==================== design 1
Design 1, clock network drawn from the DEF:
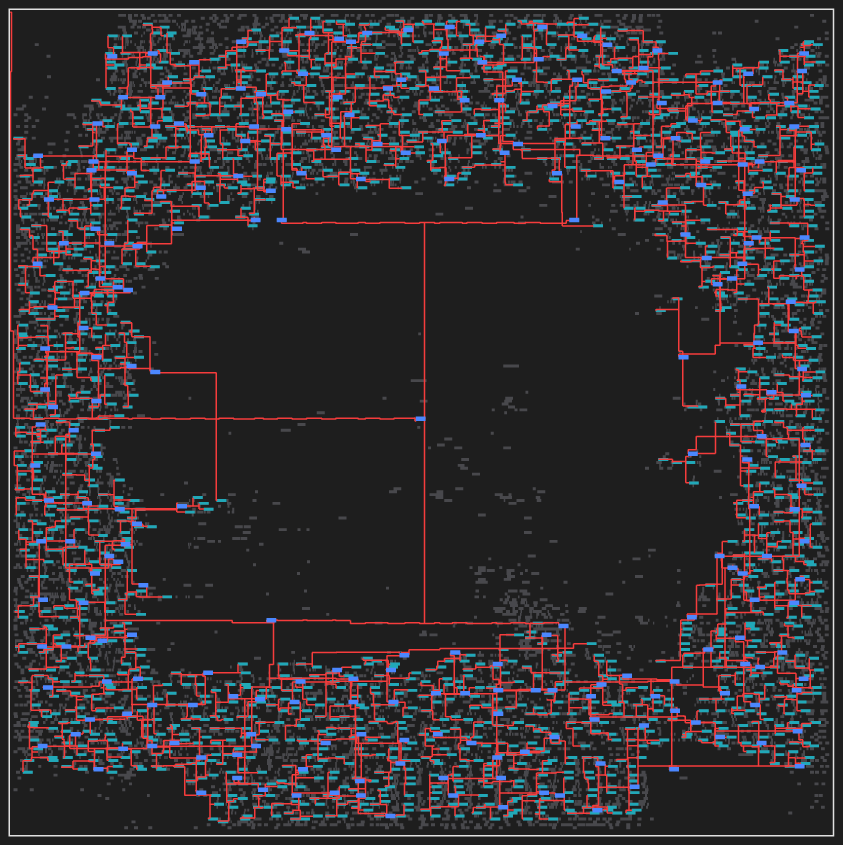

[src/rtl/mem_request_queue_pkg.sv]
// Shared types for the trace-driven memory request path: time base,
// age counters, request opcodes and the parser-to-queue request record.
package global_defs;

  localparam int QUEUE_SIZE = 16;

  typedef logic [63:0] int_t;
  typedef logic [7:0]  age_counter_t;

  typedef enum logic [1:0] {
    READ   = 2'd0,
    WRITE  = 2'd1,
    IFETCH = 2'd2
  } opcode_t;

  // The timestamp field is req_time because `time` is a reserved word.
  typedef struct packed {
    int_t        req_time;
    opcode_t     opcode;
    logic [32:0] address;
  } parser_out_struct_t;

  typedef enum logic [1:0] {
    PARSER_IDLE,
    PARSER_READ_LINE,
    PARSER_WAIT_DUE,
    PARSER_DONE
  } parser_states_t;

  // Age increment that sticks at the counter's maximum value.
  function automatic age_counter_t age_inc(input age_counter_t a);
    return (a == 8'hFF) ? a : a + 8'd1;
  endfunction

endpackage

[src/rtl/mem_request_queue_entry_shift.sv]
// One storage slot of the request queue: loads a new request, shifts in
// its upper neighbour on a retire, clears when it falls out of the valid
// region, and otherwise ages its stored request.
module queue_entry_shift
  import global_defs::*;
(
  input  logic               clk,
  input  logic               rst_n,
  input  logic               i_load,
  input  logic               i_shift,
  input  logic               i_keep,
  input  parser_out_struct_t i_load_data,
  input  parser_out_struct_t i_shift_data,
  input  age_counter_t       i_shift_age,
  output parser_out_struct_t o_data,
  output age_counter_t       o_age
);

  parser_out_struct_t r_data;
  age_counter_t       r_age;

  // Slot update: load wins, then clear, then shift, then plain aging.
  // NOTE: storage is reset as well, because an unused slot must read zero.
  always_ff @(posedge clk or negedge rst_n) begin
    if (!rst_n) begin
      r_data <= '0;
      r_age  <= '0;
    end else if (i_load) begin
      r_data <= i_load_data;
      r_age  <= '0;
    end else if (!i_keep) begin
      r_data <= '0;
      r_age  <= '0;
    end else if (i_shift) begin
      // NOTE: non-blocking so every slot samples its neighbour's old value.
      r_data <= i_shift_data;
      r_age  <= age_inc(i_shift_age);
    end else begin
      r_age  <= age_inc(r_age);
    end
  end

  assign o_data = r_data;
  assign o_age  = r_age;

endmodule

[src/rtl/mem_request_queue.sv]
// Bounded, aging FIFO of memory requests between the trace parser and the
// memory controller. Owns the simulation time base queue_time. The head is
// retired once it has aged SERVICE_CYCLES cycles.
// Optional build macro TIME_SKIP_EN: with an empty queue, queue_time jumps
// straight to a far-future pending request's timestamp.
module mem_request_queue
  import global_defs::int_t;
  import global_defs::age_counter_t;
  import global_defs::parser_out_struct_t;
#(
  parameter int QUEUE_SIZE     = global_defs::QUEUE_SIZE,
  parameter int SERVICE_CYCLES = 100
) (
  input  logic               clk,
  input  logic               rst_n,
  input  parser_out_struct_t in,
  input  logic               pending_request,
  output logic               queue_full,
  output parser_out_struct_t out,
  output logic               out_valid,
  output parser_out_struct_t queue [QUEUE_SIZE],
  output age_counter_t       age [QUEUE_SIZE],
  output int_t               queue_time
);

  localparam int CW = $clog2(QUEUE_SIZE + 1);

  logic [CW-1:0]      r_count;
  int_t               r_time;
  parser_out_struct_t r_out;
  logic               r_out_valid;

  logic               w_push;
  logic               w_pop;
  logic [CW-1:0]      w_count_after_pop;
  logic [QUEUE_SIZE-1:0] w_load;
  logic [QUEUE_SIZE-1:0] w_keep;
  int_t               w_time_next;

  assign queue_full = (r_count == CW'(QUEUE_SIZE));

  // Push is blocked while full even if the head retires this cycle.
  assign w_push = pending_request && !queue_full && (in.req_time <= r_time);
  assign w_pop  = (r_count != '0) && (age[0] == age_counter_t'(SERVICE_CYCLES - 1));
  assign w_count_after_pop = r_count - {{(CW-1){1'b0}}, w_pop};

`ifdef TIME_SKIP_EN
  // Idle queue with a far-future request: jump the clock to its timestamp.
  assign w_time_next = ((r_count == '0) && pending_request && (in.req_time > r_time + 64'd1))
                       ? in.req_time : r_time + 64'd1;
`else
  assign w_time_next = r_time + 64'd1;
`endif

  // Per-slot control: slots below the post-retire count stay valid, and the
  // first free slot after the shift takes the pushed request.
  // NOTE: both vectors get a default first so no latch is inferred.
  always_comb begin
    w_load = '0;
    w_keep = '0;
    for (int i = 0; i < QUEUE_SIZE; i++) begin
      w_keep[i] = (CW'(i) < w_count_after_pop);
      w_load[i] = w_push && (CW'(i) == w_count_after_pop);
    end
  end

  // Storage slots; the top slot shifts in zero.
  for (genvar g = 0; g < QUEUE_SIZE; g++) begin : g_slot
    parser_out_struct_t w_shift_data;
    age_counter_t       w_shift_age;
    if (g < QUEUE_SIZE - 1) begin : g_mid
      assign w_shift_data = queue[g+1];
      assign w_shift_age  = age[g+1];
    end else begin : g_top
      assign w_shift_data = '0;
      assign w_shift_age  = '0;
    end
    queue_entry_shift u_slot (
      .clk          (clk),
      .rst_n        (rst_n),
      .i_load       (w_load[g]),
      .i_shift      (w_pop),
      .i_keep       (w_keep[g]),
      .i_load_data  (in),
      .i_shift_data (w_shift_data),
      .i_shift_age  (w_shift_age),
      .o_data       (queue[g]),
      .o_age        (age[g])
    );
  end

  // Occupancy, time base and retire output registers.
  always_ff @(posedge clk or negedge rst_n) begin
    if (!rst_n) begin
      r_count     <= '0;
      r_time      <= '0;
      r_out       <= '0;
      r_out_valid <= 1'b0;
    end else begin
      r_count     <= w_count_after_pop + {{(CW-1){1'b0}}, w_push};
      r_time      <= w_time_next;
      r_out_valid <= w_pop;
      if (w_pop) begin
        r_out <= queue[0];
      end
    end
  end

  assign out        = r_out;
  assign out_valid  = r_out_valid;
  assign queue_time = r_time;

endmodule

[config.mk]
export PLATFORM = sky130hd
export DESIGN_NAME = mem_request_queue
export DESIGN_NICKNAME = d
export VERILOG_FILES = /design/src/rtl/mem_request_queue_pkg.sv /design/src/rtl/mem_request_queue_entry_shift.sv /design/src/rtl/mem_request_queue.sv
export SDC_FILE = /design/constraint.sdc
export NUM_CORES = 2
export LEC_CHECK = 0
export ABC_AREA = 1
export CAP_MARGIN = 20
export CORE_AREA = 3 3 763 765
export DETAILED_ROUTE_END_ITERATION = 12
export DIE_AREA = 0 0 766 768
export PLACE_DENSITY = 0.39
export SLEW_MARGIN = 25
export SYNTH_ARGS = -nofsm -noshare
export SYNTH_HDL_FRONTEND = slang
export SYNTH_SLANG_ARGS = --single-unit
[constraint.sdc]
create_clock -name clk -period 5 [get_ports clk]
set_input_delay 0.5 -clock clk [delete_from_list [all_inputs] [get_ports clk]]
set_output_delay 0.5 -clock clk [all_outputs]
set_load 0.005 [all_outputs]
==================== design 2
**config.mk**
```make
export PLATFORM = sky130hd
export DESIGN_NAME = shiftreg_universal
export DESIGN_NICKNAME = d
export VERILOG_FILES = /design/src/rtl/shiftreg_pkg.sv /design/src/rtl/shiftreg_word_counter.sv /design/src/rtl/shiftreg_universal.sv
export SDC_FILE = /design/constraint.sdc
export NUM_CORES = 1
export LEC_CHECK = 0
export ABC_AREA = 1
export CAP_MARGIN = 20
export CORE_MARGIN = 1.5
export CORE_UTILIZATION = 41
export DETAILED_ROUTE_END_ITERATION = 6
export PLACE_DENSITY = 0.84
export SYNTH_ARGS = -nofsm -noshare
export SYNTH_HDL_FRONTEND = slang
export SYNTH_HIERARCHICAL = 1
export SYNTH_SLANG_ARGS = --single-unit
```
**constraint.sdc**
```tcl
create_clock -name clock -period 1.1 [get_ports clock]
set_input_delay 0.165 -clock clock [delete_from_list [all_inputs] [get_ports clock]]
set_output_delay 0.165 -clock clock [all_outputs]
set_load 0.03 [all_outputs]
```
**src/rtl/shiftreg_pkg.sv**
```systemverilog
// Shared definitions for the universal shift register: mode encoding and
// the helper that classifies which modes advance the word counter.
package shiftreg_pkg;

  localparam int MODE_W = 3;

  typedef enum logic [MODE_W-1:0] {
    HOLD = 3'd0,
    SHR  = 3'd1,
    SHL  = 3'd2,
    ROR  = 3'd3,
    ROL  = 3'd4,
    LOAD = 3'd5,
    SCLR = 3'd6,
    RSVD = 3'd7
  } mode_t;

  // Shifts and rotates both count as one step of a word.
  function automatic logic is_step(input mode_t m);
    return (m == SHR) || (m == SHL) || (m == ROR) || (m == ROL);
  endfunction

  // LOAD and SCLR start a fresh word.
  function automatic logic is_restart(input mode_t m);
    return (m == LOAD) || (m == SCLR);
  endfunction

endpackage

```
**src/rtl/shiftreg_word_counter.sv**
```systemverilog
// Counts shift/rotate steps modulo WIDTH and emits a registered one-cycle
// pulse on the step that completes a word.
module shiftreg_word_counter #(
  parameter  int WIDTH = 4,
  localparam int CW    = $clog2(WIDTH)
) (
  input  logic          clock,
  input  logic          clear,
  input  logic          en,
  input  logic          step,
  input  logic          restart,
  output logic [CW-1:0] cnt,
  output logic          word_done
);

  localparam logic [CW-1:0] LAST = CW'(WIDTH - 1);

  logic [CW-1:0] cnt_reg, cnt_next;
  logic          word_done_reg, word_done_next;

  always_comb begin
    cnt_next       = cnt_reg;
    word_done_next = 1'b0;
    if (en) begin
      if (restart) begin
        cnt_next = '0;
      end else if (step) begin
        if (cnt_reg == LAST) begin
          cnt_next       = '0;
          word_done_next = 1'b1;
        end else begin
          cnt_next = cnt_reg + CW'(1);
        end
      end
    end
  end

  always_ff @(posedge clock or posedge clear) begin
    if (clear) begin
      cnt_reg       <= '0;
      word_done_reg <= 1'b0;
    end else begin
      cnt_reg       <= cnt_next;
      word_done_reg <= word_done_next;
    end
  end

  assign cnt       = cnt_reg;
  assign word_done = word_done_reg;

endmodule

```
**src/rtl/shiftreg_universal.sv**
```systemverilog
// Parametrised universal shift register: mode-selected datapath with clock
// enable, serial taps from both ends and a word-completion counter.
module shiftreg_universal
  import shiftreg_pkg::*;
#(
  parameter  int WIDTH = 4,
  localparam int CW    = $clog2(WIDTH)
) (
  input  logic              clock,
  input  logic              clear,
  input  logic              en,
  input  logic [MODE_W-1:0] mode,
  input  logic              sin_msb,
  input  logic              sin_lsb,
  input  logic [WIDTH-1:0]  pdata,
  output logic [WIDTH-1:0]  q,
  output logic              sout_lsb,
  output logic              sout_msb,
  output logic [CW-1:0]     cnt,
  output logic              word_done
);

  mode_t            op;
  logic [WIDTH-1:0] q_reg, q_next;
  logic             step;
  logic             restart;

  assign op      = mode_t'(mode);
  assign step    = is_step(op);
  assign restart = is_restart(op);

  always_comb begin
    q_next = q_reg;
    case (op)
      SHR:     q_next = {sin_msb, q_reg[WIDTH-1:1]};
      SHL:     q_next = {q_reg[WIDTH-2:0], sin_lsb};
      ROR:     q_next = {q_reg[0], q_reg[WIDTH-1:1]};
      ROL:     q_next = {q_reg[WIDTH-2:0], q_reg[WIDTH-1]};
      LOAD:    q_next = pdata;
      SCLR:    q_next = '0;
      default: q_next = q_reg;  // HOLD and the reserved code
    endcase
  end

  always_ff @(posedge clock or posedge clear) begin
    if (clear) begin
      q_reg <= '0;
    end else if (en) begin
      q_reg <= q_next;
    end
  end

  shiftreg_word_counter #(
    .WIDTH (WIDTH)
  ) u_word_counter (
    .clock     (clock),
    .clear     (clear),
    .en        (en),
    .step      (step),
    .restart   (restart),
    .cnt       (cnt),
    .word_done (word_done)
  );

  assign q        = q_reg;
  assign sout_lsb = q_reg[0];
  assign sout_msb = q_reg[WIDTH-1];

endmodule

```
==================== design 3
==> src/rtl/dma_hold_page_ctrl_if.sv <==
// -----------------------------------------------------------------------------
// dma_hold_page_ctrl_if
//
// Purpose : bundles the bus-hold handshake, the DMA address/data taps, the CPU
//           page-register write port and the assembled system address between
//           the 8237 DMA core, the host CPU and dma_hold_page_ctrl.
//
// Signals :
//   HRQ        hold request from the DMA core
//   HLDA       hold acknowledge to the DMA core
//   CPU_BUSY   CPU bus cycle in progress
//   CPU_LOCK_n CPU locked sequence, active low
//   CPU_FLOAT  CPU must float its bus
//   AEN        DMA address enable
//   ADSTB      upper address strobe (DB carries A[15:8])
//   DACK[3:0]  channel acknowledge, active high
//   DB[7:0]    DMA data bus
//   A_LO[7:0]  DMA address A[7:0]
//   PG_WE      page register write strobe
//   PG_ADDR    page register index
//   PG_DATA    page value, becomes SA[19:16]
//   SA[19:0]   system address
//   SA_VALID   SA driven by DMA
//
// Modports:
//   slave  - the controller side (dma_hold_page_ctrl)
//   master - the environment side (DMA core + CPU, or a testbench)
// -----------------------------------------------------------------------------
interface dma_hold_page_ctrl_if;
    logic        HRQ;
    logic        HLDA;
    logic        CPU_BUSY;
    logic        CPU_LOCK_n;
    logic        CPU_FLOAT;
    logic        AEN;
    logic        ADSTB;
    logic [3:0]  DACK;
    logic [7:0]  DB;
    logic [7:0]  A_LO;
    logic        PG_WE;
    logic [1:0]  PG_ADDR;
    logic [3:0]  PG_DATA;
    logic [19:0] SA;
    logic        SA_VALID;

    modport slave (
        input  HRQ, CPU_BUSY, CPU_LOCK_n, AEN, ADSTB, DACK, DB, A_LO,
               PG_WE, PG_ADDR, PG_DATA,
        output HLDA, CPU_FLOAT, SA, SA_VALID
    );

    modport master (
        output HRQ, CPU_BUSY, CPU_LOCK_n, AEN, ADSTB, DACK, DB, A_LO,
               PG_WE, PG_ADDR, PG_DATA,
        input  HLDA, CPU_FLOAT, SA, SA_VALID
    );
endinterface

==> src/rtl/dma_hold_page_ctrl.sv <==
// -----------------------------------------------------------------------------
// dma_hold_page_ctrl
//
// Purpose : system-side companion to an 8237 DMA core.
//           * Arbitrates the bus hold: HRQ from the DMA core is only answered
//             with HLDA once the CPU is neither busy nor locked, with one
//             CPU_FLOAT turnaround cycle before HLDA and one after it.
//           * Builds the 20-bit system address from a 4x4-bit page register
//             file (SA[19:16]), the ADSTB-latched upper byte (SA[15:8]) and
//             the live low address byte (SA[7:0]).
//
// Ports   :
//   CLK    system clock, rising edge
//   RESET  asynchronous, active-high reset
//   bus    dma_hold_page_ctrl_if.slave (see interface file for signal list)
// -----------------------------------------------------------------------------
module dma_hold_page_ctrl (
    input  logic                     CLK,
    input  logic                     RESET,
    dma_hold_page_ctrl_if.slave      bus
);

    typedef enum logic [2:0] {
        IDLE     = 3'd0,
        WAIT_CPU = 3'd1,
        FLOAT    = 3'd2,
        GRANT    = 3'd3,
        RELEASE  = 3'd4
    } hold_state_t;

    hold_state_t state;
    logic        hlda;
    logic        cpu_float;
    logic [7:0]  hi;
    logic [3:0]  page [4];
    logic [1:0]  ch;
    logic        page_wr_ok;
    logic        sa_valid;

    // -------------------------------------------------------------------------
    // Hold FSM. HLDA and CPU_FLOAT are registered alongside the state so they
    // change on the same edge as the state they belong to.
    // -------------------------------------------------------------------------
    // NOTE: sequential state uses non-blocking assignments so every register
    // samples pre-edge values, independent of statement order.
    always_ff @(posedge CLK or posedge RESET) begin
        if (RESET) begin
            state     <= IDLE;
            hlda      <= 1'b0;
            cpu_float <= 1'b0;
        end else begin
            case (state)
                IDLE: begin
                    hlda      <= 1'b0;
                    cpu_float <= 1'b0;
                    if (bus.HRQ) begin
                        state <= WAIT_CPU;
                    end
                end

                WAIT_CPU: begin
                    if (!bus.HRQ) begin
                        // Request withdrawn before the CPU let go of the bus.
                        state <= IDLE;
                    end else if (!bus.CPU_BUSY && bus.CPU_LOCK_n) begin
                        state     <= FLOAT;
                        cpu_float <= 1'b1;
                    end
                end

                FLOAT: begin
                    // Turnaround cycle: the CPU is floated but the DMA core is
                    // not yet granted. A late HRQ drop is deliberately ignored
                    // here and handled from GRANT.
                    state <= GRANT;
                    hlda  <= 1'b1;
                end

                GRANT: begin
                    if (!bus.HRQ) begin
                        state <= RELEASE;
                        hlda  <= 1'b0;
                    end
                end

                RELEASE: begin
                    // CPU_FLOAT trails HLDA by one cycle on the way out.
                    state     <= IDLE;
                    cpu_float <= 1'b0;
                end

                default: begin
                    state     <= IDLE;
                    hlda      <= 1'b0;
                    cpu_float <= 1'b0;
                end
            endcase
        end
    end

    // -------------------------------------------------------------------------
    // Upper address byte latch: DB carries A[15:8] while ADSTB is high.
    // -------------------------------------------------------------------------
    always_ff @(posedge CLK or posedge RESET) begin
        if (RESET) begin
            hi <= 8'h00;
        end else if (bus.ADSTB) begin
            hi <= bus.DB;
        end
    end

    // -------------------------------------------------------------------------
    // Page register file. The CPU may only reprogram pages while it still owns
    // the bus; the decision uses the current state, so a write in the cycle
    // that moves WAIT_CPU to FLOAT still lands.
    // -------------------------------------------------------------------------
    assign page_wr_ok = (state == IDLE) || (state == WAIT_CPU);

    // NOTE: the page file is only four small registers and SA must read zero
    // after reset, so it is reset like any other flop rather than left as an
    // uninitialised memory.
    always_ff @(posedge CLK or posedge RESET) begin
        if (RESET) begin
            for (int i = 0; i < 4; i++) begin
                page[i] <= 4'h0;
            end
        end else if (bus.PG_WE && page_wr_ok) begin
            page[bus.PG_ADDR] <= bus.PG_DATA;
        end
    end

    // -------------------------------------------------------------------------
    // Channel select: lowest-index asserted DACK wins; none asserted -> ch 0.
    // -------------------------------------------------------------------------
    // NOTE: ch gets a default before the priority chain so every path assigns
    // it and no latch is inferred.
    always_comb begin
        ch = 2'd0;
        if (bus.DACK[0]) begin
            ch = 2'd0;
        end else if (bus.DACK[1]) begin
            ch = 2'd1;
        end else if (bus.DACK[2]) begin
            ch = 2'd2;
        end else if (bus.DACK[3]) begin
            ch = 2'd3;
        end
    end

    // -------------------------------------------------------------------------
    // Outputs. SA is forced to zero whenever the DMA does not own the address
    // bus, so downstream decode never sees a stale DMA address.
    // -------------------------------------------------------------------------
    assign sa_valid      = bus.AEN & hlda;
    assign bus.SA_VALID  = sa_valid;
    assign bus.SA        = sa_valid ? {page[ch], hi, bus.A_LO} : 20'h00000;
    assign bus.HLDA      = hlda;
    assign bus.CPU_FLOAT = cpu_float;

endmodule

==> src/flat_wrapper.sv <==
// flat-port wrapper written by rule: the top's interface ports become plain ports
module dma_hold_page_ctrl_flat 
  (CLK, RESET, bus_HRQ, bus_CPU_BUSY, bus_CPU_LOCK_n, bus_AEN, bus_ADSTB, bus_DACK, bus_DB, bus_A_LO, bus_PG_WE, bus_PG_ADDR, bus_PG_DATA, bus_HLDA, bus_CPU_FLOAT, bus_SA, bus_SA_VALID);
  dma_hold_page_ctrl_if bus_i ();
  input  logic CLK;
  input  logic RESET;
  input wire logic [$bits(bus_i.HRQ)-1:0] bus_HRQ;
  input wire logic [$bits(bus_i.CPU_BUSY)-1:0] bus_CPU_BUSY;
  input wire logic [$bits(bus_i.CPU_LOCK_n)-1:0] bus_CPU_LOCK_n;
  input wire logic [$bits(bus_i.AEN)-1:0] bus_AEN;
  input wire logic [$bits(bus_i.ADSTB)-1:0] bus_ADSTB;
  input wire logic [$bits(bus_i.DACK)-1:0] bus_DACK;
  input wire logic [$bits(bus_i.DB)-1:0] bus_DB;
  input wire logic [$bits(bus_i.A_LO)-1:0] bus_A_LO;
  input wire logic [$bits(bus_i.PG_WE)-1:0] bus_PG_WE;
  input wire logic [$bits(bus_i.PG_ADDR)-1:0] bus_PG_ADDR;
  input wire logic [$bits(bus_i.PG_DATA)-1:0] bus_PG_DATA;
  output wire logic [$bits(bus_i.HLDA)-1:0] bus_HLDA;
  output wire logic [$bits(bus_i.CPU_FLOAT)-1:0] bus_CPU_FLOAT;
  output wire logic [$bits(bus_i.SA)-1:0] bus_SA;
  output wire logic [$bits(bus_i.SA_VALID)-1:0] bus_SA_VALID;
  assign bus_i.HRQ = bus_HRQ;
  assign bus_i.CPU_BUSY = bus_CPU_BUSY;
  assign bus_i.CPU_LOCK_n = bus_CPU_LOCK_n;
  assign bus_i.AEN = bus_AEN;
  assign bus_i.ADSTB = bus_ADSTB;
  assign bus_i.DACK = bus_DACK;
  assign bus_i.DB = bus_DB;
  assign bus_i.A_LO = bus_A_LO;
  assign bus_i.PG_WE = bus_PG_WE;
  assign bus_i.PG_ADDR = bus_PG_ADDR;
  assign bus_i.PG_DATA = bus_PG_DATA;
  assign bus_HLDA = bus_i.HLDA;
  assign bus_CPU_FLOAT = bus_i.CPU_FLOAT;
  assign bus_SA = bus_i.SA;
  assign bus_SA_VALID = bus_i.SA_VALID;
  dma_hold_page_ctrl u_core (.CLK(CLK), .RESET(RESET), .bus(bus_i));
endmodule
==> config.mk <==
export PLATFORM = sky130hd
export DESIGN_NAME = dma_hold_page_ctrl_flat
export DESIGN_NICKNAME = d
export VERILOG_FILES = /design/src/rtl/dma_hold_page_ctrl_if.sv /design/src/rtl/dma_hold_page_ctrl.sv /design/src/flat_wrapper.sv
export SDC_FILE = /design/constraint.sdc
export NUM_CORES = 1
export LEC_CHECK = 0
export CAP_MARGIN = 20
export CORE_MARGIN = 2
export CORE_UTILIZATION = 43
export DETAILED_ROUTE_END_ITERATION = 8
export PLACE_DENSITY = 0.81
export SYNTH_ARGS = -nofsm -noshare
export SYNTH_HDL_FRONTEND = slang
export SYNTH_SLANG_ARGS = --single-unit
==> constraint.sdc <==
create_clock -name CLK -period 2.3 [get_ports CLK]
set_clock_uncertainty 0.2 [all_clocks]
set_input_delay 0.69 -clock CLK [delete_from_list [all_inputs] [get_ports CLK]]
set_output_delay 0.69 -clock CLK [all_outputs]
set_load 0.01 [all_outputs]
==================== design 4
===== config.mk =====
export PLATFORM = sky130hd
export DESIGN_NAME = l2_port_arbiter
export DESIGN_NICKNAME = d
export VERILOG_FILES = /design/src/rtl/l2_port_arbiter.sv
export SDC_FILE = /design/constraint.sdc
export NUM_CORES = 1
export LEC_CHECK = 0
export CAP_MARGIN = 20
export CORE_AREA = 3 3 117 119
export CTS_CLUSTER_DIAMETER = 40
export CTS_CLUSTER_SIZE = 20
export DETAILED_ROUTE_END_ITERATION = 8
export DIE_AREA = 0 0 120 122
export GPL_ROUTABILITY_DRIVEN = 0
export PLACE_DENSITY_LB_ADDON = 0.25
export SLEW_MARGIN = 30
export SYNTH_ARGS = -nofsm -noshare
export SYNTH_HDL_FRONTEND = slang
export SYNTH_SLANG_ARGS = --single-unit

===== constraint.sdc =====
create_clock -name clk -period 1.58 [get_ports clk]
set_input_delay 0.395 -clock clk [delete_from_list [all_inputs] [get_ports clk]]
set_output_delay 0.395 -clock clk [all_outputs]
set_load 0.03 [all_outputs]

===== src/rtl/l2_port_arbiter.sv =====
// l2_port_arbiter: shares the single L2 request port between the icache and the dcache,
// holding each grant for a full line burst. Define L2_ARB_ROUND_ROBIN_EN for round-robin ties.
package l2_arb_pkg;

    typedef enum logic [1:0] {
        MEM_OP_NONE  = 2'b00,
        MEM_OP_READ  = 2'b01,
        MEM_OP_WRITE = 2'b10,
        MEM_OP_FLUSH = 2'b11
    } memory_operation_e;

endpackage

module l2_port_arbiter
    import l2_arb_pkg::*;
#(
    parameter int unsigned LINE_SIZE = 32,
    parameter int unsigned XLEN      = 32
) (
    input  logic              clk,
    input  logic              reset,

    input  logic [XLEN-1:0]   ic_req_address,
    input  memory_operation_e ic_req_type,
    input  logic              ic_req_valid,
    input  logic [XLEN-1:0]   ic_word_to_store,
    output logic [XLEN-1:0]   ic_fetched_word,
    output logic              ic_fetched_word_valid,

    input  logic [XLEN-1:0]   dc_req_address,
    input  memory_operation_e dc_req_type,
    input  logic              dc_req_valid,
    input  logic [XLEN-1:0]   dc_word_to_store,
    output logic [XLEN-1:0]   dc_fetched_word,
    output logic              dc_fetched_word_valid,

    output logic [XLEN-1:0]   l2_req_address,
    output memory_operation_e l2_req_type,
    output logic              l2_req_valid,
    output logic [XLEN-1:0]   l2_word_to_store,
    input  logic [XLEN-1:0]   l2_fetched_word,
    input  logic              l2_fetched_word_valid,

    output logic [1:0]        arb_owner
);

    localparam int unsigned BEATS_PER_LINE = LINE_SIZE / (XLEN / 8);
    localparam int unsigned CNT_W          = $clog2(BEATS_PER_LINE + 1);

    localparam logic [CNT_W-1:0] LAST_BEAT = CNT_W'(BEATS_PER_LINE - 1);

    // State encoding doubles as the arb_owner code.
    localparam logic [1:0] IDLE   = 2'b00;
    localparam logic [1:0] OWN_IC = 2'b01;
    localparam logic [1:0] OWN_DC = 2'b10;

    logic [1:0]       state_q, state_d;
    logic [CNT_W-1:0] beat_cnt_q, beat_cnt_d;
    logic             pending_q, pending_d;

    logic             owner_valid;
    logic             last_beat;
    logic             release_grant;
    logic [1:0]       winner;

    // ------------------------------------------------------------------
    // Arbitration between simultaneous requests in IDLE
    // ------------------------------------------------------------------
`ifdef L2_ARB_ROUND_ROBIN_EN
    logic last_owner_q, last_owner_d;  // 1: dcache held the last grant

    always_comb begin
        winner = IDLE;
        if (ic_req_valid && dc_req_valid) begin
            winner = last_owner_q ? OWN_IC : OWN_DC;
        end else if (dc_req_valid) begin
            winner = OWN_DC;
        end else if (ic_req_valid) begin
            winner = OWN_IC;
        end
    end

    always_comb begin
        last_owner_d = last_owner_q;
        if (state_q == IDLE && winner != IDLE) begin
            last_owner_d = (winner == OWN_DC);
        end
    end

    always_ff @(posedge clk or negedge reset) begin
        if (!reset) begin
            last_owner_q <= 1'b0;
        end else begin
            last_owner_q <= last_owner_d;
        end
    end
`else
    always_comb begin
        winner = IDLE;
        if (dc_req_valid) begin
            winner = OWN_DC;
        end else if (ic_req_valid) begin
            winner = OWN_IC;
        end
    end
`endif

    // ------------------------------------------------------------------
    // Ownership state machine
    // ------------------------------------------------------------------
    always_comb begin
        owner_valid = 1'b0;
        case (state_q)
            OWN_IC:  owner_valid = ic_req_valid;
            OWN_DC:  owner_valid = dc_req_valid;
            default: owner_valid = 1'b0;
        endcase
    end

    assign last_beat = l2_fetched_word_valid && (beat_cnt_q == LAST_BEAT);
    // An owner that drops valid with a beat outstanding keeps the grant until the response lands.
    assign release_grant = last_beat || (!owner_valid && !pending_q);

    always_comb begin
        state_d = state_q;
        case (state_q)
            IDLE:           state_d = winner;
            OWN_IC, OWN_DC: if (release_grant) state_d = IDLE;
            default:        state_d = IDLE;
        endcase
    end

    always_comb begin
        beat_cnt_d = beat_cnt_q;
        if (state_d == IDLE) begin
            beat_cnt_d = '0;
        end else if (state_q != IDLE && l2_fetched_word_valid) begin
            beat_cnt_d = beat_cnt_q + CNT_W'(1);
        end
    end

    always_comb begin
        pending_d = pending_q;
        if (l2_fetched_word_valid) begin
            pending_d = 1'b0;
        end else if (l2_req_valid) begin
            pending_d = 1'b1;
        end
    end

    always_ff @(posedge clk or negedge reset) begin
        if (!reset) begin
            state_q    <= IDLE;
            beat_cnt_q <= '0;
            pending_q  <= 1'b0;
        end else begin
            state_q    <= state_d;
            beat_cnt_q <= beat_cnt_d;
            pending_q  <= pending_d;
        end
    end

    // ------------------------------------------------------------------
    // Request mux and response routing
    // ------------------------------------------------------------------
    always_comb begin
        l2_req_address        = '0;
        l2_req_type           = memory_operation_e'('0);
        l2_req_valid          = 1'b0;
        l2_word_to_store      = '0;
        ic_fetched_word_valid = 1'b0;
        dc_fetched_word_valid = 1'b0;
        case (state_q)
            OWN_IC: begin
                l2_req_address        = ic_req_address;
                l2_req_type           = ic_req_type;
                l2_req_valid          = ic_req_valid;
                l2_word_to_store      = ic_word_to_store;
                ic_fetched_word_valid = l2_fetched_word_valid;
            end
            OWN_DC: begin
                l2_req_address        = dc_req_address;
                l2_req_type           = dc_req_type;
                l2_req_valid          = dc_req_valid;
                l2_word_to_store      = dc_word_to_store;
                dc_fetched_word_valid = l2_fetched_word_valid;
            end
            default: begin
                // responses arriving with no owner are dropped
            end
        endcase
    end

    assign ic_fetched_word = l2_fetched_word;
    assign dc_fetched_word = l2_fetched_word;
    assign arb_owner       = state_q;

endmodule

Design 2, cell placement:
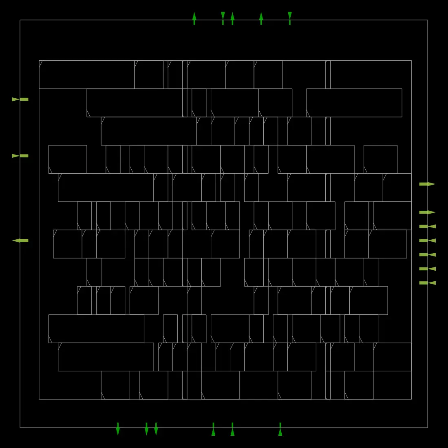
num tapcells: 14
standard-cell rows: 12
fraction of area in registers: 0.222
FFs & Latches: 7
fillcell total: 115

==> results.cfg, design 2 <==
; generated from flow reports
[setup_path]
endpoint = q[0]
regToRegSetupSlack_ns = 0.13
crit_path_max_incr_delay_ns = 0.43
crit_path_start = q[0]
cp_data_required_time_ns = 0.94
critPathMaxFanout = 5
critPathTopFamily = flip-flops
worstRegToRegCells = 3

[yosys]
yosysTopAreaCell = dfrtp_1
ys_seq_elements = 7
syn_inst = 81
synth-area-yosys_um2 = 539
post_synth_xor_area_fraction = 0
synth.area.top_cells = dfrtp_1 32%, nand2_1 17%, nor2_1 9.7%
synth.area.mux_share = 0
fa_ha_area_frac = 0.0232
top_cell_area_share = 0.325
post_synth_instance_area_um2 = 539
synthMostInstantiatedCell = nand2_1
enable_flop_cells = 0
yosys.stat.seqShare = 0.325
yosys_cells = 81

[finish]
finish.cell_count_without_fillers = 124
layout.cell_area.non_filler_um2 = 791
n_multi_input_combinational_cell = 62
insertedDiodeCount = 0
post-route-util = 0.675
largest_register_ffs = 4
comb_area_frac = 0.384
flop_area_um2 = 175
layout-drive-gt1-share = 0.318
final_layout_top_logic_cell = nand2_1

[power_and_ir_drop]
peakVddDrop_mv = 1.06
power.clock.fraction = 0.214
switching_share = 0.408
top_consumer = combinational cells
power.density_mw_per_mm2 = 1380
p_clk_mw = 0.234
comb_power_share = 0.452
static-leakage-power_nw = 0.426
fin_total_pwr_mw = 1.09
pwr-share-seq = 0.334

[cts]
cts.sink_count = 7
cts_inserted_buffers = 3
cts_setup_buffers = 0

[timing]
part_of_the_cycle_the_worst_path_needs = 0.950
final_hold_viol_count = 0
slew_headroom = 0.779
worst_slack_ns = 0.0550

[global_route]
grt_first_pass_wirelength_um = 2240
globalRouteMet2Util = 0.367
met3_usage = 0.0511
grt_pass1_vias = 578
globalRouteTotalUtil = 0.222
gr-max-usage-layer = met2

[outcome]
status = finished clean

[floorplan]
fp-utilization = 0.460
die-width_um = 39.3

[placement]
placed_cells = 120
post-place-ws_ns = -0.429
placement.io_buffers = 20
detailedPlacementHpwl_um = 1140
placedInstanceArea_um2 = 768

[run]
openroad.warnings = 26
max_cap_viol_count = 0

[detailed_routing]
vias = 600
detail_route.wirelength.met1_um = 641
final_antenna_net_count = 0
drt_drc_violations_left = 0
drt_pre_antenna_iters = 4
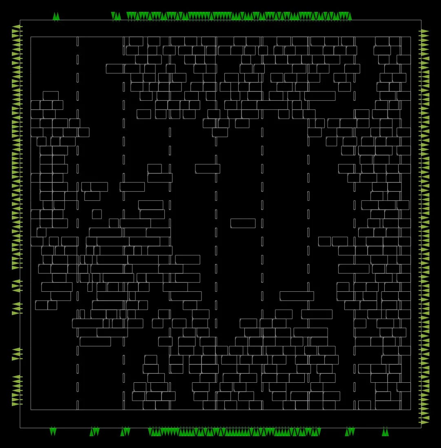
Design 4: cell placement
standard-cell rows: 41
Std-Cell Core Area: 0.0127 mm2
fillcell total: 1,256

==> results.cfg, design 4 <==
; generated from flow reports
[yosys]
fa_ha_area_frac = 0.0319
enable_flop_cells = 0
yosysUniqueCellTypes = 26
floorplan.nets = 436
compound_gate_portion_of_the_synthesized_area = 0.300
syn_inst = 262
async_reset_ff_frac = 1.00
yosys_cells = 262
yosys-top-cells-count = 68 x nor2b_1, 67 x a22oi_1, 67 x buf_4

[power_and_ir_drop]
peakVddDrop_mv = 0.483
power.clock.fraction = 0.091
power.density_mw_per_mm2 = 944
powerComb_mw = 4.05
seq_power_mw = 0.239
comb_power_share = 0.858
pwr-share-seq = 0.051
top_consumer = combinational cells

[finish]
seq-cell-share = 0.0356
n_multi_input_combinational_cell = 165
nFlopsAndLatches = 7
layout_nets = 591
finish.cell_count_without_fillers = 588
clock_area_frac = 0.0158
clkbuf_count = 4
layout.non_clock_inverters = 3
insertedDiodeCount = 0
post-route-util = 0.394

[setup_path]
r2r_end = beat_cnt_q[3]
crit_buf_inv = 3
worst_setup_path_type = reg2out
r2r-start = arb_owner[1]
critPathMaxFanout = 30

[floorplan]
io-pin-count = 304
dieHeight_um = 122
fp.dieArea_mm2 = 0.0146

[detailed_routing]
detail_route.wirelength.met1_um = 3650
wl_met3_um = 777
top_layer_used = met4
route.detailed.wl_per_inst_um = 16.5
drt_pre_antenna_iters = 4
route.met2.wl_um = 5150
final_antenna_net_count = 0

[outcome]
failed_checks = setup timing
status = finished, violations left

[timing]
finalClockSkew_ns = 0.000608
worst_slack_ns = -0.420
rsz0062_at_grt = yes
max_slew_violation_count = 0
fmaxAchievable_mhz = 500
report.final.setup_viol = 71
worst_pin_slew_ns = 0.325
part_of_the_cycle_the_worst_path_needs = 1.27

[placement]
post-place-ws_ns = -0.172
placed_cells = 572
placedInstanceArea_mm2 = 0.00428

[cts]
tritoncts = done

[global_route]
gr-max-usage-layer = met2
grt_pass1_vias = 2627
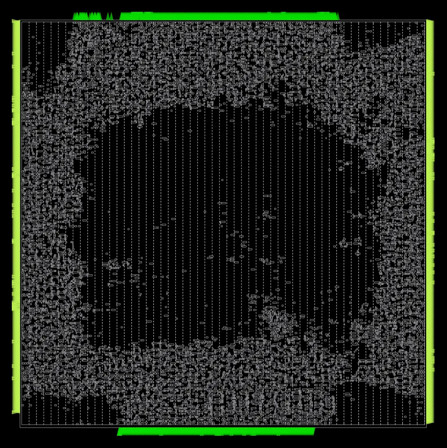
Design 1: cell placement
fraction of area in registers: 0.362
num tapcells: 7,727
Std-Cell Core Area: 0.576 mm2

Notes on 'clock network drawn from the DEF' of design 1 above:
legend:
  clock-net drivers:
    color: blue
    count: 267
  flip-flops:
    color: cyan
    count: 1,881
  clock wires:
    color: red
    length: 36.8 mm
flops lie: all over the die
clock network power share: 0.257
Layout Skew: 0.0758 ns
clock latency on the worst-skew pair: 0.96 ns
Power Clock: 19.9 mW

==> results.cfg, design 1 <==
; generated from flow reports
[setup_path]
worstRegToRegCells = 19
worst_setup_path_type = reg2reg
r2r-start = g_slot[0].u_slot.o_age[1]
crit_buf_inv = 6
crit_path_start = g_slot[0].u_slot.o_age[1]
signal_arrival_time_at_the_worst_endpoint_ns = 5.54
cp_num_cells = 19

[power_and_ir_drop]
seq_power_mw = 26.4
peakVddDrop_mv = 0.328
static-leakage-power_nw = 56.4
switching_share = 0.436

[yosys]
floorplan.nets = 11100
top_cell_area_share = 0.523
synthMostInstantiatedCell = nand2_1
fa_ha_area_frac = 0.0118
yosysUniqueCellTypes = 53
main_combinational_cell_family_by_area_after_synthesis = simple AND/OR/NAND/NOR gates
yosysTopAreaCell = dfrtp_1
syn-mean-instance-area_um2 = 8.25

[cts]
root_buffer = clkbuf_16
cts.hold.buffers_added = 1
cts_inserted_buffers = 267
cts_resizes = 0

[finish]
layout_nets = 12900
final_layout_top_logic_cell = nand2_1
mi_logic_area_mm2 = 0.0378
comb_area_frac = 0.290
buffers_excl_clock = 2440
layout.cell_area.non_filler_mm2 = 0.130

[detailed_routing]
drt_pre_antenna_iters = 6
final_antenna_net_count = 0
top_layer_used = met5
drt_drc_violations_left = 0

[placement]
placedInstanceArea_mm2 = 0.121
placed_cells = 20100
post-place-ws_ns = 0.213

[floorplan]
fp.dieArea_mm2 = 0.588
die-width_um = 766

[timing]
period_minus_slack_ns = 4.69
report.final.setup_viol = 0
worst_pin_slew_ns = 1.16

[worst_hold_path]
min_path_cells = 3
timing.hold.worst.class = in2reg

[global_route]
met1_usage = 0.310
grt_first_pass_wirelength_um = 986000
globalRouteTotalUtil = 0.246
globalRouteMet2Util = 0.384
met3_usage = 0.0830

[outcome]
status = finished clean
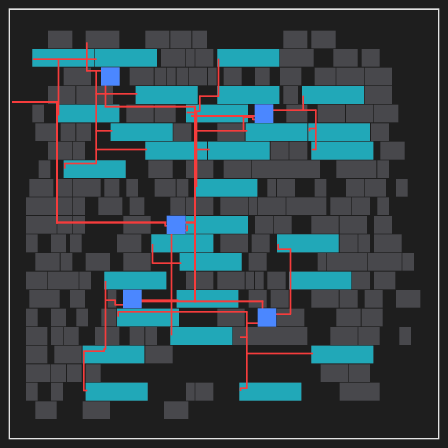
Design 3: clock network drawn from the DEF
legend:
  clock wires:
    color: red
    length: 348 um
  flip-flops:
    color: cyan
    count: 29
  clock-net drivers:
    color: blue
    count: 5
routed clock nets: 6
clock latency on the worst-skew pair: 0.32 ns
clock network power share: 0.218
Power Clock: 0.433 mW

==> results.cfg, design 3 <==
; generated from flow reports
[finish]
flop_area_um2 = 726
buffers_excl_clock = 70
final.fill_count = 281
largest_register = u_core.page
layout.cell_area.non_filler_mm2 = 0.00223

[worst_hold_path]
min_path_cells = 1

[yosys]
post_synth_instance_area_mm2 = 0.00149
synth-area-yosys_mm2 = 0.00149
fraction_of_the_mapped_netlist_area_in_simple_logic_gates = 0.202
ys_seq_elements = 29
top_cell_area_share = 0.488

[global_route]
grt_max_degree = 30
globalRoute.totalOverflow = 0
grt_pass1_vias = 1504

[outcome]
failed_checks = setup timing
status = finished, violations left

[detailed_routing]
wl_met3_um = 313
drt_drc_violations_left = 0
route.met2.wl_um = 2140

[setup_path]
cp_data_required_time_ns = 1.41
r2r-start = u_core.state[2]

[floorplan]
floorplan.core_area_mm2 = 0.00334
fp.dieArea_mm2 = 0.00394

[timing]
max_slew_violation_count = 0
report.final.setup_viol = 4
worst_slack_ns = -0.107

[placement]
placedInstanceArea_mm2 = 0.00211
placement.io_buffers = 56

[cts]
tritoncts = done

[power_and_ir_drop]
power.density_mw_per_mm2 = 892

==================== design 5
Design 5, sizing map:
The bar under the picture is 20 um long.
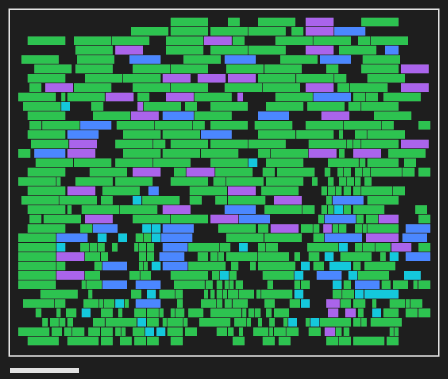

[src/rtl/la_pkg.sv]
// rtl/la_pkg.sv - shared constants and state type for the logic analyzer capture and generator paths
package la_pkg;

    // Pin width and buffer sizing shared with the capture core.
    localparam int PG_WIDTH = 8;
    localparam int PG_DEPTH = 16;
    localparam int PG_AW    = $clog2(PG_DEPTH);
    localparam int PG_DIV_W = 8;

    typedef enum logic {
        PG_IDLE = 1'b0,
        PG_RUN  = 1'b1
    } pg_state_t;

endpackage

[src/rtl/la_pattern_gen_if.sv]
// rtl/la_pattern_gen_if.sv - host load/control bus and pin outputs of the pattern generator
// master: host side (drives load/control, observes status and pins)
// slave:  generator side
interface la_pattern_gen_if
    import la_pkg::*;
#(
    parameter int WIDTH = PG_WIDTH,
    parameter int AW    = PG_AW,
    parameter int DIV_W = PG_DIV_W
);
    logic             load_clr;
    logic             load_valid;
    logic [WIDTH-1:0] load_data;
    logic             load_ready;
    logic [AW:0]      wptr;
    logic             start;
    logic             stop;
    logic             loop_en;
    logic [AW-1:0]    len;
    logic [DIV_W-1:0] div;
    logic [WIDTH-1:0] pat_out;
    logic             pat_oe;
    logic             busy;
    logic             done;

    modport master (
        output load_clr, load_valid, load_data, start, stop, loop_en, len, div,
        input  load_ready, wptr, pat_out, pat_oe, busy, done
    );

    modport slave (
        input  load_clr, load_valid, load_data, start, stop, loop_en, len, div,
        output load_ready, wptr, pat_out, pat_oe, busy, done
    );
endinterface

[src/rtl/la_pg_tick.sv]
// rtl/la_pg_tick.sv - playback rate divider, ticks once every div+1 enabled cycles
// clk, rst_n : clock, async active-low reset
// en         : count enable (freezes counter when 0)
// clr        : hold counter at 0 while enabled
// div        : terminal count
// tick       : counter has reached div
module la_pg_tick
    import la_pkg::*;
#(
    parameter int DIV_W = PG_DIV_W
) (
    input  logic             clk,
    input  logic             rst_n,
    input  logic             en,
    input  logic             clr,
    input  logic [DIV_W-1:0] div,
    output logic             tick
);

    logic [DIV_W-1:0] cnt;

    // >= so that lowering div below the running count ends the period next cycle.
    assign tick = (cnt >= div);

    always_ff @(posedge clk or negedge rst_n) begin
        if (!rst_n) begin
            cnt <= '0;
        end else if (en) begin
            if (clr || tick) begin
                cnt <= '0;
            end else begin
                cnt <= cnt + 1'b1;
            end
        end
    end

endmodule

[src/rtl/la_pattern_gen.sv]
// rtl/la_pattern_gen.sv - pattern memory and playback sequencer driving the uio pins
// clk, rst_n : clock, async active-low reset
// ena        : global enable, freezes all state when 0
// bus        : load port (load_clr/valid/data/ready, wptr), control (start, stop,
//              loop_en, len, div), pin outputs (pat_out, pat_oe) and status (busy, done)
module la_pattern_gen
    import la_pkg::*;
#(
    parameter int WIDTH = PG_WIDTH,
    parameter int DEPTH = PG_DEPTH,
    parameter int AW    = $clog2(DEPTH),
    parameter int DIV_W = PG_DIV_W
) (
    input  logic             clk,
    input  logic             rst_n,
    input  logic             ena,
    la_pattern_gen_if.slave  bus
);

    pg_state_t        state, state_n;
    logic [WIDTH-1:0] mem [DEPTH];
    logic [AW:0]      wptr;
    logic [AW-1:0]    rptr;
    logic [WIDTH-1:0] pat_out;
    logic             pat_oe;
    logic             done;
    logic             tick;
    logic             do_start, do_adv, do_wrap, do_done;
    logic             wr_fire;
    logic             full;

    assign bus.load_ready = (state == PG_IDLE);
    assign bus.busy       = (state == PG_RUN);
    assign bus.wptr       = wptr;
    assign bus.pat_out    = pat_out;
    assign bus.pat_oe     = pat_oe;
    assign bus.done       = done;

    // Counter is held at 0 through IDLE so the first entry lasts exactly div+1 cycles.
    la_pg_tick #(.DIV_W(DIV_W)) u_tick (
        .clk   (clk),
        .rst_n (rst_n),
        .en    (ena),
        .clr   (state == PG_IDLE),
        .div   (bus.div),
        .tick  (tick)
    );

    always_ff @(posedge clk or negedge rst_n) begin
        if (!rst_n) begin
            state <= PG_IDLE;
        end else begin
            state <= state_n;
        end
    end

    always_comb begin
        state_n  = state;
        do_start = 1'b0;
        do_adv   = 1'b0;
        do_wrap  = 1'b0;
        do_done  = 1'b0;
        if (ena) begin
            case (state)
                PG_IDLE: begin
                    if (bus.start && !bus.stop) begin
                        state_n  = PG_RUN;
                        do_start = 1'b1;
                    end
                end
                PG_RUN: begin
                    if (bus.stop) begin
                        state_n = PG_IDLE;
                    end else if (tick) begin
                        // rptr above a lowered len is handled as the last entry.
                        if (rptr < bus.len) begin
                            do_adv = 1'b1;
                        end else if (bus.loop_en) begin
                            do_wrap = 1'b1;
                        end else begin
                            state_n = PG_IDLE;
                            do_done = 1'b1;
                        end
                    end
                end
                default: state_n = PG_IDLE;
            endcase
        end
    end

    always_ff @(posedge clk or negedge rst_n) begin
        if (!rst_n) begin
            rptr    <= '0;
            pat_out <= '0;
            pat_oe  <= 1'b0;
            done    <= 1'b0;
        end else if (ena) begin
            done <= do_done;
            if (do_start) begin
                rptr    <= '0;
                pat_out <= mem[0];
                pat_oe  <= 1'b1;
            end else if (do_adv) begin
                rptr    <= rptr + 1'b1;
                pat_out <= mem[rptr + 1'b1];
            end else if (do_wrap) begin
                rptr    <= '0;
                pat_out <= mem[0];
            end
        end
    end

    // Beats past a full memory are still accepted (ready stays high) but dropped.
    assign full    = wptr[AW];
    assign wr_fire = ena && bus.load_valid && bus.load_ready && !bus.load_clr;

    always_ff @(posedge clk or negedge rst_n) begin
        if (!rst_n) begin
            wptr <= '0;
        end else if (ena) begin
            if (bus.load_clr) begin
                wptr <= '0;
            end else if (wr_fire && !full) begin
                wptr <= wptr + 1'b1;
            end
        end
    end

    always_ff @(posedge clk) begin
        if (wr_fire && !full) begin
            mem[wptr[AW-1:0]] <= bus.load_data;
        end
    end

endmodule

[src/flat_wrapper.sv]
// flat-port wrapper written by rule: the top's interface ports become plain ports
module la_pattern_gen_flat import la_pkg::*;
#(
    parameter int WIDTH = PG_WIDTH,
    parameter int DEPTH = PG_DEPTH,
    parameter int AW    = $clog2(DEPTH),
    parameter int DIV_W = PG_DIV_W
)
  (clk, rst_n, ena, bus_load_clr, bus_load_valid, bus_load_data, bus_start, bus_stop, bus_loop_en, bus_len, bus_div, bus_load_ready, bus_wptr, bus_pat_out, bus_pat_oe, bus_busy, bus_done);
  la_pattern_gen_if #(.WIDTH(WIDTH), .AW(AW), .DIV_W(DIV_W)) bus_i ();
  input  logic clk;
  input  logic rst_n;
  input  logic ena;
  input wire logic [$bits(bus_i.load_clr)-1:0] bus_load_clr;
  input wire logic [$bits(bus_i.load_valid)-1:0] bus_load_valid;
  input wire logic [$bits(bus_i.load_data)-1:0] bus_load_data;
  input wire logic [$bits(bus_i.start)-1:0] bus_start;
  input wire logic [$bits(bus_i.stop)-1:0] bus_stop;
  input wire logic [$bits(bus_i.loop_en)-1:0] bus_loop_en;
  input wire logic [$bits(bus_i.len)-1:0] bus_len;
  input wire logic [$bits(bus_i.div)-1:0] bus_div;
  output wire logic [$bits(bus_i.load_ready)-1:0] bus_load_ready;
  output wire logic [$bits(bus_i.wptr)-1:0] bus_wptr;
  output wire logic [$bits(bus_i.pat_out)-1:0] bus_pat_out;
  output wire logic [$bits(bus_i.pat_oe)-1:0] bus_pat_oe;
  output wire logic [$bits(bus_i.busy)-1:0] bus_busy;
  output wire logic [$bits(bus_i.done)-1:0] bus_done;
  assign bus_i.load_clr = bus_load_clr;
  assign bus_i.load_valid = bus_load_valid;
  assign bus_i.load_data = bus_load_data;
  assign bus_i.start = bus_start;
  assign bus_i.stop = bus_stop;
  assign bus_i.loop_en = bus_loop_en;
  assign bus_i.len = bus_len;
  assign bus_i.div = bus_div;
  assign bus_load_ready = bus_i.load_ready;
  assign bus_wptr = bus_i.wptr;
  assign bus_pat_out = bus_i.pat_out;
  assign bus_pat_oe = bus_i.pat_oe;
  assign bus_busy = bus_i.busy;
  assign bus_done = bus_i.done;
  la_pattern_gen #(.WIDTH(WIDTH), .DEPTH(DEPTH), .AW(AW), .DIV_W(DIV_W)) u_core (.clk(clk), .rst_n(rst_n), .ena(ena), .bus(bus_i));
endmodule
[config.mk]
export PLATFORM = sky130hd
export DESIGN_NAME = la_pattern_gen_flat
export DESIGN_NICKNAME = d
export VERILOG_FILES = /design/src/rtl/la_pkg.sv /design/src/rtl/la_pattern_gen_if.sv /design/src/rtl/la_pg_tick.sv /design/src/rtl/la_pattern_gen.sv /design/src/flat_wrapper.sv
export SDC_FILE = /design/constraint.sdc
export NUM_CORES = 1
export LEC_CHECK = 0
export CORE_ASPECT_RATIO = 0.8
export CORE_MARGIN = 2
export CORE_UTILIZATION = 59
export DETAILED_ROUTE_END_ITERATION = 8
export PLACE_DENSITY_LB_ADDON = 0.08
export REMOVE_ABC_BUFFERS = 1
export SLEW_MARGIN = 10
export SYNTH_ARGS = -nofsm -noshare
export SYNTH_HDL_FRONTEND = slang
export SYNTH_SLANG_ARGS = --single-unit
[constraint.sdc]
create_clock -name clk -period 2.26 [get_ports clk]
set_input_delay 0.339 -clock clk [delete_from_list [all_inputs] [get_ports clk]]
set_output_delay 0.339 -clock clk [all_outputs]
set_load 0.005 [all_outputs]
==================== design 6
**config.mk**
```make
export PLATFORM = sky130hd
export DESIGN_NAME = note_tone_seq
export DESIGN_NICKNAME = d
export VERILOG_FILES = /design/src/rtl/note_tone_seq.sv
export SDC_FILE = /design/constraint.sdc
export NUM_CORES = 1
export LEC_CHECK = 0
export ABC_AREA = 1
export CAP_MARGIN = 20
export CELL_PAD_IN_SITES_DETAIL_PLACEMENT = 2
export CELL_PAD_IN_SITES_GLOBAL_PLACEMENT = 2
export CORE_UTILIZATION = 33
export CTS_CLUSTER_DIAMETER = 60
export DETAILED_ROUTE_END_ITERATION = 16
export PLACE_DENSITY_LB_ADDON = 0.05
export REMOVE_ABC_BUFFERS = 1
export SLEW_MARGIN = 20
export SYNTH_ARGS = -nofsm -noshare
export SYNTH_HDL_FRONTEND = slang
export SYNTH_SLANG_ARGS = --single-unit
```
**constraint.sdc**
```tcl
create_clock -name clk -period 2.6 [get_ports clk]
set_input_delay 0.39 -clock clk [delete_from_list [all_inputs] [get_ports clk]]
set_output_delay 0.39 -clock clk [all_outputs]
set_load 0.005 [all_outputs]
```
**src/rtl/note_tone_seq.sv**
```systemverilog
// note_tone_seq: accepts one note command at a time and plays it as a 50%-duty
// square wave for dur_ms ticks. The tone always ends on a falling half-period
// boundary, and done pulses for one cycle when the command completes.
module note_tone_seq #(
  parameter int TICK_DIV = 5000,
  parameter int CNT_W    = 14,
  parameter int DUR_W    = 12
) (
  input  logic             clk,
  input  logic             rst_n,
  input  logic             note_valid,
  output logic             note_ready,
  input  logic [3:0]       note,
  input  logic [1:0]       octave,
  input  logic [DUR_W-1:0] dur_ms,
  output logic             tone_out,
  output logic             playing,
  output logic             done,
  output logic [7:0]       note_leds
);

  localparam int TK_W = (TICK_DIV > 1) ? $clog2(TICK_DIV) : 1;

  typedef enum logic {IDLE, PLAY} state_t;

  state_t             state, state_nxt;
  logic [3:0]         note_q;
  logic [1:0]         oct_q;
  logic [CNT_W-1:0]   cnt;
  logic [TK_W-1:0]    tick_cnt;
  logic [DUR_W-1:0]   remaining;

  logic               accept;
  logic               is_rest;
  logic [CNT_W-1:0]   base;
  logic [CNT_W-1:0]   term;
  logic               cnt_hit;
  logic               expired;
  logic               tick_wrap;
  logic               end_now;

  // Base half-period per note at octave 0; rests get 0 (counter unused then).
  always_comb begin
    base = '0;
    case (note_q)
      4'd1:  base = CNT_W'(9560);
      4'd2:  base = CNT_W'(9025);
      4'd3:  base = CNT_W'(8518);
      4'd4:  base = CNT_W'(8039);
      4'd5:  base = CNT_W'(7587);
      4'd6:  base = CNT_W'(7163);
      4'd7:  base = CNT_W'(6766);
      4'd8:  base = CNT_W'(6378);
      4'd9:  base = CNT_W'(6017);
      4'd10: base = CNT_W'(5682);
      4'd11: base = CNT_W'(5364);
      4'd12: base = CNT_W'(5066);
      default: base = '0;
    endcase
  end

  // Derived terms: half-period terminal, expiry, and the glitch-free end test.
  always_comb begin
    is_rest   = (note_q == 4'd0) || (note_q > 4'd12);
    term      = base >> oct_q;
    cnt_hit   = (cnt == term);
    expired   = (remaining == '0);
    tick_wrap = (tick_cnt == TK_W'(TICK_DIV - 1));
    // Ending while high is only allowed on the edge that would toggle low anyway.
    end_now   = expired && (!tone_out || is_rest || cnt_hit);
    accept    = note_valid && note_ready;
  end

  // State register.
  always_ff @(posedge clk or negedge rst_n) begin
    if (!rst_n) state <= IDLE;
    else        state <= state_nxt;
  end

  // Next-state and handshake/status outputs.
  always_comb begin
    state_nxt  = state;
    note_ready = 1'b0;
    playing    = 1'b0;
    case (state)
      IDLE: begin
        note_ready = 1'b1;
        if (note_valid) state_nxt = PLAY;
      end
      PLAY: begin
        playing = 1'b1;
        if (end_now) state_nxt = IDLE;
      end
      default: state_nxt = IDLE;
    endcase
  end

  // Datapath: command latch, tone counter, duration counter, done pulse.
  always_ff @(posedge clk or negedge rst_n) begin
    if (!rst_n) begin
      note_q    <= '0;
      oct_q     <= '0;
      cnt       <= '0;
      tick_cnt  <= '0;
      remaining <= '0;
      tone_out  <= 1'b0;
      done      <= 1'b0;
    end else begin
      done <= 1'b0;
      if (accept) begin
        note_q    <= note;
        oct_q     <= octave;
        remaining <= dur_ms;
        cnt       <= '0;
        tick_cnt  <= '0;
        tone_out  <= 1'b0;
      end else if (state == PLAY) begin
        // Half-period counter; idle and silent for rests.
        if (is_rest) begin
          cnt      <= '0;
          tone_out <= 1'b0;
        end else if (cnt_hit) begin
          cnt      <= '0;
          tone_out <= ~tone_out;
        end else begin
          cnt <= cnt + 1'b1;
        end
        // Millisecond ticks; remaining saturates at zero.
        if (tick_wrap) begin
          tick_cnt <= '0;
          if (!expired) remaining <= remaining - 1'b1;
        end else begin
          tick_cnt <= tick_cnt + 1'b1;
        end
        if (end_now) begin
          tone_out <= 1'b0;
          done     <= 1'b1;
        end
      end
    end
  end

  // LED pattern for the latched note while playing.
  always_comb begin
    note_leds = 8'h00;
    if (state == PLAY) begin
      case (note_q)
        4'd1:  note_leds = 8'h01;
        4'd2:  note_leds = 8'h03;
        4'd3:  note_leds = 8'h02;
        4'd4:  note_leds = 8'h06;
        4'd5:  note_leds = 8'h04;
        4'd6:  note_leds = 8'h08;
        4'd7:  note_leds = 8'h18;
        4'd8:  note_leds = 8'h10;
        4'd9:  note_leds = 8'h30;
        4'd10: note_leds = 8'h20;
        4'd11: note_leds = 8'h60;
        4'd12: note_leds = 8'h40;
        default: note_leds = 8'h00;
      endcase
    end
  end

endmodule

```
==================== design 7
<file path="config.mk">
export PLATFORM = sky130hd
export DESIGN_NAME = gate_unit_arbiter
export DESIGN_NICKNAME = d
export VERILOG_FILES = /design/src/rtl/gate_unit_arbiter.sv
export SDC_FILE = /design/constraint.sdc
export NUM_CORES = 1
export LEC_CHECK = 0
export ABC_AREA = 1
export CAP_MARGIN = 20
export CORE_ASPECT_RATIO = 0.7
export CORE_MARGIN = 2
export CORE_UTILIZATION = 25
export CTS_BUF_LIST = sky130_fd_sc_hd__clkbuf_4
export CTS_CLUSTER_SIZE = 14
export DETAILED_ROUTE_END_ITERATION = 16
export PLACE_DENSITY = 0.58
export SLEW_MARGIN = 20
export SYNTH_ARGS = -nofsm -noshare
export SYNTH_HDL_FRONTEND = slang
export SYNTH_SLANG_ARGS = --single-unit
</file>
<file path="constraint.sdc">
create_clock -name CLK -period 2.45 [get_ports CLK]
set_input_delay 0.49 -clock CLK [delete_from_list [all_inputs] [get_ports CLK]]
set_output_delay 0.49 -clock CLK [all_outputs]
set_load 0.005 [all_outputs]
</file>
<file path="src/rtl/gate_unit_arbiter.sv">
// Round-robin arbiter that shares one registered gate unit between two requesters,
// issuing a single operand at a time and returning the tagged result after LAT cycles.
module gate_unit_arbiter #(
    parameter int unsigned LAT        = 1,
    parameter bit          START_PRIO = 1'b0
) (
    input  logic       CLK,
    input  logic       RST,
    input  logic       REQ0,
    input  logic [3:0] DATA0,
    input  logic       REQ1,
    input  logic [3:0] DATA1,
    output logic       GNT0,
    output logic       GNT1,
    output logic [3:0] IN_BUS,
    input  logic [2:0] RES_IN,
    output logic [2:0] RES,
    output logic       RES_ID,
    output logic       RES_VALID,
    output logic       BUSY
);

    localparam logic [2:0] LAT_CNT = 3'(LAT);

    typedef enum logic [1:0] {
        IDLE  = 2'd0,
        ISSUE = 2'd1,
        WAIT  = 2'd2
    } state_t;

    state_t     state_r, state_nx;
    logic       prio_r, prio_nx;
    logic       owner_r, owner_nx;
    logic [2:0] cnt_r, cnt_nx;
    logic [3:0] in_bus_r, in_bus_nx;
    logic [2:0] res_r, res_nx;
    logic       res_id_r, res_id_nx;
    logic       res_valid_r, res_valid_nx;
    logic       gnt0_r, gnt0_nx;
    logic       gnt1_r, gnt1_nx;
    logic       winner_s;

    // With both requesting the priority holder wins, otherwise the lone requester.
    function automatic logic pick_winner(input logic req0, input logic req1, input logic prio);
        logic w;
        if (req0 && req1) begin
            w = prio;
        end else begin
            w = req1;
        end
        return w;
    endfunction

    // State and registered outputs.
    always_ff @(posedge CLK or posedge RST) begin
        if (RST) begin
            state_r     <= IDLE;
            prio_r      <= START_PRIO;
            owner_r     <= 1'b0;
            cnt_r       <= 3'd0;
            in_bus_r    <= 4'd0;
            res_r       <= 3'd0;
            res_id_r    <= 1'b0;
            res_valid_r <= 1'b0;
            gnt0_r      <= 1'b0;
            gnt1_r      <= 1'b0;
        end else begin
            state_r     <= state_nx;
            prio_r      <= prio_nx;
            owner_r     <= owner_nx;
            cnt_r       <= cnt_nx;
            in_bus_r    <= in_bus_nx;
            res_r       <= res_nx;
            res_id_r    <= res_id_nx;
            res_valid_r <= res_valid_nx;
            gnt0_r      <= gnt0_nx;
            gnt1_r      <= gnt1_nx;
        end
    end

    // Next-state and next-output decode; pulses default low, everything else holds.
    always_comb begin
        state_nx     = state_r;
        prio_nx      = prio_r;
        owner_nx     = owner_r;
        cnt_nx       = cnt_r;
        in_bus_nx    = in_bus_r;
        res_nx       = res_r;
        res_id_nx    = res_id_r;
        res_valid_nx = 1'b0;
        gnt0_nx      = 1'b0;
        gnt1_nx      = 1'b0;
        winner_s     = pick_winner(REQ0, REQ1, prio_r);
        case (state_r)
            IDLE: begin
                if (REQ0 || REQ1) begin
                    in_bus_nx = winner_s ? DATA1 : DATA0;
                    gnt0_nx   = ~winner_s;
                    gnt1_nx   = winner_s;
                    owner_nx  = winner_s;
                    prio_nx   = ~winner_s;
                    state_nx  = ISSUE;
                end else begin
                    state_nx = IDLE;
                end
            end
            ISSUE: begin
                cnt_nx   = 3'd1;
                state_nx = WAIT;
            end
            WAIT: begin
                // cnt reaches LAT in the cycle the gate unit output reflects IN_BUS.
                if (cnt_r == LAT_CNT) begin
                    res_nx       = RES_IN;
                    res_id_nx    = owner_r;
                    res_valid_nx = 1'b1;
                    state_nx     = IDLE;
                end else begin
                    cnt_nx = cnt_r + 3'd1;
                end
            end
            default: begin
                state_nx = IDLE;
            end
        endcase
    end

    assign GNT0      = gnt0_r;
    assign GNT1      = gnt1_r;
    assign IN_BUS    = in_bus_r;
    assign RES       = res_r;
    assign RES_ID    = res_id_r;
    assign RES_VALID = res_valid_r;
    assign BUSY      = (state_r != IDLE);

endmodule

</file>
==================== design 8
[src/rtl/instruction_cache_pkg.sv]
// Shared definitions for the direct-mapped, read-only instruction cache.
// Holds the controller state encoding, the block-address width and the word-select helper.
package instruction_cache_pkg;

    localparam int BLOCK_ADDR_W = 28;
    localparam int LINE_W       = 128;

    typedef enum logic [1:0] {
        IDLE   = 2'd0,
        FETCH  = 2'd1,
        UPDATE = 2'd2
    } icache_state_e;

    function automatic logic [31:0] select_word(input logic [LINE_W-1:0] line,
                                                input logic [1:0]        offset);
        return line[{offset, 5'd0} +: 32];
    endfunction

endpackage

[src/rtl/icache_line_array.sv]
// Valid/tag/data storage for the instruction cache: one read port, one write port,
// and a flash clear that drops every valid bit in one edge.
module icache_line_array
    import instruction_cache_pkg::*;
#(
    parameter int NUM_LINES = 8,
    parameter int INDEX_W   = $clog2(NUM_LINES),
    parameter int TAG_W     = BLOCK_ADDR_W - INDEX_W
) (
    input  logic               clock,
    input  logic               reset,
    input  logic               flash_clear,
    input  logic [INDEX_W-1:0] rd_index,
    output logic               rd_valid,
    output logic [TAG_W-1:0]   rd_tag,
    output logic [LINE_W-1:0]  rd_data,
    input  logic               wr_en,
    input  logic [INDEX_W-1:0] wr_index,
    input  logic               wr_valid,
    input  logic [TAG_W-1:0]   wr_tag,
    input  logic [LINE_W-1:0]  wr_data
);

    logic [NUM_LINES-1:0] valid_q;
    logic [TAG_W-1:0]     tag_q  [NUM_LINES];
    logic [LINE_W-1:0]    data_q [NUM_LINES];

    // Flash clear has priority so a coincident install lands invalid.
    always_ff @(posedge clock or negedge reset) begin
        if (!reset) begin
            valid_q <= '0;
        end else if (flash_clear) begin
            valid_q <= '0;
        end else if (wr_en) begin
            valid_q[wr_index] <= wr_valid;
        end
    end

    always_ff @(posedge clock) begin
        if (wr_en) begin
            tag_q[wr_index]  <= wr_tag;
            data_q[wr_index] <= wr_data;
        end
    end

    assign rd_valid = valid_q[rd_index];
    assign rd_tag   = tag_q[rd_index];
    assign rd_data  = data_q[rd_index];

endmodule

[src/rtl/instruction_cache.sv]
// Direct-mapped read-only instruction cache with a single-block fill from instruction memory.
// Hits are served combinationally in IDLE; misses stall through FETCH and UPDATE.
//
//   state  | meaning
//   IDLE   | serve hits; on a miss latch {tag,index} and request a fill
//   FETCH  | mem_read held with latched address until mem_busywait drops
//   UPDATE | install the captured block into the latched line, then retry
module instruction_cache
    import instruction_cache_pkg::*;
#(
    parameter int NUM_LINES = 8
) (
    input  logic                    clock,
    input  logic                    reset,
    input  logic                    cpu_read,
    input  logic [31:0]             cpu_address,
    input  logic                    invalidate,
    output logic [31:0]             instruction,
    output logic                    cpu_busywait,
    output logic                    mem_read,
    output logic [BLOCK_ADDR_W-1:0] mem_address,
    input  logic [LINE_W-1:0]       mem_readdata,
    input  logic                    mem_busywait
);

    localparam int INDEX_W = $clog2(NUM_LINES);
    localparam int TAG_W   = BLOCK_ADDR_W - INDEX_W;

    icache_state_e state_q, state_d;

    logic [BLOCK_ADDR_W-1:0] blk_addr_q;
    logic [LINE_W-1:0]       fill_q;
    logic [31:0]             instr_q;

    logic [TAG_W-1:0]   addr_tag;
    logic [INDEX_W-1:0] addr_index;
    logic [1:0]         addr_offset;
    logic               unused_addr_bits;

    logic               rd_valid;
    logic [TAG_W-1:0]   rd_tag;
    logic [LINE_W-1:0]  rd_data;
    logic               hit;
    logic [31:0]        hit_word;

    logic busy_d;
    logic mem_read_d;
    logic wr_en;
    logic latch_miss;
    logic serve_hit;
    logic capture_fill;

    assign addr_tag         = cpu_address[31:INDEX_W+4];
    assign addr_index       = cpu_address[INDEX_W+3:4];
    assign addr_offset      = cpu_address[3:2];
    assign unused_addr_bits = ^cpu_address[1:0];

    icache_line_array #(
        .NUM_LINES (NUM_LINES),
        .INDEX_W   (INDEX_W),
        .TAG_W     (TAG_W)
    ) u_line_array (
        .clock       (clock),
        .reset       (reset),
        .flash_clear (invalidate),
        .rd_index    (addr_index),
        .rd_valid    (rd_valid),
        .rd_tag      (rd_tag),
        .rd_data     (rd_data),
        .wr_en       (wr_en),
        .wr_index    (blk_addr_q[INDEX_W-1:0]),
        .wr_valid    (1'b1),
        .wr_tag      (blk_addr_q[BLOCK_ADDR_W-1:INDEX_W]),
        .wr_data     (fill_q)
    );

    assign hit      = rd_valid && (rd_tag == addr_tag);
    assign hit_word = select_word(rd_data, addr_offset);

    always_ff @(posedge clock or negedge reset) begin
        if (!reset) begin
            state_q <= IDLE;
        end else begin
            state_q <= state_d;
        end
    end

    always_comb begin
        state_d      = state_q;
        busy_d       = 1'b0;
        mem_read_d   = 1'b0;
        wr_en        = 1'b0;
        latch_miss   = 1'b0;
        serve_hit    = 1'b0;
        capture_fill = 1'b0;
        case (state_q)
            IDLE: begin
                if (cpu_read) begin
                    if (hit) begin
                        serve_hit = 1'b1;
                    end else begin
                        busy_d     = 1'b1;
                        latch_miss = 1'b1;
                        state_d    = FETCH;
                    end
                end
            end
            FETCH: begin
                busy_d     = 1'b1;
                mem_read_d = 1'b1;
                if (!mem_busywait) begin
                    capture_fill = 1'b1;
                    state_d      = UPDATE;
                end
            end
            UPDATE: begin
                busy_d  = 1'b1;
                wr_en   = 1'b1;
                state_d = IDLE;
            end
            default: begin
                state_d = IDLE;
            end
        endcase
    end

    // Fill address is frozen for the whole handshake, independent of later CPU activity.
    always_ff @(posedge clock or negedge reset) begin
        if (!reset) begin
            blk_addr_q <= '0;
            instr_q    <= '0;
        end else begin
            if (latch_miss) begin
                blk_addr_q <= {addr_tag, addr_index};
            end
            if (serve_hit) begin
                instr_q <= hit_word;
            end
        end
    end

    always_ff @(posedge clock) begin
        if (capture_fill) begin
            fill_q <= mem_readdata;
        end
    end

    assign instruction  = serve_hit ? hit_word : instr_q;
    assign cpu_busywait = busy_d & reset;
    assign mem_read     = mem_read_d;
    assign mem_address  = blk_addr_q;

endmodule

[config.mk]
export PLATFORM = sky130hd
export DESIGN_NAME = instruction_cache
export DESIGN_NICKNAME = d
export VERILOG_FILES = /design/src/rtl/instruction_cache_pkg.sv /design/src/rtl/icache_line_array.sv /design/src/rtl/instruction_cache.sv
export SDC_FILE = /design/constraint.sdc
export NUM_CORES = 1
export LEC_CHECK = 0
export CAP_MARGIN = 15
export CELL_PAD_IN_SITES_DETAIL_PLACEMENT = 0
export CELL_PAD_IN_SITES_GLOBAL_PLACEMENT = 2
export CORE_MARGIN = 2
export CORE_UTILIZATION = 49
export CTS_BUF_LIST = sky130_fd_sc_hd__clkbuf_16
export DETAILED_ROUTE_END_ITERATION = 12
export GPL_TIMING_DRIVEN = 0
export PLACE_DENSITY = 0.89
export SLEW_MARGIN = 20
export SYNTH_ARGS = -nofsm -noshare
export SYNTH_HDL_FRONTEND = slang
export SYNTH_SLANG_ARGS = --single-unit
[constraint.sdc]
create_clock -name clock -period 16.25 [get_ports clock]
set_input_delay 1.625 -clock clock [delete_from_list [all_inputs] [get_ports clock]]
set_output_delay 1.625 -clock clock [all_outputs]
set_load 0.05 [all_outputs]
Design 5, cell placement:
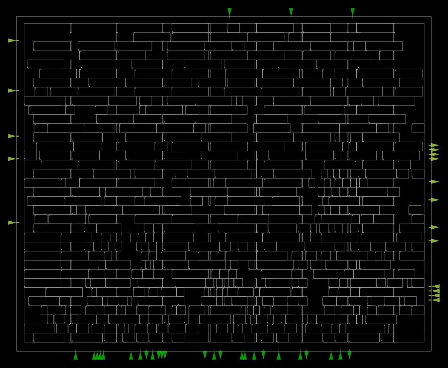
num tapcells: 148
FFs & Latches: 156
Final Non-Filler Cells: 645
standard-cell rows: 35
Core Util, Final: 0.732

About 'sizing map' of design 5:
legend:
  x2:
    color: purple
    cells: 42
    share: 8.5%
  x6 and larger:
    color: blue
    cells: 34
    share: 6.8%
  x1 and smaller:
    color: green
    cells: 386
    share: 78%
  x3 and x4:
    color: cyan
    cells: 35
    share: 7.0%
post-route worst setup slack: 0.151 ns
area added between synthesis and finish: 22.7%
non-clock buffer total of the final layout: 85
cell area after layout: 0.00834 mm2

==> results.cfg, design 5 <==
; generated from flow reports
[yosys]
dominantRegCellSynth = edfxtp_1
yosysTopAreaCell = edfxtp_1
yosys_cells = 403
synthMostInstantiatedCell = edfxtp_1
ys.warnings.count = 0
post_synth_instance_area_mm2 = 0.00680
synth.area.top_cells = edfxtp_1 57%, mux4_2 11%, dfrtp_1 10%
ys_seq_elements = 156
syn-mean-instance-area_um2 = 16.9
top_cell_area_share = 0.565

[power_and_ir_drop]
pwr-share-seq = 0.505
fin_total_pwr_mw = 6.38
static-leakage-power_nw = 3.10
top_consumer = registers
seq_power_mw = 3.22

[placement]
placed_cells = 614
placedInstanceArea_mm2 = 0.00778

[cts]
max-clock-path-buffers = 2
clock_latency_ns = 0.41
cts_setup_buffers = 0
tritoncts = done
cts_inserted_buffers = 17
cts_resizes = 0

[finish]
comb_area_frac = 0.249
mi_logic_area_mm2 = 0.00207
seq-cell-share = 0.545
n_multi_input_combinational_cell = 208
layout.nonclk_buf_frac = 0.110
layout_nets = 530
layout.non_clock_inverters = 17
layout-drive-gt1-share = 0.223
final.fill_count = 696

[outcome]
status = finished clean

[setup_path]
crit_path_cell_trace = ha_1 > nor2_1 > nor3_1 > buf_4 > a21o_1 > buf_4 > nand3_1 > a31oi_1
crit_path_end_kind = flip-flop
r2r-start = u_core.u_tick.cnt[3]
r2r_end = u_core.bus.pat_out[3]
crit_top_cell = buf_4
crit_buf_inv = 2
regToRegSetupSlack_ns = 0.15

[detailed_routing]
dr.first_iter.drc_count = 414
top_layer_used = met4
post_dr_vias_cell = 6.17
drt_pre_antenna_iters = 5
wl_met3_um = 1080
route.detailed.wl_per_inst_um = 22.5

[timing]
rsz0062_at_grt = no
report.final.setup_viol = 0
period_minus_slack_ns = 2.11

[global_route]
grt_max_degree = 34
met1_usage = 0.382
grt_first_pass_wirelength_um = 22600
globalRouteMet2Util = 0.389
grt_pass1_vias = 4009

[floorplan]
die-width_um = 124

[run]
max_cap_viol_count = 0
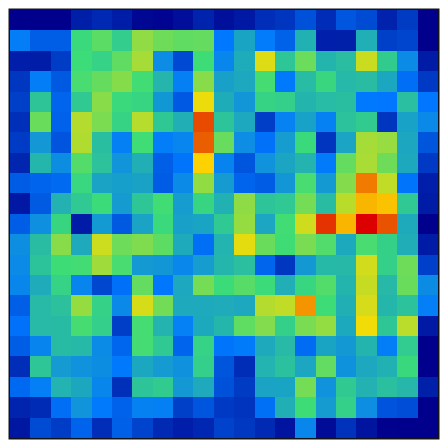
Design 6: routed metal per tile
21 x 21 tiles, from dark blue (low) to red (high), scaled to the fullest tile. Values are wire area over tile area, all layers added.
fullest tile: 0.44
mean over tiles: 0.16
densest ninth of the die: east
tiles over half the peak: 22%
nearly empty tiles: 3.2%
via count of the routed design: 3,793
Routed wire per std cell: 16.6 um
wire length after detailed routing: 12,000 um

==> results.cfg, design 6 <==
; generated from flow reports
[timing]
finalClockSkew_ns = 0.00692
max_slew_violation_count = 0
fin_setup_tns_ns = 0
part_of_the_cycle_the_worst_path_needs = 0.946

[finish]
clock_area_frac = 0.0226
buffers_excl_clock = 51
nFlopsAndLatches = 48
comb_area_frac = 0.501
mi_logic_area_mm2 = 0.00217
final.fill_count = 1327
n_multi_input_combinational_cell = 416
post-route-util = 0.399
finish.cell_count_without_fillers = 724
flop_area_mm2 = 0.00120
syn_to_final_growth_pct = 18.0
clkbuf_count = 6
insertedDiodeCount = 0

[run]
max_cap_viol_count = 0

[setup_path]
r2r-start = note_q[0]
worstRegToRegCells = 18
crit_path_end_kind = output pin
critPathTopFamily = buffers and inverters
cp_num_cells = 5
cp_data_required_time_ns = 2.21

[power_and_ir_drop]
switching_share = 0.416
power.clock.fraction = 0.198

[yosys]
synthMostInstantiatedCell = nand2_1
post_synth_instance_area_mm2 = 0.00367
compound_gate_portion_of_the_synthesized_area = 0.124
syn-mean-instance-area_um2 = 6.74
ys.warnings.count = 0
synth.area.top_cells = dfrtp_1 33%, nand2_1 16%, nand3_1 8.6%
async_reset_ff_frac = 1.00
fraction_of_the_mapped_netlist_area_in_simple_logic_gates = 0.375
fa_ha_area_frac = 0.0375
yosys-top-cells-count = 154 x nand2_1, 63 x nand3_1, 55 x inv_1
synth-area-yosys_mm2 = 0.00367
post_synth_xor_area_fraction = 0.0406

[cts]
cts_setup_buffers = 0
cts.sink_count = 48
clk_transition_reported_paths_ns = 0.10

[floorplan]
floorplan.core_area_mm2 = 0.0108
die-width_um = 107
fp-utilization = 0.338
dieHeight_um = 107

[outcome]
status = finished clean

[global_route]
grt_antenna_before_repair = 0
met1_usage = 0.256
met3_usage = 0.0285
globalRoute.totalOverflow = 0

[detailed_routing]
drt_pre_antenna_iters = 5
route.met2.wl_um = 6460

[worst_hold_path]
timing.hold.worst.class = in2async

[placement]
post-place-ws_ns = 0.0215
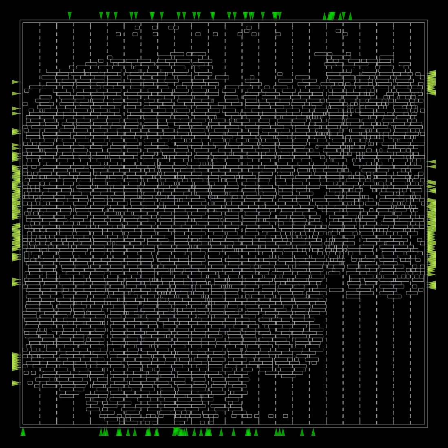
Design 8: cell placement
num tapcells: 1,414
Core Util, Final: 0.587
FFs & Latches: 1,422

==> results.cfg, design 8 <==
; generated from flow reports
[cts]
h-tree-depth = 4
cts.hold.buffers_added = 0
root_buffer = clkbuf_16
cts_setup_buffers = 0
clock_latency_ns = 0.75
cts_inserted_buffers = 139
tritoncts = done

[floorplan]
fp.dieArea_mm2 = 0.112
fp-utilization = 0.492

[finish]
layout.non_clock_inverters = 5
mi_logic_area_mm2 = 0.0106
finish.cell_count_without_fillers = 4177
insertedDiodeCount = 0
final_layout_top_logic_cell = edfxtp_1
n_multi_input_combinational_cell = 657
largest_register = u_line_array.data_q
biggestRegsByFlops = u_line_array.data_q x1024, u_line_array.tag_q x200, fill_q x128
syn_to_final_growth_pct = 19.2
flop_area_mm2 = 0.0424
clkbuf_count = 140

[power_and_ir_drop]
top_consumer = registers
p_clk_mw = 3.02
netSwitchingPower_mw = 2.22
power.clock.fraction = 0.341
internal_power_mw = 6.62
fin_total_pwr_mw = 8.84

[timing]
finalClockSkew_ns = 0.0341
hold_ws_ns = 0.496

[yosys]
async_reset_ff_frac = 0.0492
compound_gate_portion_of_the_synthesized_area = 0.00746
yosysUniqueCellTypes = 51
yosysTopAreaCell = edfxtp_1
yosys_cells = 2184
synthMostInstantiatedCell = edfxtp_1
floorplan.nets = 2354

[setup_path]
worst_setup_path_start_kind = primary input
cp_num_cells = 12
crit_path_cell_trace = clkdlybuf4s50_1 > buf_6 > buf_8 > buf_6 > buf_2 > clkbuf_1 > clkbuf_1 > mux4_2 > mux4_2 > mux2_2 > mux2_2 > clkdlybuf4s50_1
cp_data_required_time_ns = 14.62

[worst_hold_path]
hold-path-endpoint = u_line_array.valid_q[6]

[detailed_routing]
route.met2.wl_um = 64400
final_antenna_net_count = 0

[global_route]
grt_antenna_before_repair = 5
gr-max-usage-layer = met2

[placement]
placement.io_buffers = 219
detailedPlacementHpwl_um = 83000
post-place-ws_ns = 7.43

[outcome]
status = finished clean
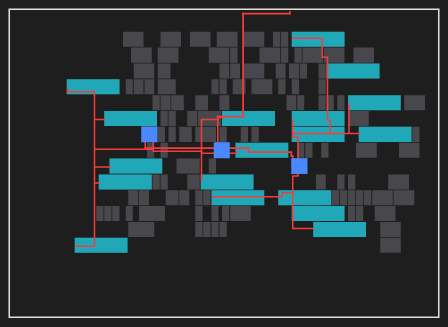
Design 7: clock network drawn from the DEF
legend:
  flip-flops:
    color: cyan
    count: 18
  clock-net drivers:
    color: blue
    count: 3
  clock wires:
    color: red
    length: 227 um
routed clock nets: 4
clock latency on the worst-skew pair: 0.29 ns
clock network power share: 0.117

==> results.cfg, design 7 <==
; generated from flow reports
[power_and_ir_drop]
power.density_mw_per_mm2 = 1060
p_clk_mw = 0.146
switching_share = 0.369
peakVddDrop_mv = 0.270
comb_power_share = 0.474
static-leakage-power_nw = 0.590
internal_power_mw = 0.787

[cts]
cts_setup_buffers = 0
h-tree-depth = 1
root_buffer = clkbuf_4
max-clock-path-buffers = 2
tritoncts = done

[run]
openroad.warnings = 27

[global_route]
met1_usage = 0.141
globalRouteMet2Util = 0.140
globalRouteTotalUtil = 0.0977
gr-max-usage-layer = met1
met3_usage = 0.0288

[detailed_routing]
final_antenna_net_count = 0
drt_pre_antenna_iters = 4
post_dr_vias_cell = 3.97
drt_drc_violations_left = 0

[floorplan]
dieHeight_um = 52.6
floorplan.core_area_mm2 = 0.00319
fp-utilization = 0.265
num_rows = 17

[yosys]
async_reset_ff_frac = 1.00
yosys_cells = 101
yosys-top-cells-count = 33 x nand2_1, 18 x dfrtp_1, 15 x inv_1
post_synth_instance_area_um2 = 845
compound_gate_portion_of_the_synthesized_area = 0.0281
post_synth_xor_area_fraction = 0
enable_flop_cells = 0
floorplan.nets = 118
top_cell_area_share = 0.533
synth.area.mux_share = 0
main_combinational_cell_family_by_area_after_synthesis = simple AND/OR/NAND/NOR gates
synthMostInstantiatedCell = nand2_1

[finish]
nFlopsAndLatches = 18
layout-drive-gt1-share = 0.123
layout.non_clock_inverters = 18
seq-cell-share = 0.385
post-route-util = 0.367
mi_logic_area_um2 = 318
final_layout_top_logic_cells = 33 x nand2_1, 26 x clkdlybuf4s50_1, 18 x dfrtp_1, 15 x inv_1, 10 x nand3_1
largest_register_ffs = 4

[timing]
part_of_the_cycle_the_worst_path_needs = 0.790
report.final.setup_viol = 0
worst_pin_slew_ns = 0.668
final_hold_viol_count = 0
fmaxAchievable_mhz = 517

[setup_path]
worst_setup_path_type = reg2out
worstRegToRegCells = 5
r2r_end = RES[1]
crit_buf_inv = 2

[placement]
placedInstanceArea_mm2 = 0.00114

[worst_hold_path]
timing.hold.worst.class = reg2reg
hold_path_startpoint = owner_r

[outcome]
status = finished clean

==================== design 9
`config.mk`:
```
export PLATFORM = sky130hd
export DESIGN_NAME = adc_capture_sched
export DESIGN_NICKNAME = d
export VERILOG_FILES = /design/src/rtl/adc_pkg.sv /design/src/rtl/sample_fifo.sv /design/src/rtl/adc_capture_sched.sv
export SDC_FILE = /design/constraint.sdc
export NUM_CORES = 1
export LEC_CHECK = 0
export CAP_MARGIN = 20
export CORE_MARGIN = 2
export CORE_UTILIZATION = 45
export CTS_CLUSTER_DIAMETER = 200
export DETAILED_ROUTE_END_ITERATION = 8
export PLACE_DENSITY = 0.61
export SLEW_MARGIN = 20
export SYNTH_ARGS = -nofsm -noshare
export SYNTH_HDL_FRONTEND = slang
export SYNTH_SLANG_ARGS = --single-unit
```
`constraint.sdc`:
```
create_clock -name clk -period 8.9 [get_ports clk]
set_input_delay 0.89 -clock clk [delete_from_list [all_inputs] [get_ports clk]]
set_output_delay 0.89 -clock clk [all_outputs]
set_load 0.01 [all_outputs]
```
`src/rtl/adc_pkg.sv`:
```
// Shared definitions for the ADC capture scheduler: state encoding and
// default configuration constants.
package adc_pkg;

  localparam int ADC_RES    = 8;
  localparam int DEF_PERIOD = 100;
  localparam int DEF_COUNT  = 1;

  typedef enum logic [2:0] {
    ST_IDLE      = 3'd0,
    ST_REQ       = 3'd1,
    ST_ACK       = 3'd2,
    ST_WAIT_TICK = 3'd3,
    ST_DRAIN     = 3'd4
  } sched_state_t;

endpackage

```
`src/rtl/sample_fifo.sv`:
```
// First-word-fall-through sample buffer. A write while full is dropped unless
// a read pops the head on the same edge, in which case both take effect.
module sample_fifo
  import adc_pkg::*;
#(
  parameter int DATA_W  = ADC_RES,
  parameter int FIFO_AW = 4
) (
  input  logic              clk,
  input  logic              reset,
  input  logic              i_wr,
  input  logic [DATA_W-1:0] i_wdata,
  input  logic              i_rd,
  output logic [DATA_W-1:0] o_rdata,
  output logic              o_empty,
  output logic              o_full,
  output logic [FIFO_AW:0]  o_level
);
  localparam int DEPTH = 2 ** FIFO_AW;

  logic [DATA_W-1:0] r_mem [DEPTH];
  logic [FIFO_AW:0]  r_wr_ptr;
  logic [FIFO_AW:0]  r_rd_ptr;
  logic [FIFO_AW:0]  w_level;
  logic              w_empty;
  logic              w_full;
  logic              w_do_rd;
  logic              w_do_wr;

  // Extra pointer bit distinguishes full from empty; level never exceeds DEPTH.
  assign w_level = r_wr_ptr - r_rd_ptr;
  assign w_empty = (w_level == '0);
  assign w_full  = w_level[FIFO_AW];
  assign w_do_rd = i_rd && !w_empty;
  assign w_do_wr = i_wr && (!w_full || w_do_rd);

  always_ff @(posedge clk) begin
    if (w_do_wr) begin
      r_mem[r_wr_ptr[FIFO_AW-1:0]] <= i_wdata;
    end
  end

  always_ff @(posedge clk or negedge reset) begin
    if (!reset) begin
      r_wr_ptr <= '0;
      r_rd_ptr <= '0;
    end else begin
      if (w_do_wr) r_wr_ptr <= r_wr_ptr + 1'b1;
      if (w_do_rd) r_rd_ptr <= r_rd_ptr + 1'b1;
    end
  end

  assign o_rdata = r_mem[r_rd_ptr[FIFO_AW-1:0]];
  assign o_empty = w_empty;
  assign o_full  = w_full;
  assign o_level = w_level;

endmodule

```
`src/rtl/adc_capture_sched.sv`:
```
// ADC sample scheduler: paces conversion requests on the driver's active-low
// start/complete handshake and buffers captured samples in a FWFT FIFO.
module adc_capture_sched
  import adc_pkg::*;
#(
  parameter int DATA_W  = ADC_RES,
  parameter int CNT_W   = 16,
  parameter int DIV_W   = 16,
  parameter int FIFO_AW = 4
) (
  input  logic              clk,
  input  logic              reset,
  input  logic [DIV_W-1:0]  cfg_period,
  input  logic [CNT_W-1:0]  cfg_count,
  input  logic              start,
  input  logic              abort,
  output logic              busy,
  output logic              done,
  output logic              overrun,
  output logic              adc_start_n,
  input  logic              adc_done_n,
  input  logic [DATA_W-1:0] adc_data,
  input  logic              fifo_rd,
  output logic [DATA_W-1:0] fifo_data,
  output logic              fifo_empty,
  output logic [FIFO_AW:0]  fifo_level
);
  sched_state_t     r_state;
  sched_state_t     w_state_nxt;
  logic [DIV_W-1:0] r_period;
  logic [DIV_W-1:0] r_timer;
  logic [CNT_W-1:0] r_remaining;
  logic             r_busy;
  logic             r_done;
  logic             r_overrun;
  logic             r_start_n;
  logic             w_start_n_nxt;
  logic             w_accept;
  logic             w_finish;
  logic             w_fifo_wr;
  logic             w_fifo_full;
  logic             w_run;
  logic             w_tick;

  assign w_run  = (r_state == ST_REQ) || (r_state == ST_ACK) || (r_state == ST_WAIT_TICK);
  assign w_tick = w_run && (r_timer == '0);

  // A zero-count run parks in IDLE with busy set for one cycle, then finishes.
  always_comb begin
    w_state_nxt   = r_state;
    w_start_n_nxt = 1'b1;
    w_accept      = 1'b0;
    w_finish      = 1'b0;
    w_fifo_wr     = 1'b0;
    case (r_state)
      ST_IDLE: begin
        if (r_busy) begin
          w_finish = 1'b1;
        end else if (start && !abort) begin
          w_accept = 1'b1;
          if (cfg_count != '0) w_state_nxt = ST_REQ;
          else                 w_state_nxt = ST_IDLE;
        end else begin
          w_state_nxt = ST_IDLE;
        end
      end
      ST_REQ: begin
        w_fifo_wr = !adc_done_n;
        if (abort)            w_state_nxt = ST_DRAIN;
        else if (!adc_done_n) w_state_nxt = ST_ACK;
        else                  w_start_n_nxt = 1'b0;
      end
      ST_ACK: begin
        if (abort) begin
          w_state_nxt = ST_DRAIN;
        end else if (adc_done_n) begin
          if (r_remaining == '0) begin
            w_state_nxt = ST_IDLE;
            w_finish    = 1'b1;
          end else begin
            w_state_nxt = ST_WAIT_TICK;
          end
        end else begin
          w_state_nxt = ST_ACK;
        end
      end
      ST_WAIT_TICK: begin
        if (abort)       w_state_nxt = ST_IDLE;
        else if (w_tick) w_state_nxt = ST_REQ;
        else             w_state_nxt = ST_WAIT_TICK;
      end
      ST_DRAIN: begin
        if (adc_done_n) w_state_nxt = ST_IDLE;
        else            w_state_nxt = ST_DRAIN;
      end
      default: w_state_nxt = ST_IDLE;
    endcase
  end

  always_ff @(posedge clk or negedge reset) begin
    if (!reset) r_state <= ST_IDLE;
    else        r_state <= w_state_nxt;
  end

  // Timer reloads period-1 on each tick; ticks seen outside WAIT_TICK are lost.
  always_ff @(posedge clk or negedge reset) begin
    if (!reset) begin
      r_period    <= DIV_W'(1);
      r_timer     <= '0;
      r_remaining <= '0;
      r_busy      <= 1'b0;
      r_done      <= 1'b0;
      r_overrun   <= 1'b0;
      r_start_n   <= 1'b1;
    end else begin
      r_start_n <= w_start_n_nxt;
      r_busy    <= w_accept || (w_state_nxt != ST_IDLE);
      r_done    <= w_finish;
      if (w_accept) begin
        r_period    <= (cfg_period == '0) ? DIV_W'(1) : cfg_period;
        r_timer     <= (cfg_period == '0) ? '0 : (cfg_period - DIV_W'(1));
        r_remaining <= cfg_count;
        r_overrun   <= 1'b0;
      end else begin
        if (w_tick)     r_timer <= r_period - DIV_W'(1);
        else if (w_run) r_timer <= r_timer - DIV_W'(1);
        if (w_fifo_wr) r_remaining <= r_remaining - CNT_W'(1);
        if ((w_tick && (r_state != ST_WAIT_TICK)) || (w_fifo_wr && w_fifo_full && !fifo_rd))
          r_overrun <= 1'b1;
      end
    end
  end

  sample_fifo #(
    .DATA_W  (DATA_W),
    .FIFO_AW (FIFO_AW)
  ) u_fifo (
    .clk     (clk),
    .reset   (reset),
    .i_wr    (w_fifo_wr),
    .i_wdata (adc_data),
    .i_rd    (fifo_rd),
    .o_rdata (fifo_data),
    .o_empty (fifo_empty),
    .o_full  (w_fifo_full),
    .o_level (fifo_level)
  );

  assign busy        = r_busy;
  assign done        = r_done;
  assign overrun     = r_overrun;
  assign adc_start_n = r_start_n;

endmodule

```
==================== design 10
`src/rtl/imem_burst_sched.sv`:
```
// Single-port instruction SRAM burst sequencer serving two fetch ports with tagged read return.
// Optional macro IMEM_SCHED_FIXED_PRIO_EN: fixed priority (port1 wins) instead of round-robin.
module imem_burst_sched #(
   parameter int unsigned ADDR_W = 10,
   parameter int unsigned DATA_W = 48,
   parameter int unsigned BURST  = 5,
   parameter int unsigned RD_LAT = 1
) (
   input  logic              clock,
   input  logic              reset,
   input  logic              req1,
   input  logic [ADDR_W-1:0] base1,
   output logic              gnt1,
   input  logic              req2,
   input  logic [ADDR_W-1:0] base2,
   output logic              gnt2,
   output logic              sram_ce,
   output logic [ADDR_W-1:0] sram_addr,
   input  logic [DATA_W-1:0] sram_rdata,
   output logic              rd_valid,
   output logic              rd_port,
   output logic [2:0]        rd_idx,
   output logic [DATA_W-1:0] rd_data,
   output logic              done1,
   output logic              done2,
   output logic              busy
);

   localparam int unsigned IDX_W = 3;

   typedef enum logic {
      S_IDLE  = 1'b0,
      S_ISSUE = 1'b1
   } state_t;

   state_t            r_state;
   state_t            w_state_nx;
   logic [ADDR_W-1:0] r_addr;
   logic [IDX_W-1:0]  r_idx;
   logic              r_port;
   logic              r_last;
   logic              w_win;
   logic              w_tags_busy;

   logic              r_tag_v [RD_LAT];
   logic              r_tag_p [RD_LAT];
   logic [IDX_W-1:0]  r_tag_i [RD_LAT];

   assign sram_ce   = (r_state == S_ISSUE);
   assign sram_addr = r_addr;

   // Arbitration and next-state; grants only leave IDLE and are masked by reset.
   always_comb begin
      w_state_nx = r_state;
      gnt1       = 1'b0;
      gnt2       = 1'b0;
      w_win      = 1'b0;
      case (r_state)
         S_IDLE: begin
            if (!reset && (req1 || req2)) begin
               if (req1 && req2) begin
`ifdef IMEM_SCHED_FIXED_PRIO_EN
                  w_win = 1'b0;
`else
                  w_win = ~r_last;
`endif
               end else begin
                  w_win = req2;
               end
               gnt1       = ~w_win;
               gnt2       = w_win;
               w_state_nx = S_ISSUE;
            end
         end
         S_ISSUE: begin
            if (r_idx == IDX_W'(BURST - 1)) w_state_nx = S_IDLE;
         end
         default: w_state_nx = S_IDLE;
      endcase
   end

   always_comb begin
      w_tags_busy = 1'b0;
      for (int unsigned k = 0; k < RD_LAT; k++) w_tags_busy = w_tags_busy | r_tag_v[k];
   end

   // Address sequencing and arbitration history.
   always_ff @(posedge clock) begin
      if (reset) begin
         r_state <= S_IDLE;
         r_addr  <= '0;
         r_idx   <= '0;
         r_port  <= 1'b0;
         r_last  <= 1'b1;
      end else begin
         r_state <= w_state_nx;
         if (gnt1 || gnt2) begin
            r_addr <= w_win ? base2 : base1;
            r_idx  <= '0;
            r_port <= w_win;
            r_last <= w_win;
         end else if (r_state == S_ISSUE) begin
            r_addr <= r_addr + ADDR_W'(1);
            r_idx  <= r_idx + IDX_W'(1);
         end
      end
   end

   // Tag pipeline follows each address beat so returned data can be labelled.
   always_ff @(posedge clock) begin
      if (reset) begin
         for (int unsigned k = 0; k < RD_LAT; k++) begin
            r_tag_v[k] <= 1'b0;
            r_tag_p[k] <= 1'b0;
            r_tag_i[k] <= '0;
         end
      end else begin
         r_tag_v[0] <= (r_state == S_ISSUE);
         r_tag_p[0] <= r_port;
         r_tag_i[0] <= r_idx;
         for (int unsigned k = 1; k < RD_LAT; k++) begin
            r_tag_v[k] <= r_tag_v[k-1];
            r_tag_p[k] <= r_tag_p[k-1];
            r_tag_i[k] <= r_tag_i[k-1];
         end
      end
   end

   // Return register: data is captured the cycle its tag reaches the end of the pipe.
   always_ff @(posedge clock) begin
      if (reset) begin
         rd_valid <= 1'b0;
         rd_port  <= 1'b0;
         rd_idx   <= '0;
         rd_data  <= '0;
         done1    <= 1'b0;
         done2    <= 1'b0;
         busy     <= 1'b0;
      end else begin
         rd_valid <= r_tag_v[RD_LAT-1];
         done1    <= r_tag_v[RD_LAT-1] && !r_tag_p[RD_LAT-1]
                     && (r_tag_i[RD_LAT-1] == IDX_W'(BURST - 1));
         done2    <= r_tag_v[RD_LAT-1] && r_tag_p[RD_LAT-1]
                     && (r_tag_i[RD_LAT-1] == IDX_W'(BURST - 1));
         if (r_tag_v[RD_LAT-1]) begin
            rd_port <= r_tag_p[RD_LAT-1];
            rd_idx  <= r_tag_i[RD_LAT-1];
            rd_data <= sram_rdata;
         end
         busy <= (w_state_nx == S_ISSUE) || (r_state == S_ISSUE) || w_tags_busy;
      end
   end

endmodule

```
`config.mk`:
```
export PLATFORM = sky130hd
export DESIGN_NAME = imem_burst_sched
export DESIGN_NICKNAME = d
export VERILOG_FILES = /design/src/rtl/imem_burst_sched.sv
export SDC_FILE = /design/constraint.sdc
export NUM_CORES = 1
export LEC_CHECK = 0
export CAP_MARGIN = 5
export CORE_AREA = 3 3 121 123
export DETAILED_ROUTE_END_ITERATION = 7
export DIE_AREA = 0 0 124 126
export GPL_ROUTABILITY_DRIVEN = 1
export PLACE_DENSITY = 0.46
export RECOVER_POWER = 50
export SYNTH_ARGS = -nofsm -noshare
export SYNTH_HDL_FRONTEND = slang
export SYNTH_SLANG_ARGS = --single-unit
```
`constraint.sdc`:
```
create_clock -name clock -period 1.9 [get_ports clock]
set_input_delay 0.38 -clock clock [delete_from_list [all_inputs] [get_ports clock]]
set_output_delay 0.38 -clock clock [all_outputs]
set_load 0.05 [all_outputs]
```
==================== design 11
--- src/rtl/rs_latch_monitor.sv ---
// rs_latch_monitor: clocked response checker for an active-high NOR RS latch with settle window and saturating counts
module rs_latch_monitor #(
  parameter int SETTLE = 2,
  parameter int CNT_W  = 8
) (
  input  logic             clk,
  input  logic             rst,
  input  logic             s,
  input  logic             r,
  input  logic             q,
  input  logic             q_bar,
  output logic             ref_q,
  output logic             ref_valid,
  output logic             chk_pulse,
  output logic             err_pulse,
  output logic             inv_pulse,
  output logic [CNT_W-1:0] chk_cnt,
  output logic [CNT_W-1:0] err_cnt
);
  typedef enum logic [1:0] {IDLE, WAIT, CHECK} state_t;
  localparam logic [3:0] LOAD = 4'(SETTLE - 1);
  state_t state;
  logic [1:0] sr, sr_d;
  logic [3:0] cnt;
  logic change, known_pass, comp_pass, pass;
  assign sr     = {s, r};
  assign change = sr != sr_d;
  // Identity compares make an X/Z on q or q_bar count as a failure in simulation.
  assign known_pass = (q === ref_q) && (q_bar === ~ref_q);
  assign comp_pass  = (q === 1'b1 && q_bar === 1'b0) || (q === 1'b0 && q_bar === 1'b1);
  assign pass = (sr_d == 2'b11) ? (q === 1'b0 && q_bar === 1'b0) : ref_valid ? known_pass : comp_pass;
  // Stimulus sampling, latch reference model and invalid-input detection.
  always_ff @(posedge clk or posedge rst) begin
    if (rst) begin
      sr_d      <= 2'b00;
      ref_q     <= 1'b0;
      ref_valid <= 1'b0;
      inv_pulse <= 1'b0;
    end else begin
      sr_d      <= sr;
      inv_pulse <= change && sr == 2'b11;
      if (change && sr == 2'b10) begin
        ref_q     <= 1'b1;
        ref_valid <= 1'b1;
      end else if (change && sr == 2'b01) begin
        ref_q     <= 1'b0;
        ref_valid <= 1'b1;
      end else if (change && sr == 2'b00 && sr_d == 2'b11) begin
        ref_valid <= 1'b0;
      end
    end
  end
  // Settle FSM: a change (re)starts the window; CHECK performs one compare and updates the counters.
  always_ff @(posedge clk or posedge rst) begin
    if (rst) begin
      state     <= IDLE;
      cnt       <= 4'd0;
      chk_pulse <= 1'b0;
      err_pulse <= 1'b0;
      chk_cnt   <= '0;
      err_cnt   <= '0;
    end else begin
      chk_pulse <= state == CHECK;
      err_pulse <= state == CHECK && !pass;
      if (state == CHECK) chk_cnt <= chk_cnt + CNT_W'(chk_cnt != '1);
      if (state == CHECK && !pass) err_cnt <= err_cnt + CNT_W'(err_cnt != '1);
      if (change) begin
        state <= WAIT;
        cnt   <= LOAD;
      end else if (state == WAIT && cnt == 4'd0) begin
        state <= CHECK;
      end else if (state == WAIT) begin
        cnt <= cnt - 4'd1;
      end else begin
        state <= IDLE;
      end
    end
  end
endmodule
--- config.mk ---
export PLATFORM = sky130hd
export DESIGN_NAME = rs_latch_monitor
export DESIGN_NICKNAME = d
export VERILOG_FILES = /design/src/rtl/rs_latch_monitor.sv
export SDC_FILE = /design/constraint.sdc
export NUM_CORES = 1
export LEC_CHECK = 0
export ABC_CLOCK_PERIOD_IN_PS = 2500
export CORE_ASPECT_RATIO = 1.4
export CORE_MARGIN = 5
export CORE_UTILIZATION = 40
export DETAILED_ROUTE_END_ITERATION = 16
export PLACE_DENSITY = 0.62
export SYNTH_ARGS = -nofsm -noshare
export SYNTH_HDL_FRONTEND = slang
export SYNTH_SLANG_ARGS = --single-unit
--- constraint.sdc ---
create_clock -name clk -period 2.5 [get_ports clk]
set_input_delay 0.5 -clock clk [delete_from_list [all_inputs] [get_ports clk]]
set_output_delay 0.5 -clock clk [all_outputs]
set_load 0.01 [all_outputs]
==================== design 12
File: src/rtl/shared_pkg.sv
// Shared constants for the resource-shared adder: operand-pair select codes and default width.
package shared_pkg;

   localparam int unsigned DEF_W = 1;
   localparam int unsigned MAX_W = 32;

   localparam logic SEL_AB = 1'b0;
   localparam logic SEL_CD = 1'b1;

endpackage : shared_pkg

File: src/rtl/shared_adder.sv
// Purely combinational W-bit unsigned adder with carry-out.
module shared_adder
   import shared_pkg::*;
#(
   parameter int unsigned W = DEF_W
) (
   input  logic [W-1:0] x,
   input  logic [W-1:0] y,
   output logic [W-1:0] sum,
   output logic         carry
);

   localparam int unsigned SW = W + 1;

   logic [SW-1:0] full;

   // Zero-extend both operands so the carry lands in the top bit.
   always_comb begin
      full  = SW'({1'b0, x}) + SW'({1'b0, y});
      sum   = full[W-1:0];
      carry = full[W];
   end

endmodule : shared_adder

File: src/rtl/shared.sv
// Resource-shared adder: one adder fed by an operand-pair mux, with a registered sum and valid.
module shared
   import shared_pkg::*;
#(
   parameter int unsigned W = DEF_W
) (
   input  logic         clk,
   input  logic         rst,
   input  logic [W-1:0] a,
   input  logic [W-1:0] b,
   input  logic [W-1:0] c,
   input  logic [W-1:0] d,
   input  logic         m,
   input  logic         in_valid,
   output logic         s1,
   output logic [W-1:0] s0,
   output logic         out_valid
);

   logic [W-1:0] x_c;
   logic [W-1:0] y_c;
   logic [W-1:0] sum_c;
   logic         carry_c;

   // Operand pair select; the unselected pair never reaches the adder.
   always_comb begin
      x_c = a;
      y_c = b;
      if (m == SEL_CD) begin
         x_c = c;
         y_c = d;
      end
   end

   shared_adder #(
      .W(W)
   ) u_adder (
      .x    (x_c),
      .y    (y_c),
      .sum  (sum_c),
      .carry(carry_c)
   );

   // Result registers load only on an accepted sample; reset drops any concurrent input.
   always_ff @(posedge clk) begin
      if (rst) begin
         s1        <= 1'b0;
         s0        <= '0;
         out_valid <= 1'b0;
      end else begin
         out_valid <= in_valid;
         if (in_valid) begin
            s1 <= carry_c;
            s0 <= sum_c;
         end
      end
   end

endmodule : shared

File: config.mk
export PLATFORM = sky130hd
export DESIGN_NAME = shared
export DESIGN_NICKNAME = d
export VERILOG_FILES = /design/src/rtl/shared_pkg.sv /design/src/rtl/shared_adder.sv /design/src/rtl/shared.sv
export SDC_FILE = /design/constraint.sdc
export NUM_CORES = 1
export LEC_CHECK = 0
export CAP_MARGIN = 15
export CORE_AREA = 4 4 41 43
export CTS_CLUSTER_SIZE = 20
export DETAILED_ROUTE_END_ITERATION = 16
export DIE_AREA = 0 0 45 47
export SLEW_MARGIN = 20
export SYNTH_ARGS = -nofsm -noshare
export SYNTH_HDL_FRONTEND = slang
export SYNTH_SLANG_ARGS = --single-unit
File: constraint.sdc
create_clock -name clk -period 1.1 [get_ports clk]
set_clock_uncertainty 0.05 [all_clocks]
set_input_delay 0.165 -clock clk [delete_from_list [all_inputs] [get_ports clk]]
set_output_delay 0.165 -clock clk [all_outputs]
set_load 0.005 [all_outputs]
Design 12, clock network drawn from the DEF:
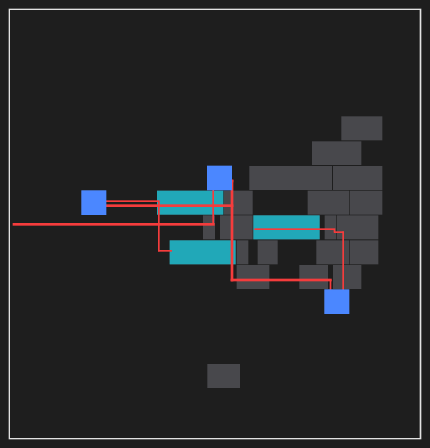
legend:
  clock wires:
    color: red
    length: 97.1 um
  clock-net drivers:
    color: blue
    count: 3
  flip-flops:
    color: cyan
    count: 3
routed clock nets: 4
clock latency on the worst-skew pair: 0.24 ns
Power Clock: 0.200 mW
clock network power share: 0.519

==> results.cfg, design 12 <==
; generated from flow reports
[detailed_routing]
top_layer_used = met4
detail_route.wirelength_um = 375
vias = 134
wl_met3_um = 115

[floorplan]
num_rows = 13
die-width_um = 45
fp-utilization = 0.0990
n_tap_cell = 15

[finish]
nFlopsAndLatches = 3
layout.nonclk_buf_frac = 0.346

[placement]
gp_congestion = 0.561
post-place-ws_ns = -0.548

[yosys]
async_reset_ff_frac = 0
main_combinational_cell_family_by_area_after_synthesis = multiplexers
ys_seq_elements = 3
yosysUniqueCellTypes = 6
synth.area.mux_share = 0.330
floorplan.nets = 20
compound_gate_portion_of_the_synthesized_area = 0

[setup_path]
crit_path_start = m
worst_setup_path_start_kind = primary input
regToRegSetupSlack_ns = 0.47
crit_path_end_kind = flip-flop
crit_path_cell_trace = clkdlybuf4s15_1 > mux2_4 > ha_4 > mux2i_1 > nor2_1

[power_and_ir_drop]
internal_power_mw = 0.298
netSwitchingPower_mw = 0.0876
pwr-share-seq = 0.309
powerComb_mw = 0.0661

[cts]
cts.hold.buffers_added = 0
cts_inserted_buffers = 3
cts_resizes = 8

[worst_hold_path]
hold-path-endpoint = s1

[timing]
report.final.setup_viol = 0
fin_setup_tns_ns = 0
final_hold_viol_count = 0

[global_route]
met1_usage = 0.0364
grt_antenna_before_repair = 0
met3_usage = 0.0881

[outcome]
status = finished clean
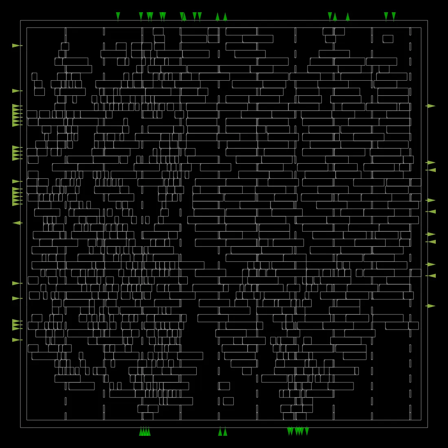
Design 9: cell placement
fraction of area in registers: 0.513
Final Non-Filler Cells: 1,042

==> results.cfg, design 9 <==
; generated from flow reports
[finish]
mi_logic_area_mm2 = 0.00353

[yosys]
syn-mean-instance-area_um2 = 13.1
ys_seq_elements = 193
dominantRegCellSynth = edfxtp_1
yosys_cells = 700
synthMostInstantiatedCell = edfxtp_1
async_reset_ff_frac = 0.337

[detailed_routing]
route.detailed.wl_per_inst_um = 20.0
top_layer_used = met4

[cts]
cts_resizes = 0
cts_inserted_buffers = 17

[placement]
gp_congestion = 0.896

[timing]
part_of_the_cycle_the_worst_path_needs = 0.472
worst_slack_ns = 4.70
fmaxAchievable_mhz = 238
worst_pin_slew_ns = 1.07

[power_and_ir_drop]
powerComb_mw = 1.19

[global_route]
grt_antenna_before_repair = 0

[floorplan]
io-pin-count = 64

[setup_path]
cp_data_required_time_ns = 9.21
worst_setup_path_type = reg2reg
crit_buf_inv = 0

[outcome]
status = finished clean
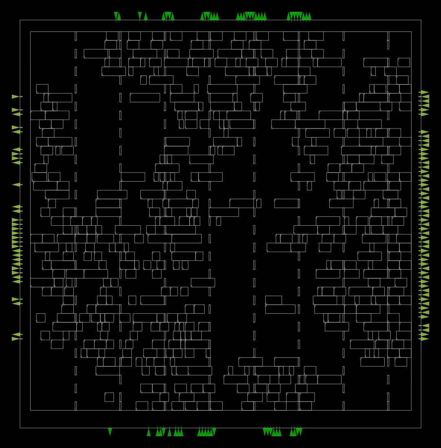
Design 10: cell placement
num tapcells: 180
fillcell total: 1,407
standard-cell rows: 43

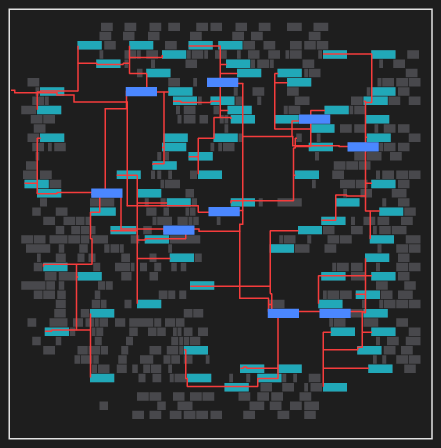
Design 10: clock network drawn from the DEF
legend:
  flip-flops:
    color: cyan
    count: 77
  clock wires:
    color: red
    length: 1,170 um
  clock-net drivers:
    color: blue
    count: 9
routed clock nets: 10
Layout Skew: 0.00819 ns
clock latency on the worst-skew pair: 0.33 ns
Power Clock: 1.63 mW
clock network power share: 0.386

==> results.cfg, design 10 <==
; generated from flow reports
[finish]
layout.cell_area.non_filler_mm2 = 0.00505
layout_nets = 536
n_multi_input_combinational_cell = 211
insertedDiodeCount = 0
final_layout_top_logic_cells = 102 x clkdlybuf4s50_1, 75 x dfxtp_1, 64 x nor2_1, 51 x mux2i_1, 22 x buf_4
layout.nonclk_buf_frac = 0.304
flop_area_mm2 = 0.00154

[floorplan]
dieHeight_um = 126
fp-utilization = 0.226
fp.dieArea_mm2 = 0.0156
floorplan.core_area_mm2 = 0.0138

[timing]
report.final.setup_viol = 0
fmaxAchievable_mhz = 536
period_minus_slack_ns = 1.86
fin_setup_tns_ns = 0

[cts]
max-clock-path-buffers = 2
root_buffer = clkbuf_16
cts_resizes = 2

[detailed_routing]
detail_route.wirelength.met1_um = 4080
route.detailed.wl_per_inst_um = 13.9
post_dr_vias_cell = 4.31
drt_pre_antenna_iters = 4
wl_met3_um = 778
drt_drc_violations_left = 0

[placement]
placed_cells = 629

[worst_hold_path]
hold-path-endpoint = r_last
hold_path_startpoint = req2

[run]
openroad.warnings = 27
max_cap_viol_count = 0

[setup_path]
worst_setup_path_type = in2out
worstRegToRegCells = 3
signal_arrival_time_at_the_worst_endpoint_ns = 1.48
crit_path_start = req1
worst_setup_path_start_kind = primary input
r2r_end = rd_data[42]

[power_and_ir_drop]
power.density_mw_per_mm2 = 838
pwr-share-seq = 0.415
switching_share = 0.273
internal_power_mw = 3.08
seq_power_mw = 1.76
netSwitchingPower_mw = 1.16
comb_power_share = 0.198
static-leakage-power_nw = 2.19
peakVddDrop_mv = 0.422
powerComb_mw = 0.840
top_consumer = registers

[yosys]
fa_ha_area_frac = 0.0121
yosysTopAreaCell = dfxtp_1
fraction_of_the_mapped_netlist_area_in_simple_logic_gates = 0.161
async_reset_ff_frac = 0
floorplan.nets = 390
main_combinational_cell_family_by_area_after_synthesis = multiplexers
synth.area.mux_share = 0.164
ys.warnings.count = 0
yosysUniqueCellTypes = 50

[global_route]
gr-max-usage-layer = met2
globalRoute.totalOverflow = 0
globalRouteTotalUtil = 0.114

[outcome]
status = finished clean
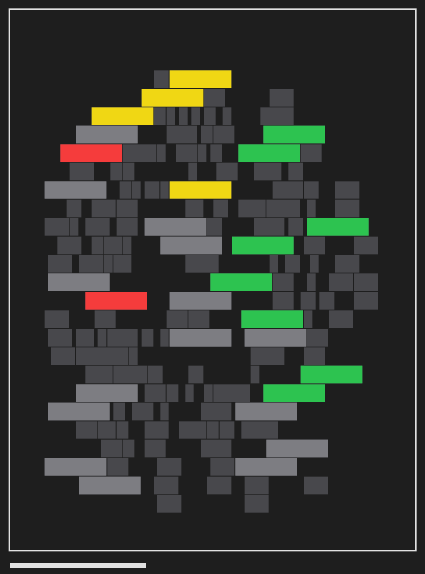
Design 11: where the registers sit
The bar under the picture is 20 um long.
legend:
  chk_cnt:
    color: green
    flops: 8
  sr_d:
    color: red
    flops: 2
  cnt:
    color: yellow
    flops: 4
    where: north
not colored: 15
fraction of area in registers: 0.408
Flop area: 726 um2
Core Util, Final: 0.532
seq pwr: 0.525 mW

==> results.cfg, design 11 <==
; generated from flow reports
[finish]
final.fill_count = 305
nFlopsAndLatches = 29
layout.cell_area.non_filler_mm2 = 0.00178
clock_area_frac = 0.0485
n_multi_input_combinational_cell = 85
final_layout_top_logic_cell = dfrtp_1

[global_route]
met3_usage = 0.0502
gr-max-usage-layer = met2

[setup_path]
cp_num_cells = 7
r2r_end = err_cnt[3]
worstRegToRegCells = 4
critPathTopFamily = buffers and inverters
critical_path.slowest_cell = clkdlybuf4s50_1

[yosys]
yosys_cells = 121
synthMostInstantiatedCell = dfrtp_1
top_cell_area_share = 0.525
yosysUniqueCellTypes = 32
floorplan.nets = 133
yosys-top-cells-count = 29 x dfrtp_1, 13 x nand2_1, 10 x xor2_1

[detailed_routing]
detail_route.wirelength.met1_um = 1000
detail_route.wirelength_um = 2440
drt_drc_violations_left = 0
wl_met3_um = 166

[cts]
cts_inserted_buffers = 5
cts.sink_count = 29

[timing]
period_minus_slack_ns = 2.07
worst_slack_ns = 0.427

[placement]
detailedPlacementHpwl_um = 1870
post-place-ws_ns = 0.130
placed_cells = 187

[power_and_ir_drop]
power.clock.fraction = 0.344

[outcome]
status = finished clean

==> screenshots <==
Sizing map.
shot_01.png
The bar under the picture is 20 um long.
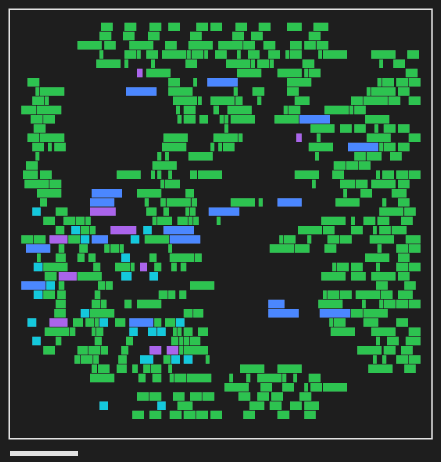
shot_02.png
The bar under the picture is 20 um long.
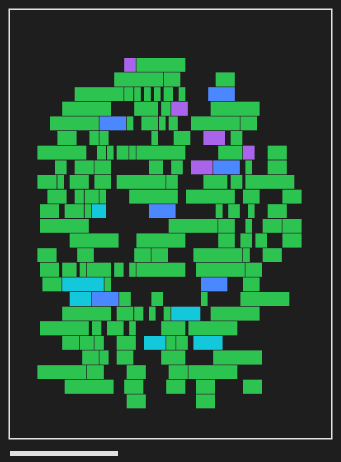
shot_03.png
The bar under the picture is 50 um long.
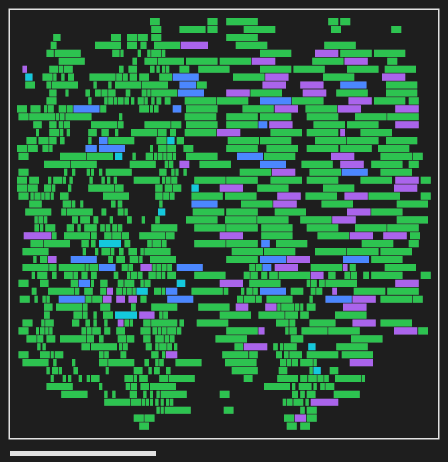
shot_04.png
The bar under the picture is 10 um long.
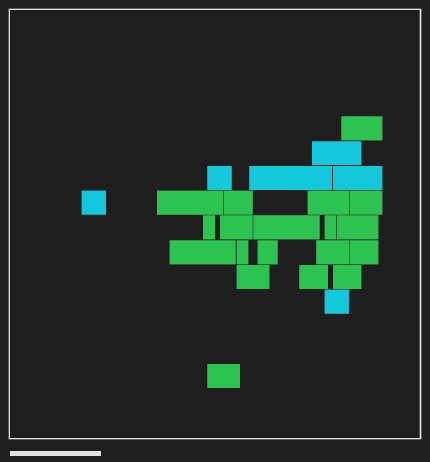
- smallest die: shot_04.png
- most cells: shot_03.png
- shot_03.png = design 9
- shot_02.png = design 11
- shot_04.png = design 12
- shot_01.png = design 10



==> layout pictures side by side <==
Cell placement.
(a)
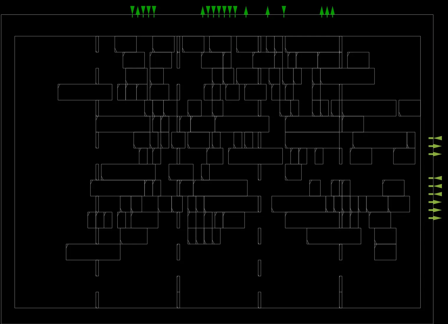
(b)
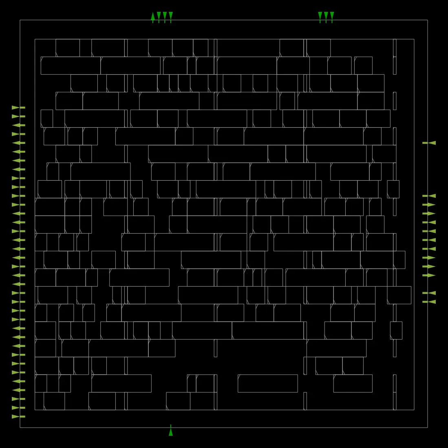
(c)
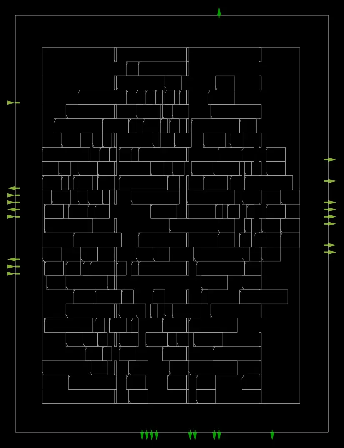
(d)
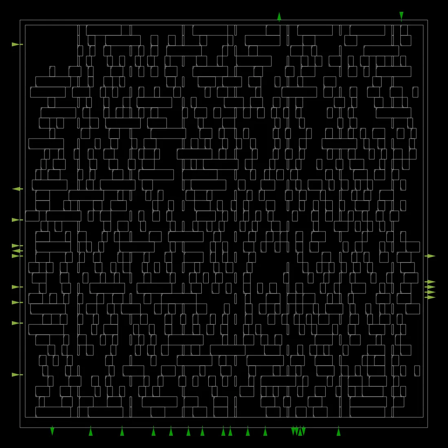
| from | picture |
|---|---|
| design 6 | (d) |
| design 11 | (c) |
| design 7 | (a) |
| design 3 | (b) |
Of these, highest utilization: (b)


==> screenshots <==
Sizing map.
picture 1
The bar under the picture is 20 um long.
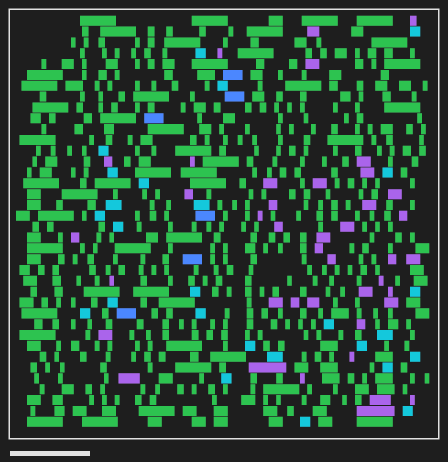
picture 2
The bar under the picture is 10 um long.
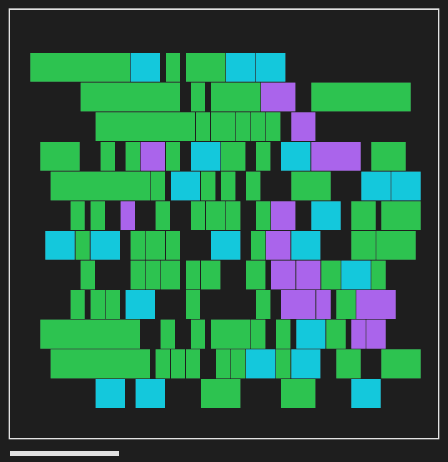
picture 3
The bar under the picture is 20 um long.
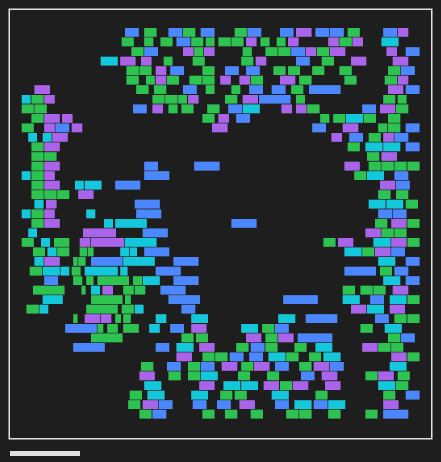
picture 4
The bar under the picture is 20 um long.
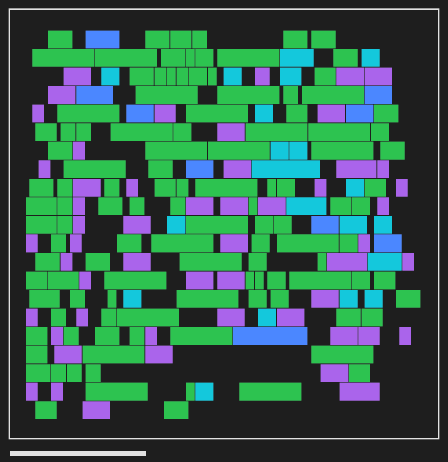
picture 5
The bar under the picture is 20 um long.
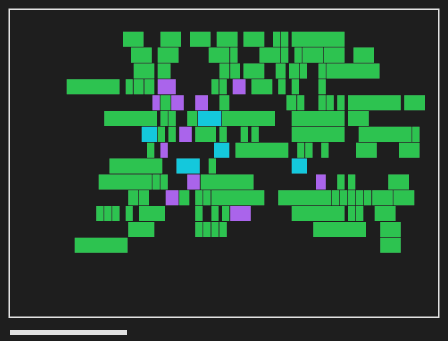
Of these, fewest cells: picture 2
Picture 5 is design 7.
Picture 1 is design 6.
Picture 4 is design 3.
Picture 2 is design 2.
Picture 3 is design 4.

Key to picture 5:
legend:
  x2:
    color: purple
    cells: 11
    share: 8.5%
  x3 and x4:
    color: cyan
    cells: 5
    share: 3.8%
  x1 and smaller:
    color: green
    cells: 114
    share: 88%

Power and IR drop assume default switching activity.
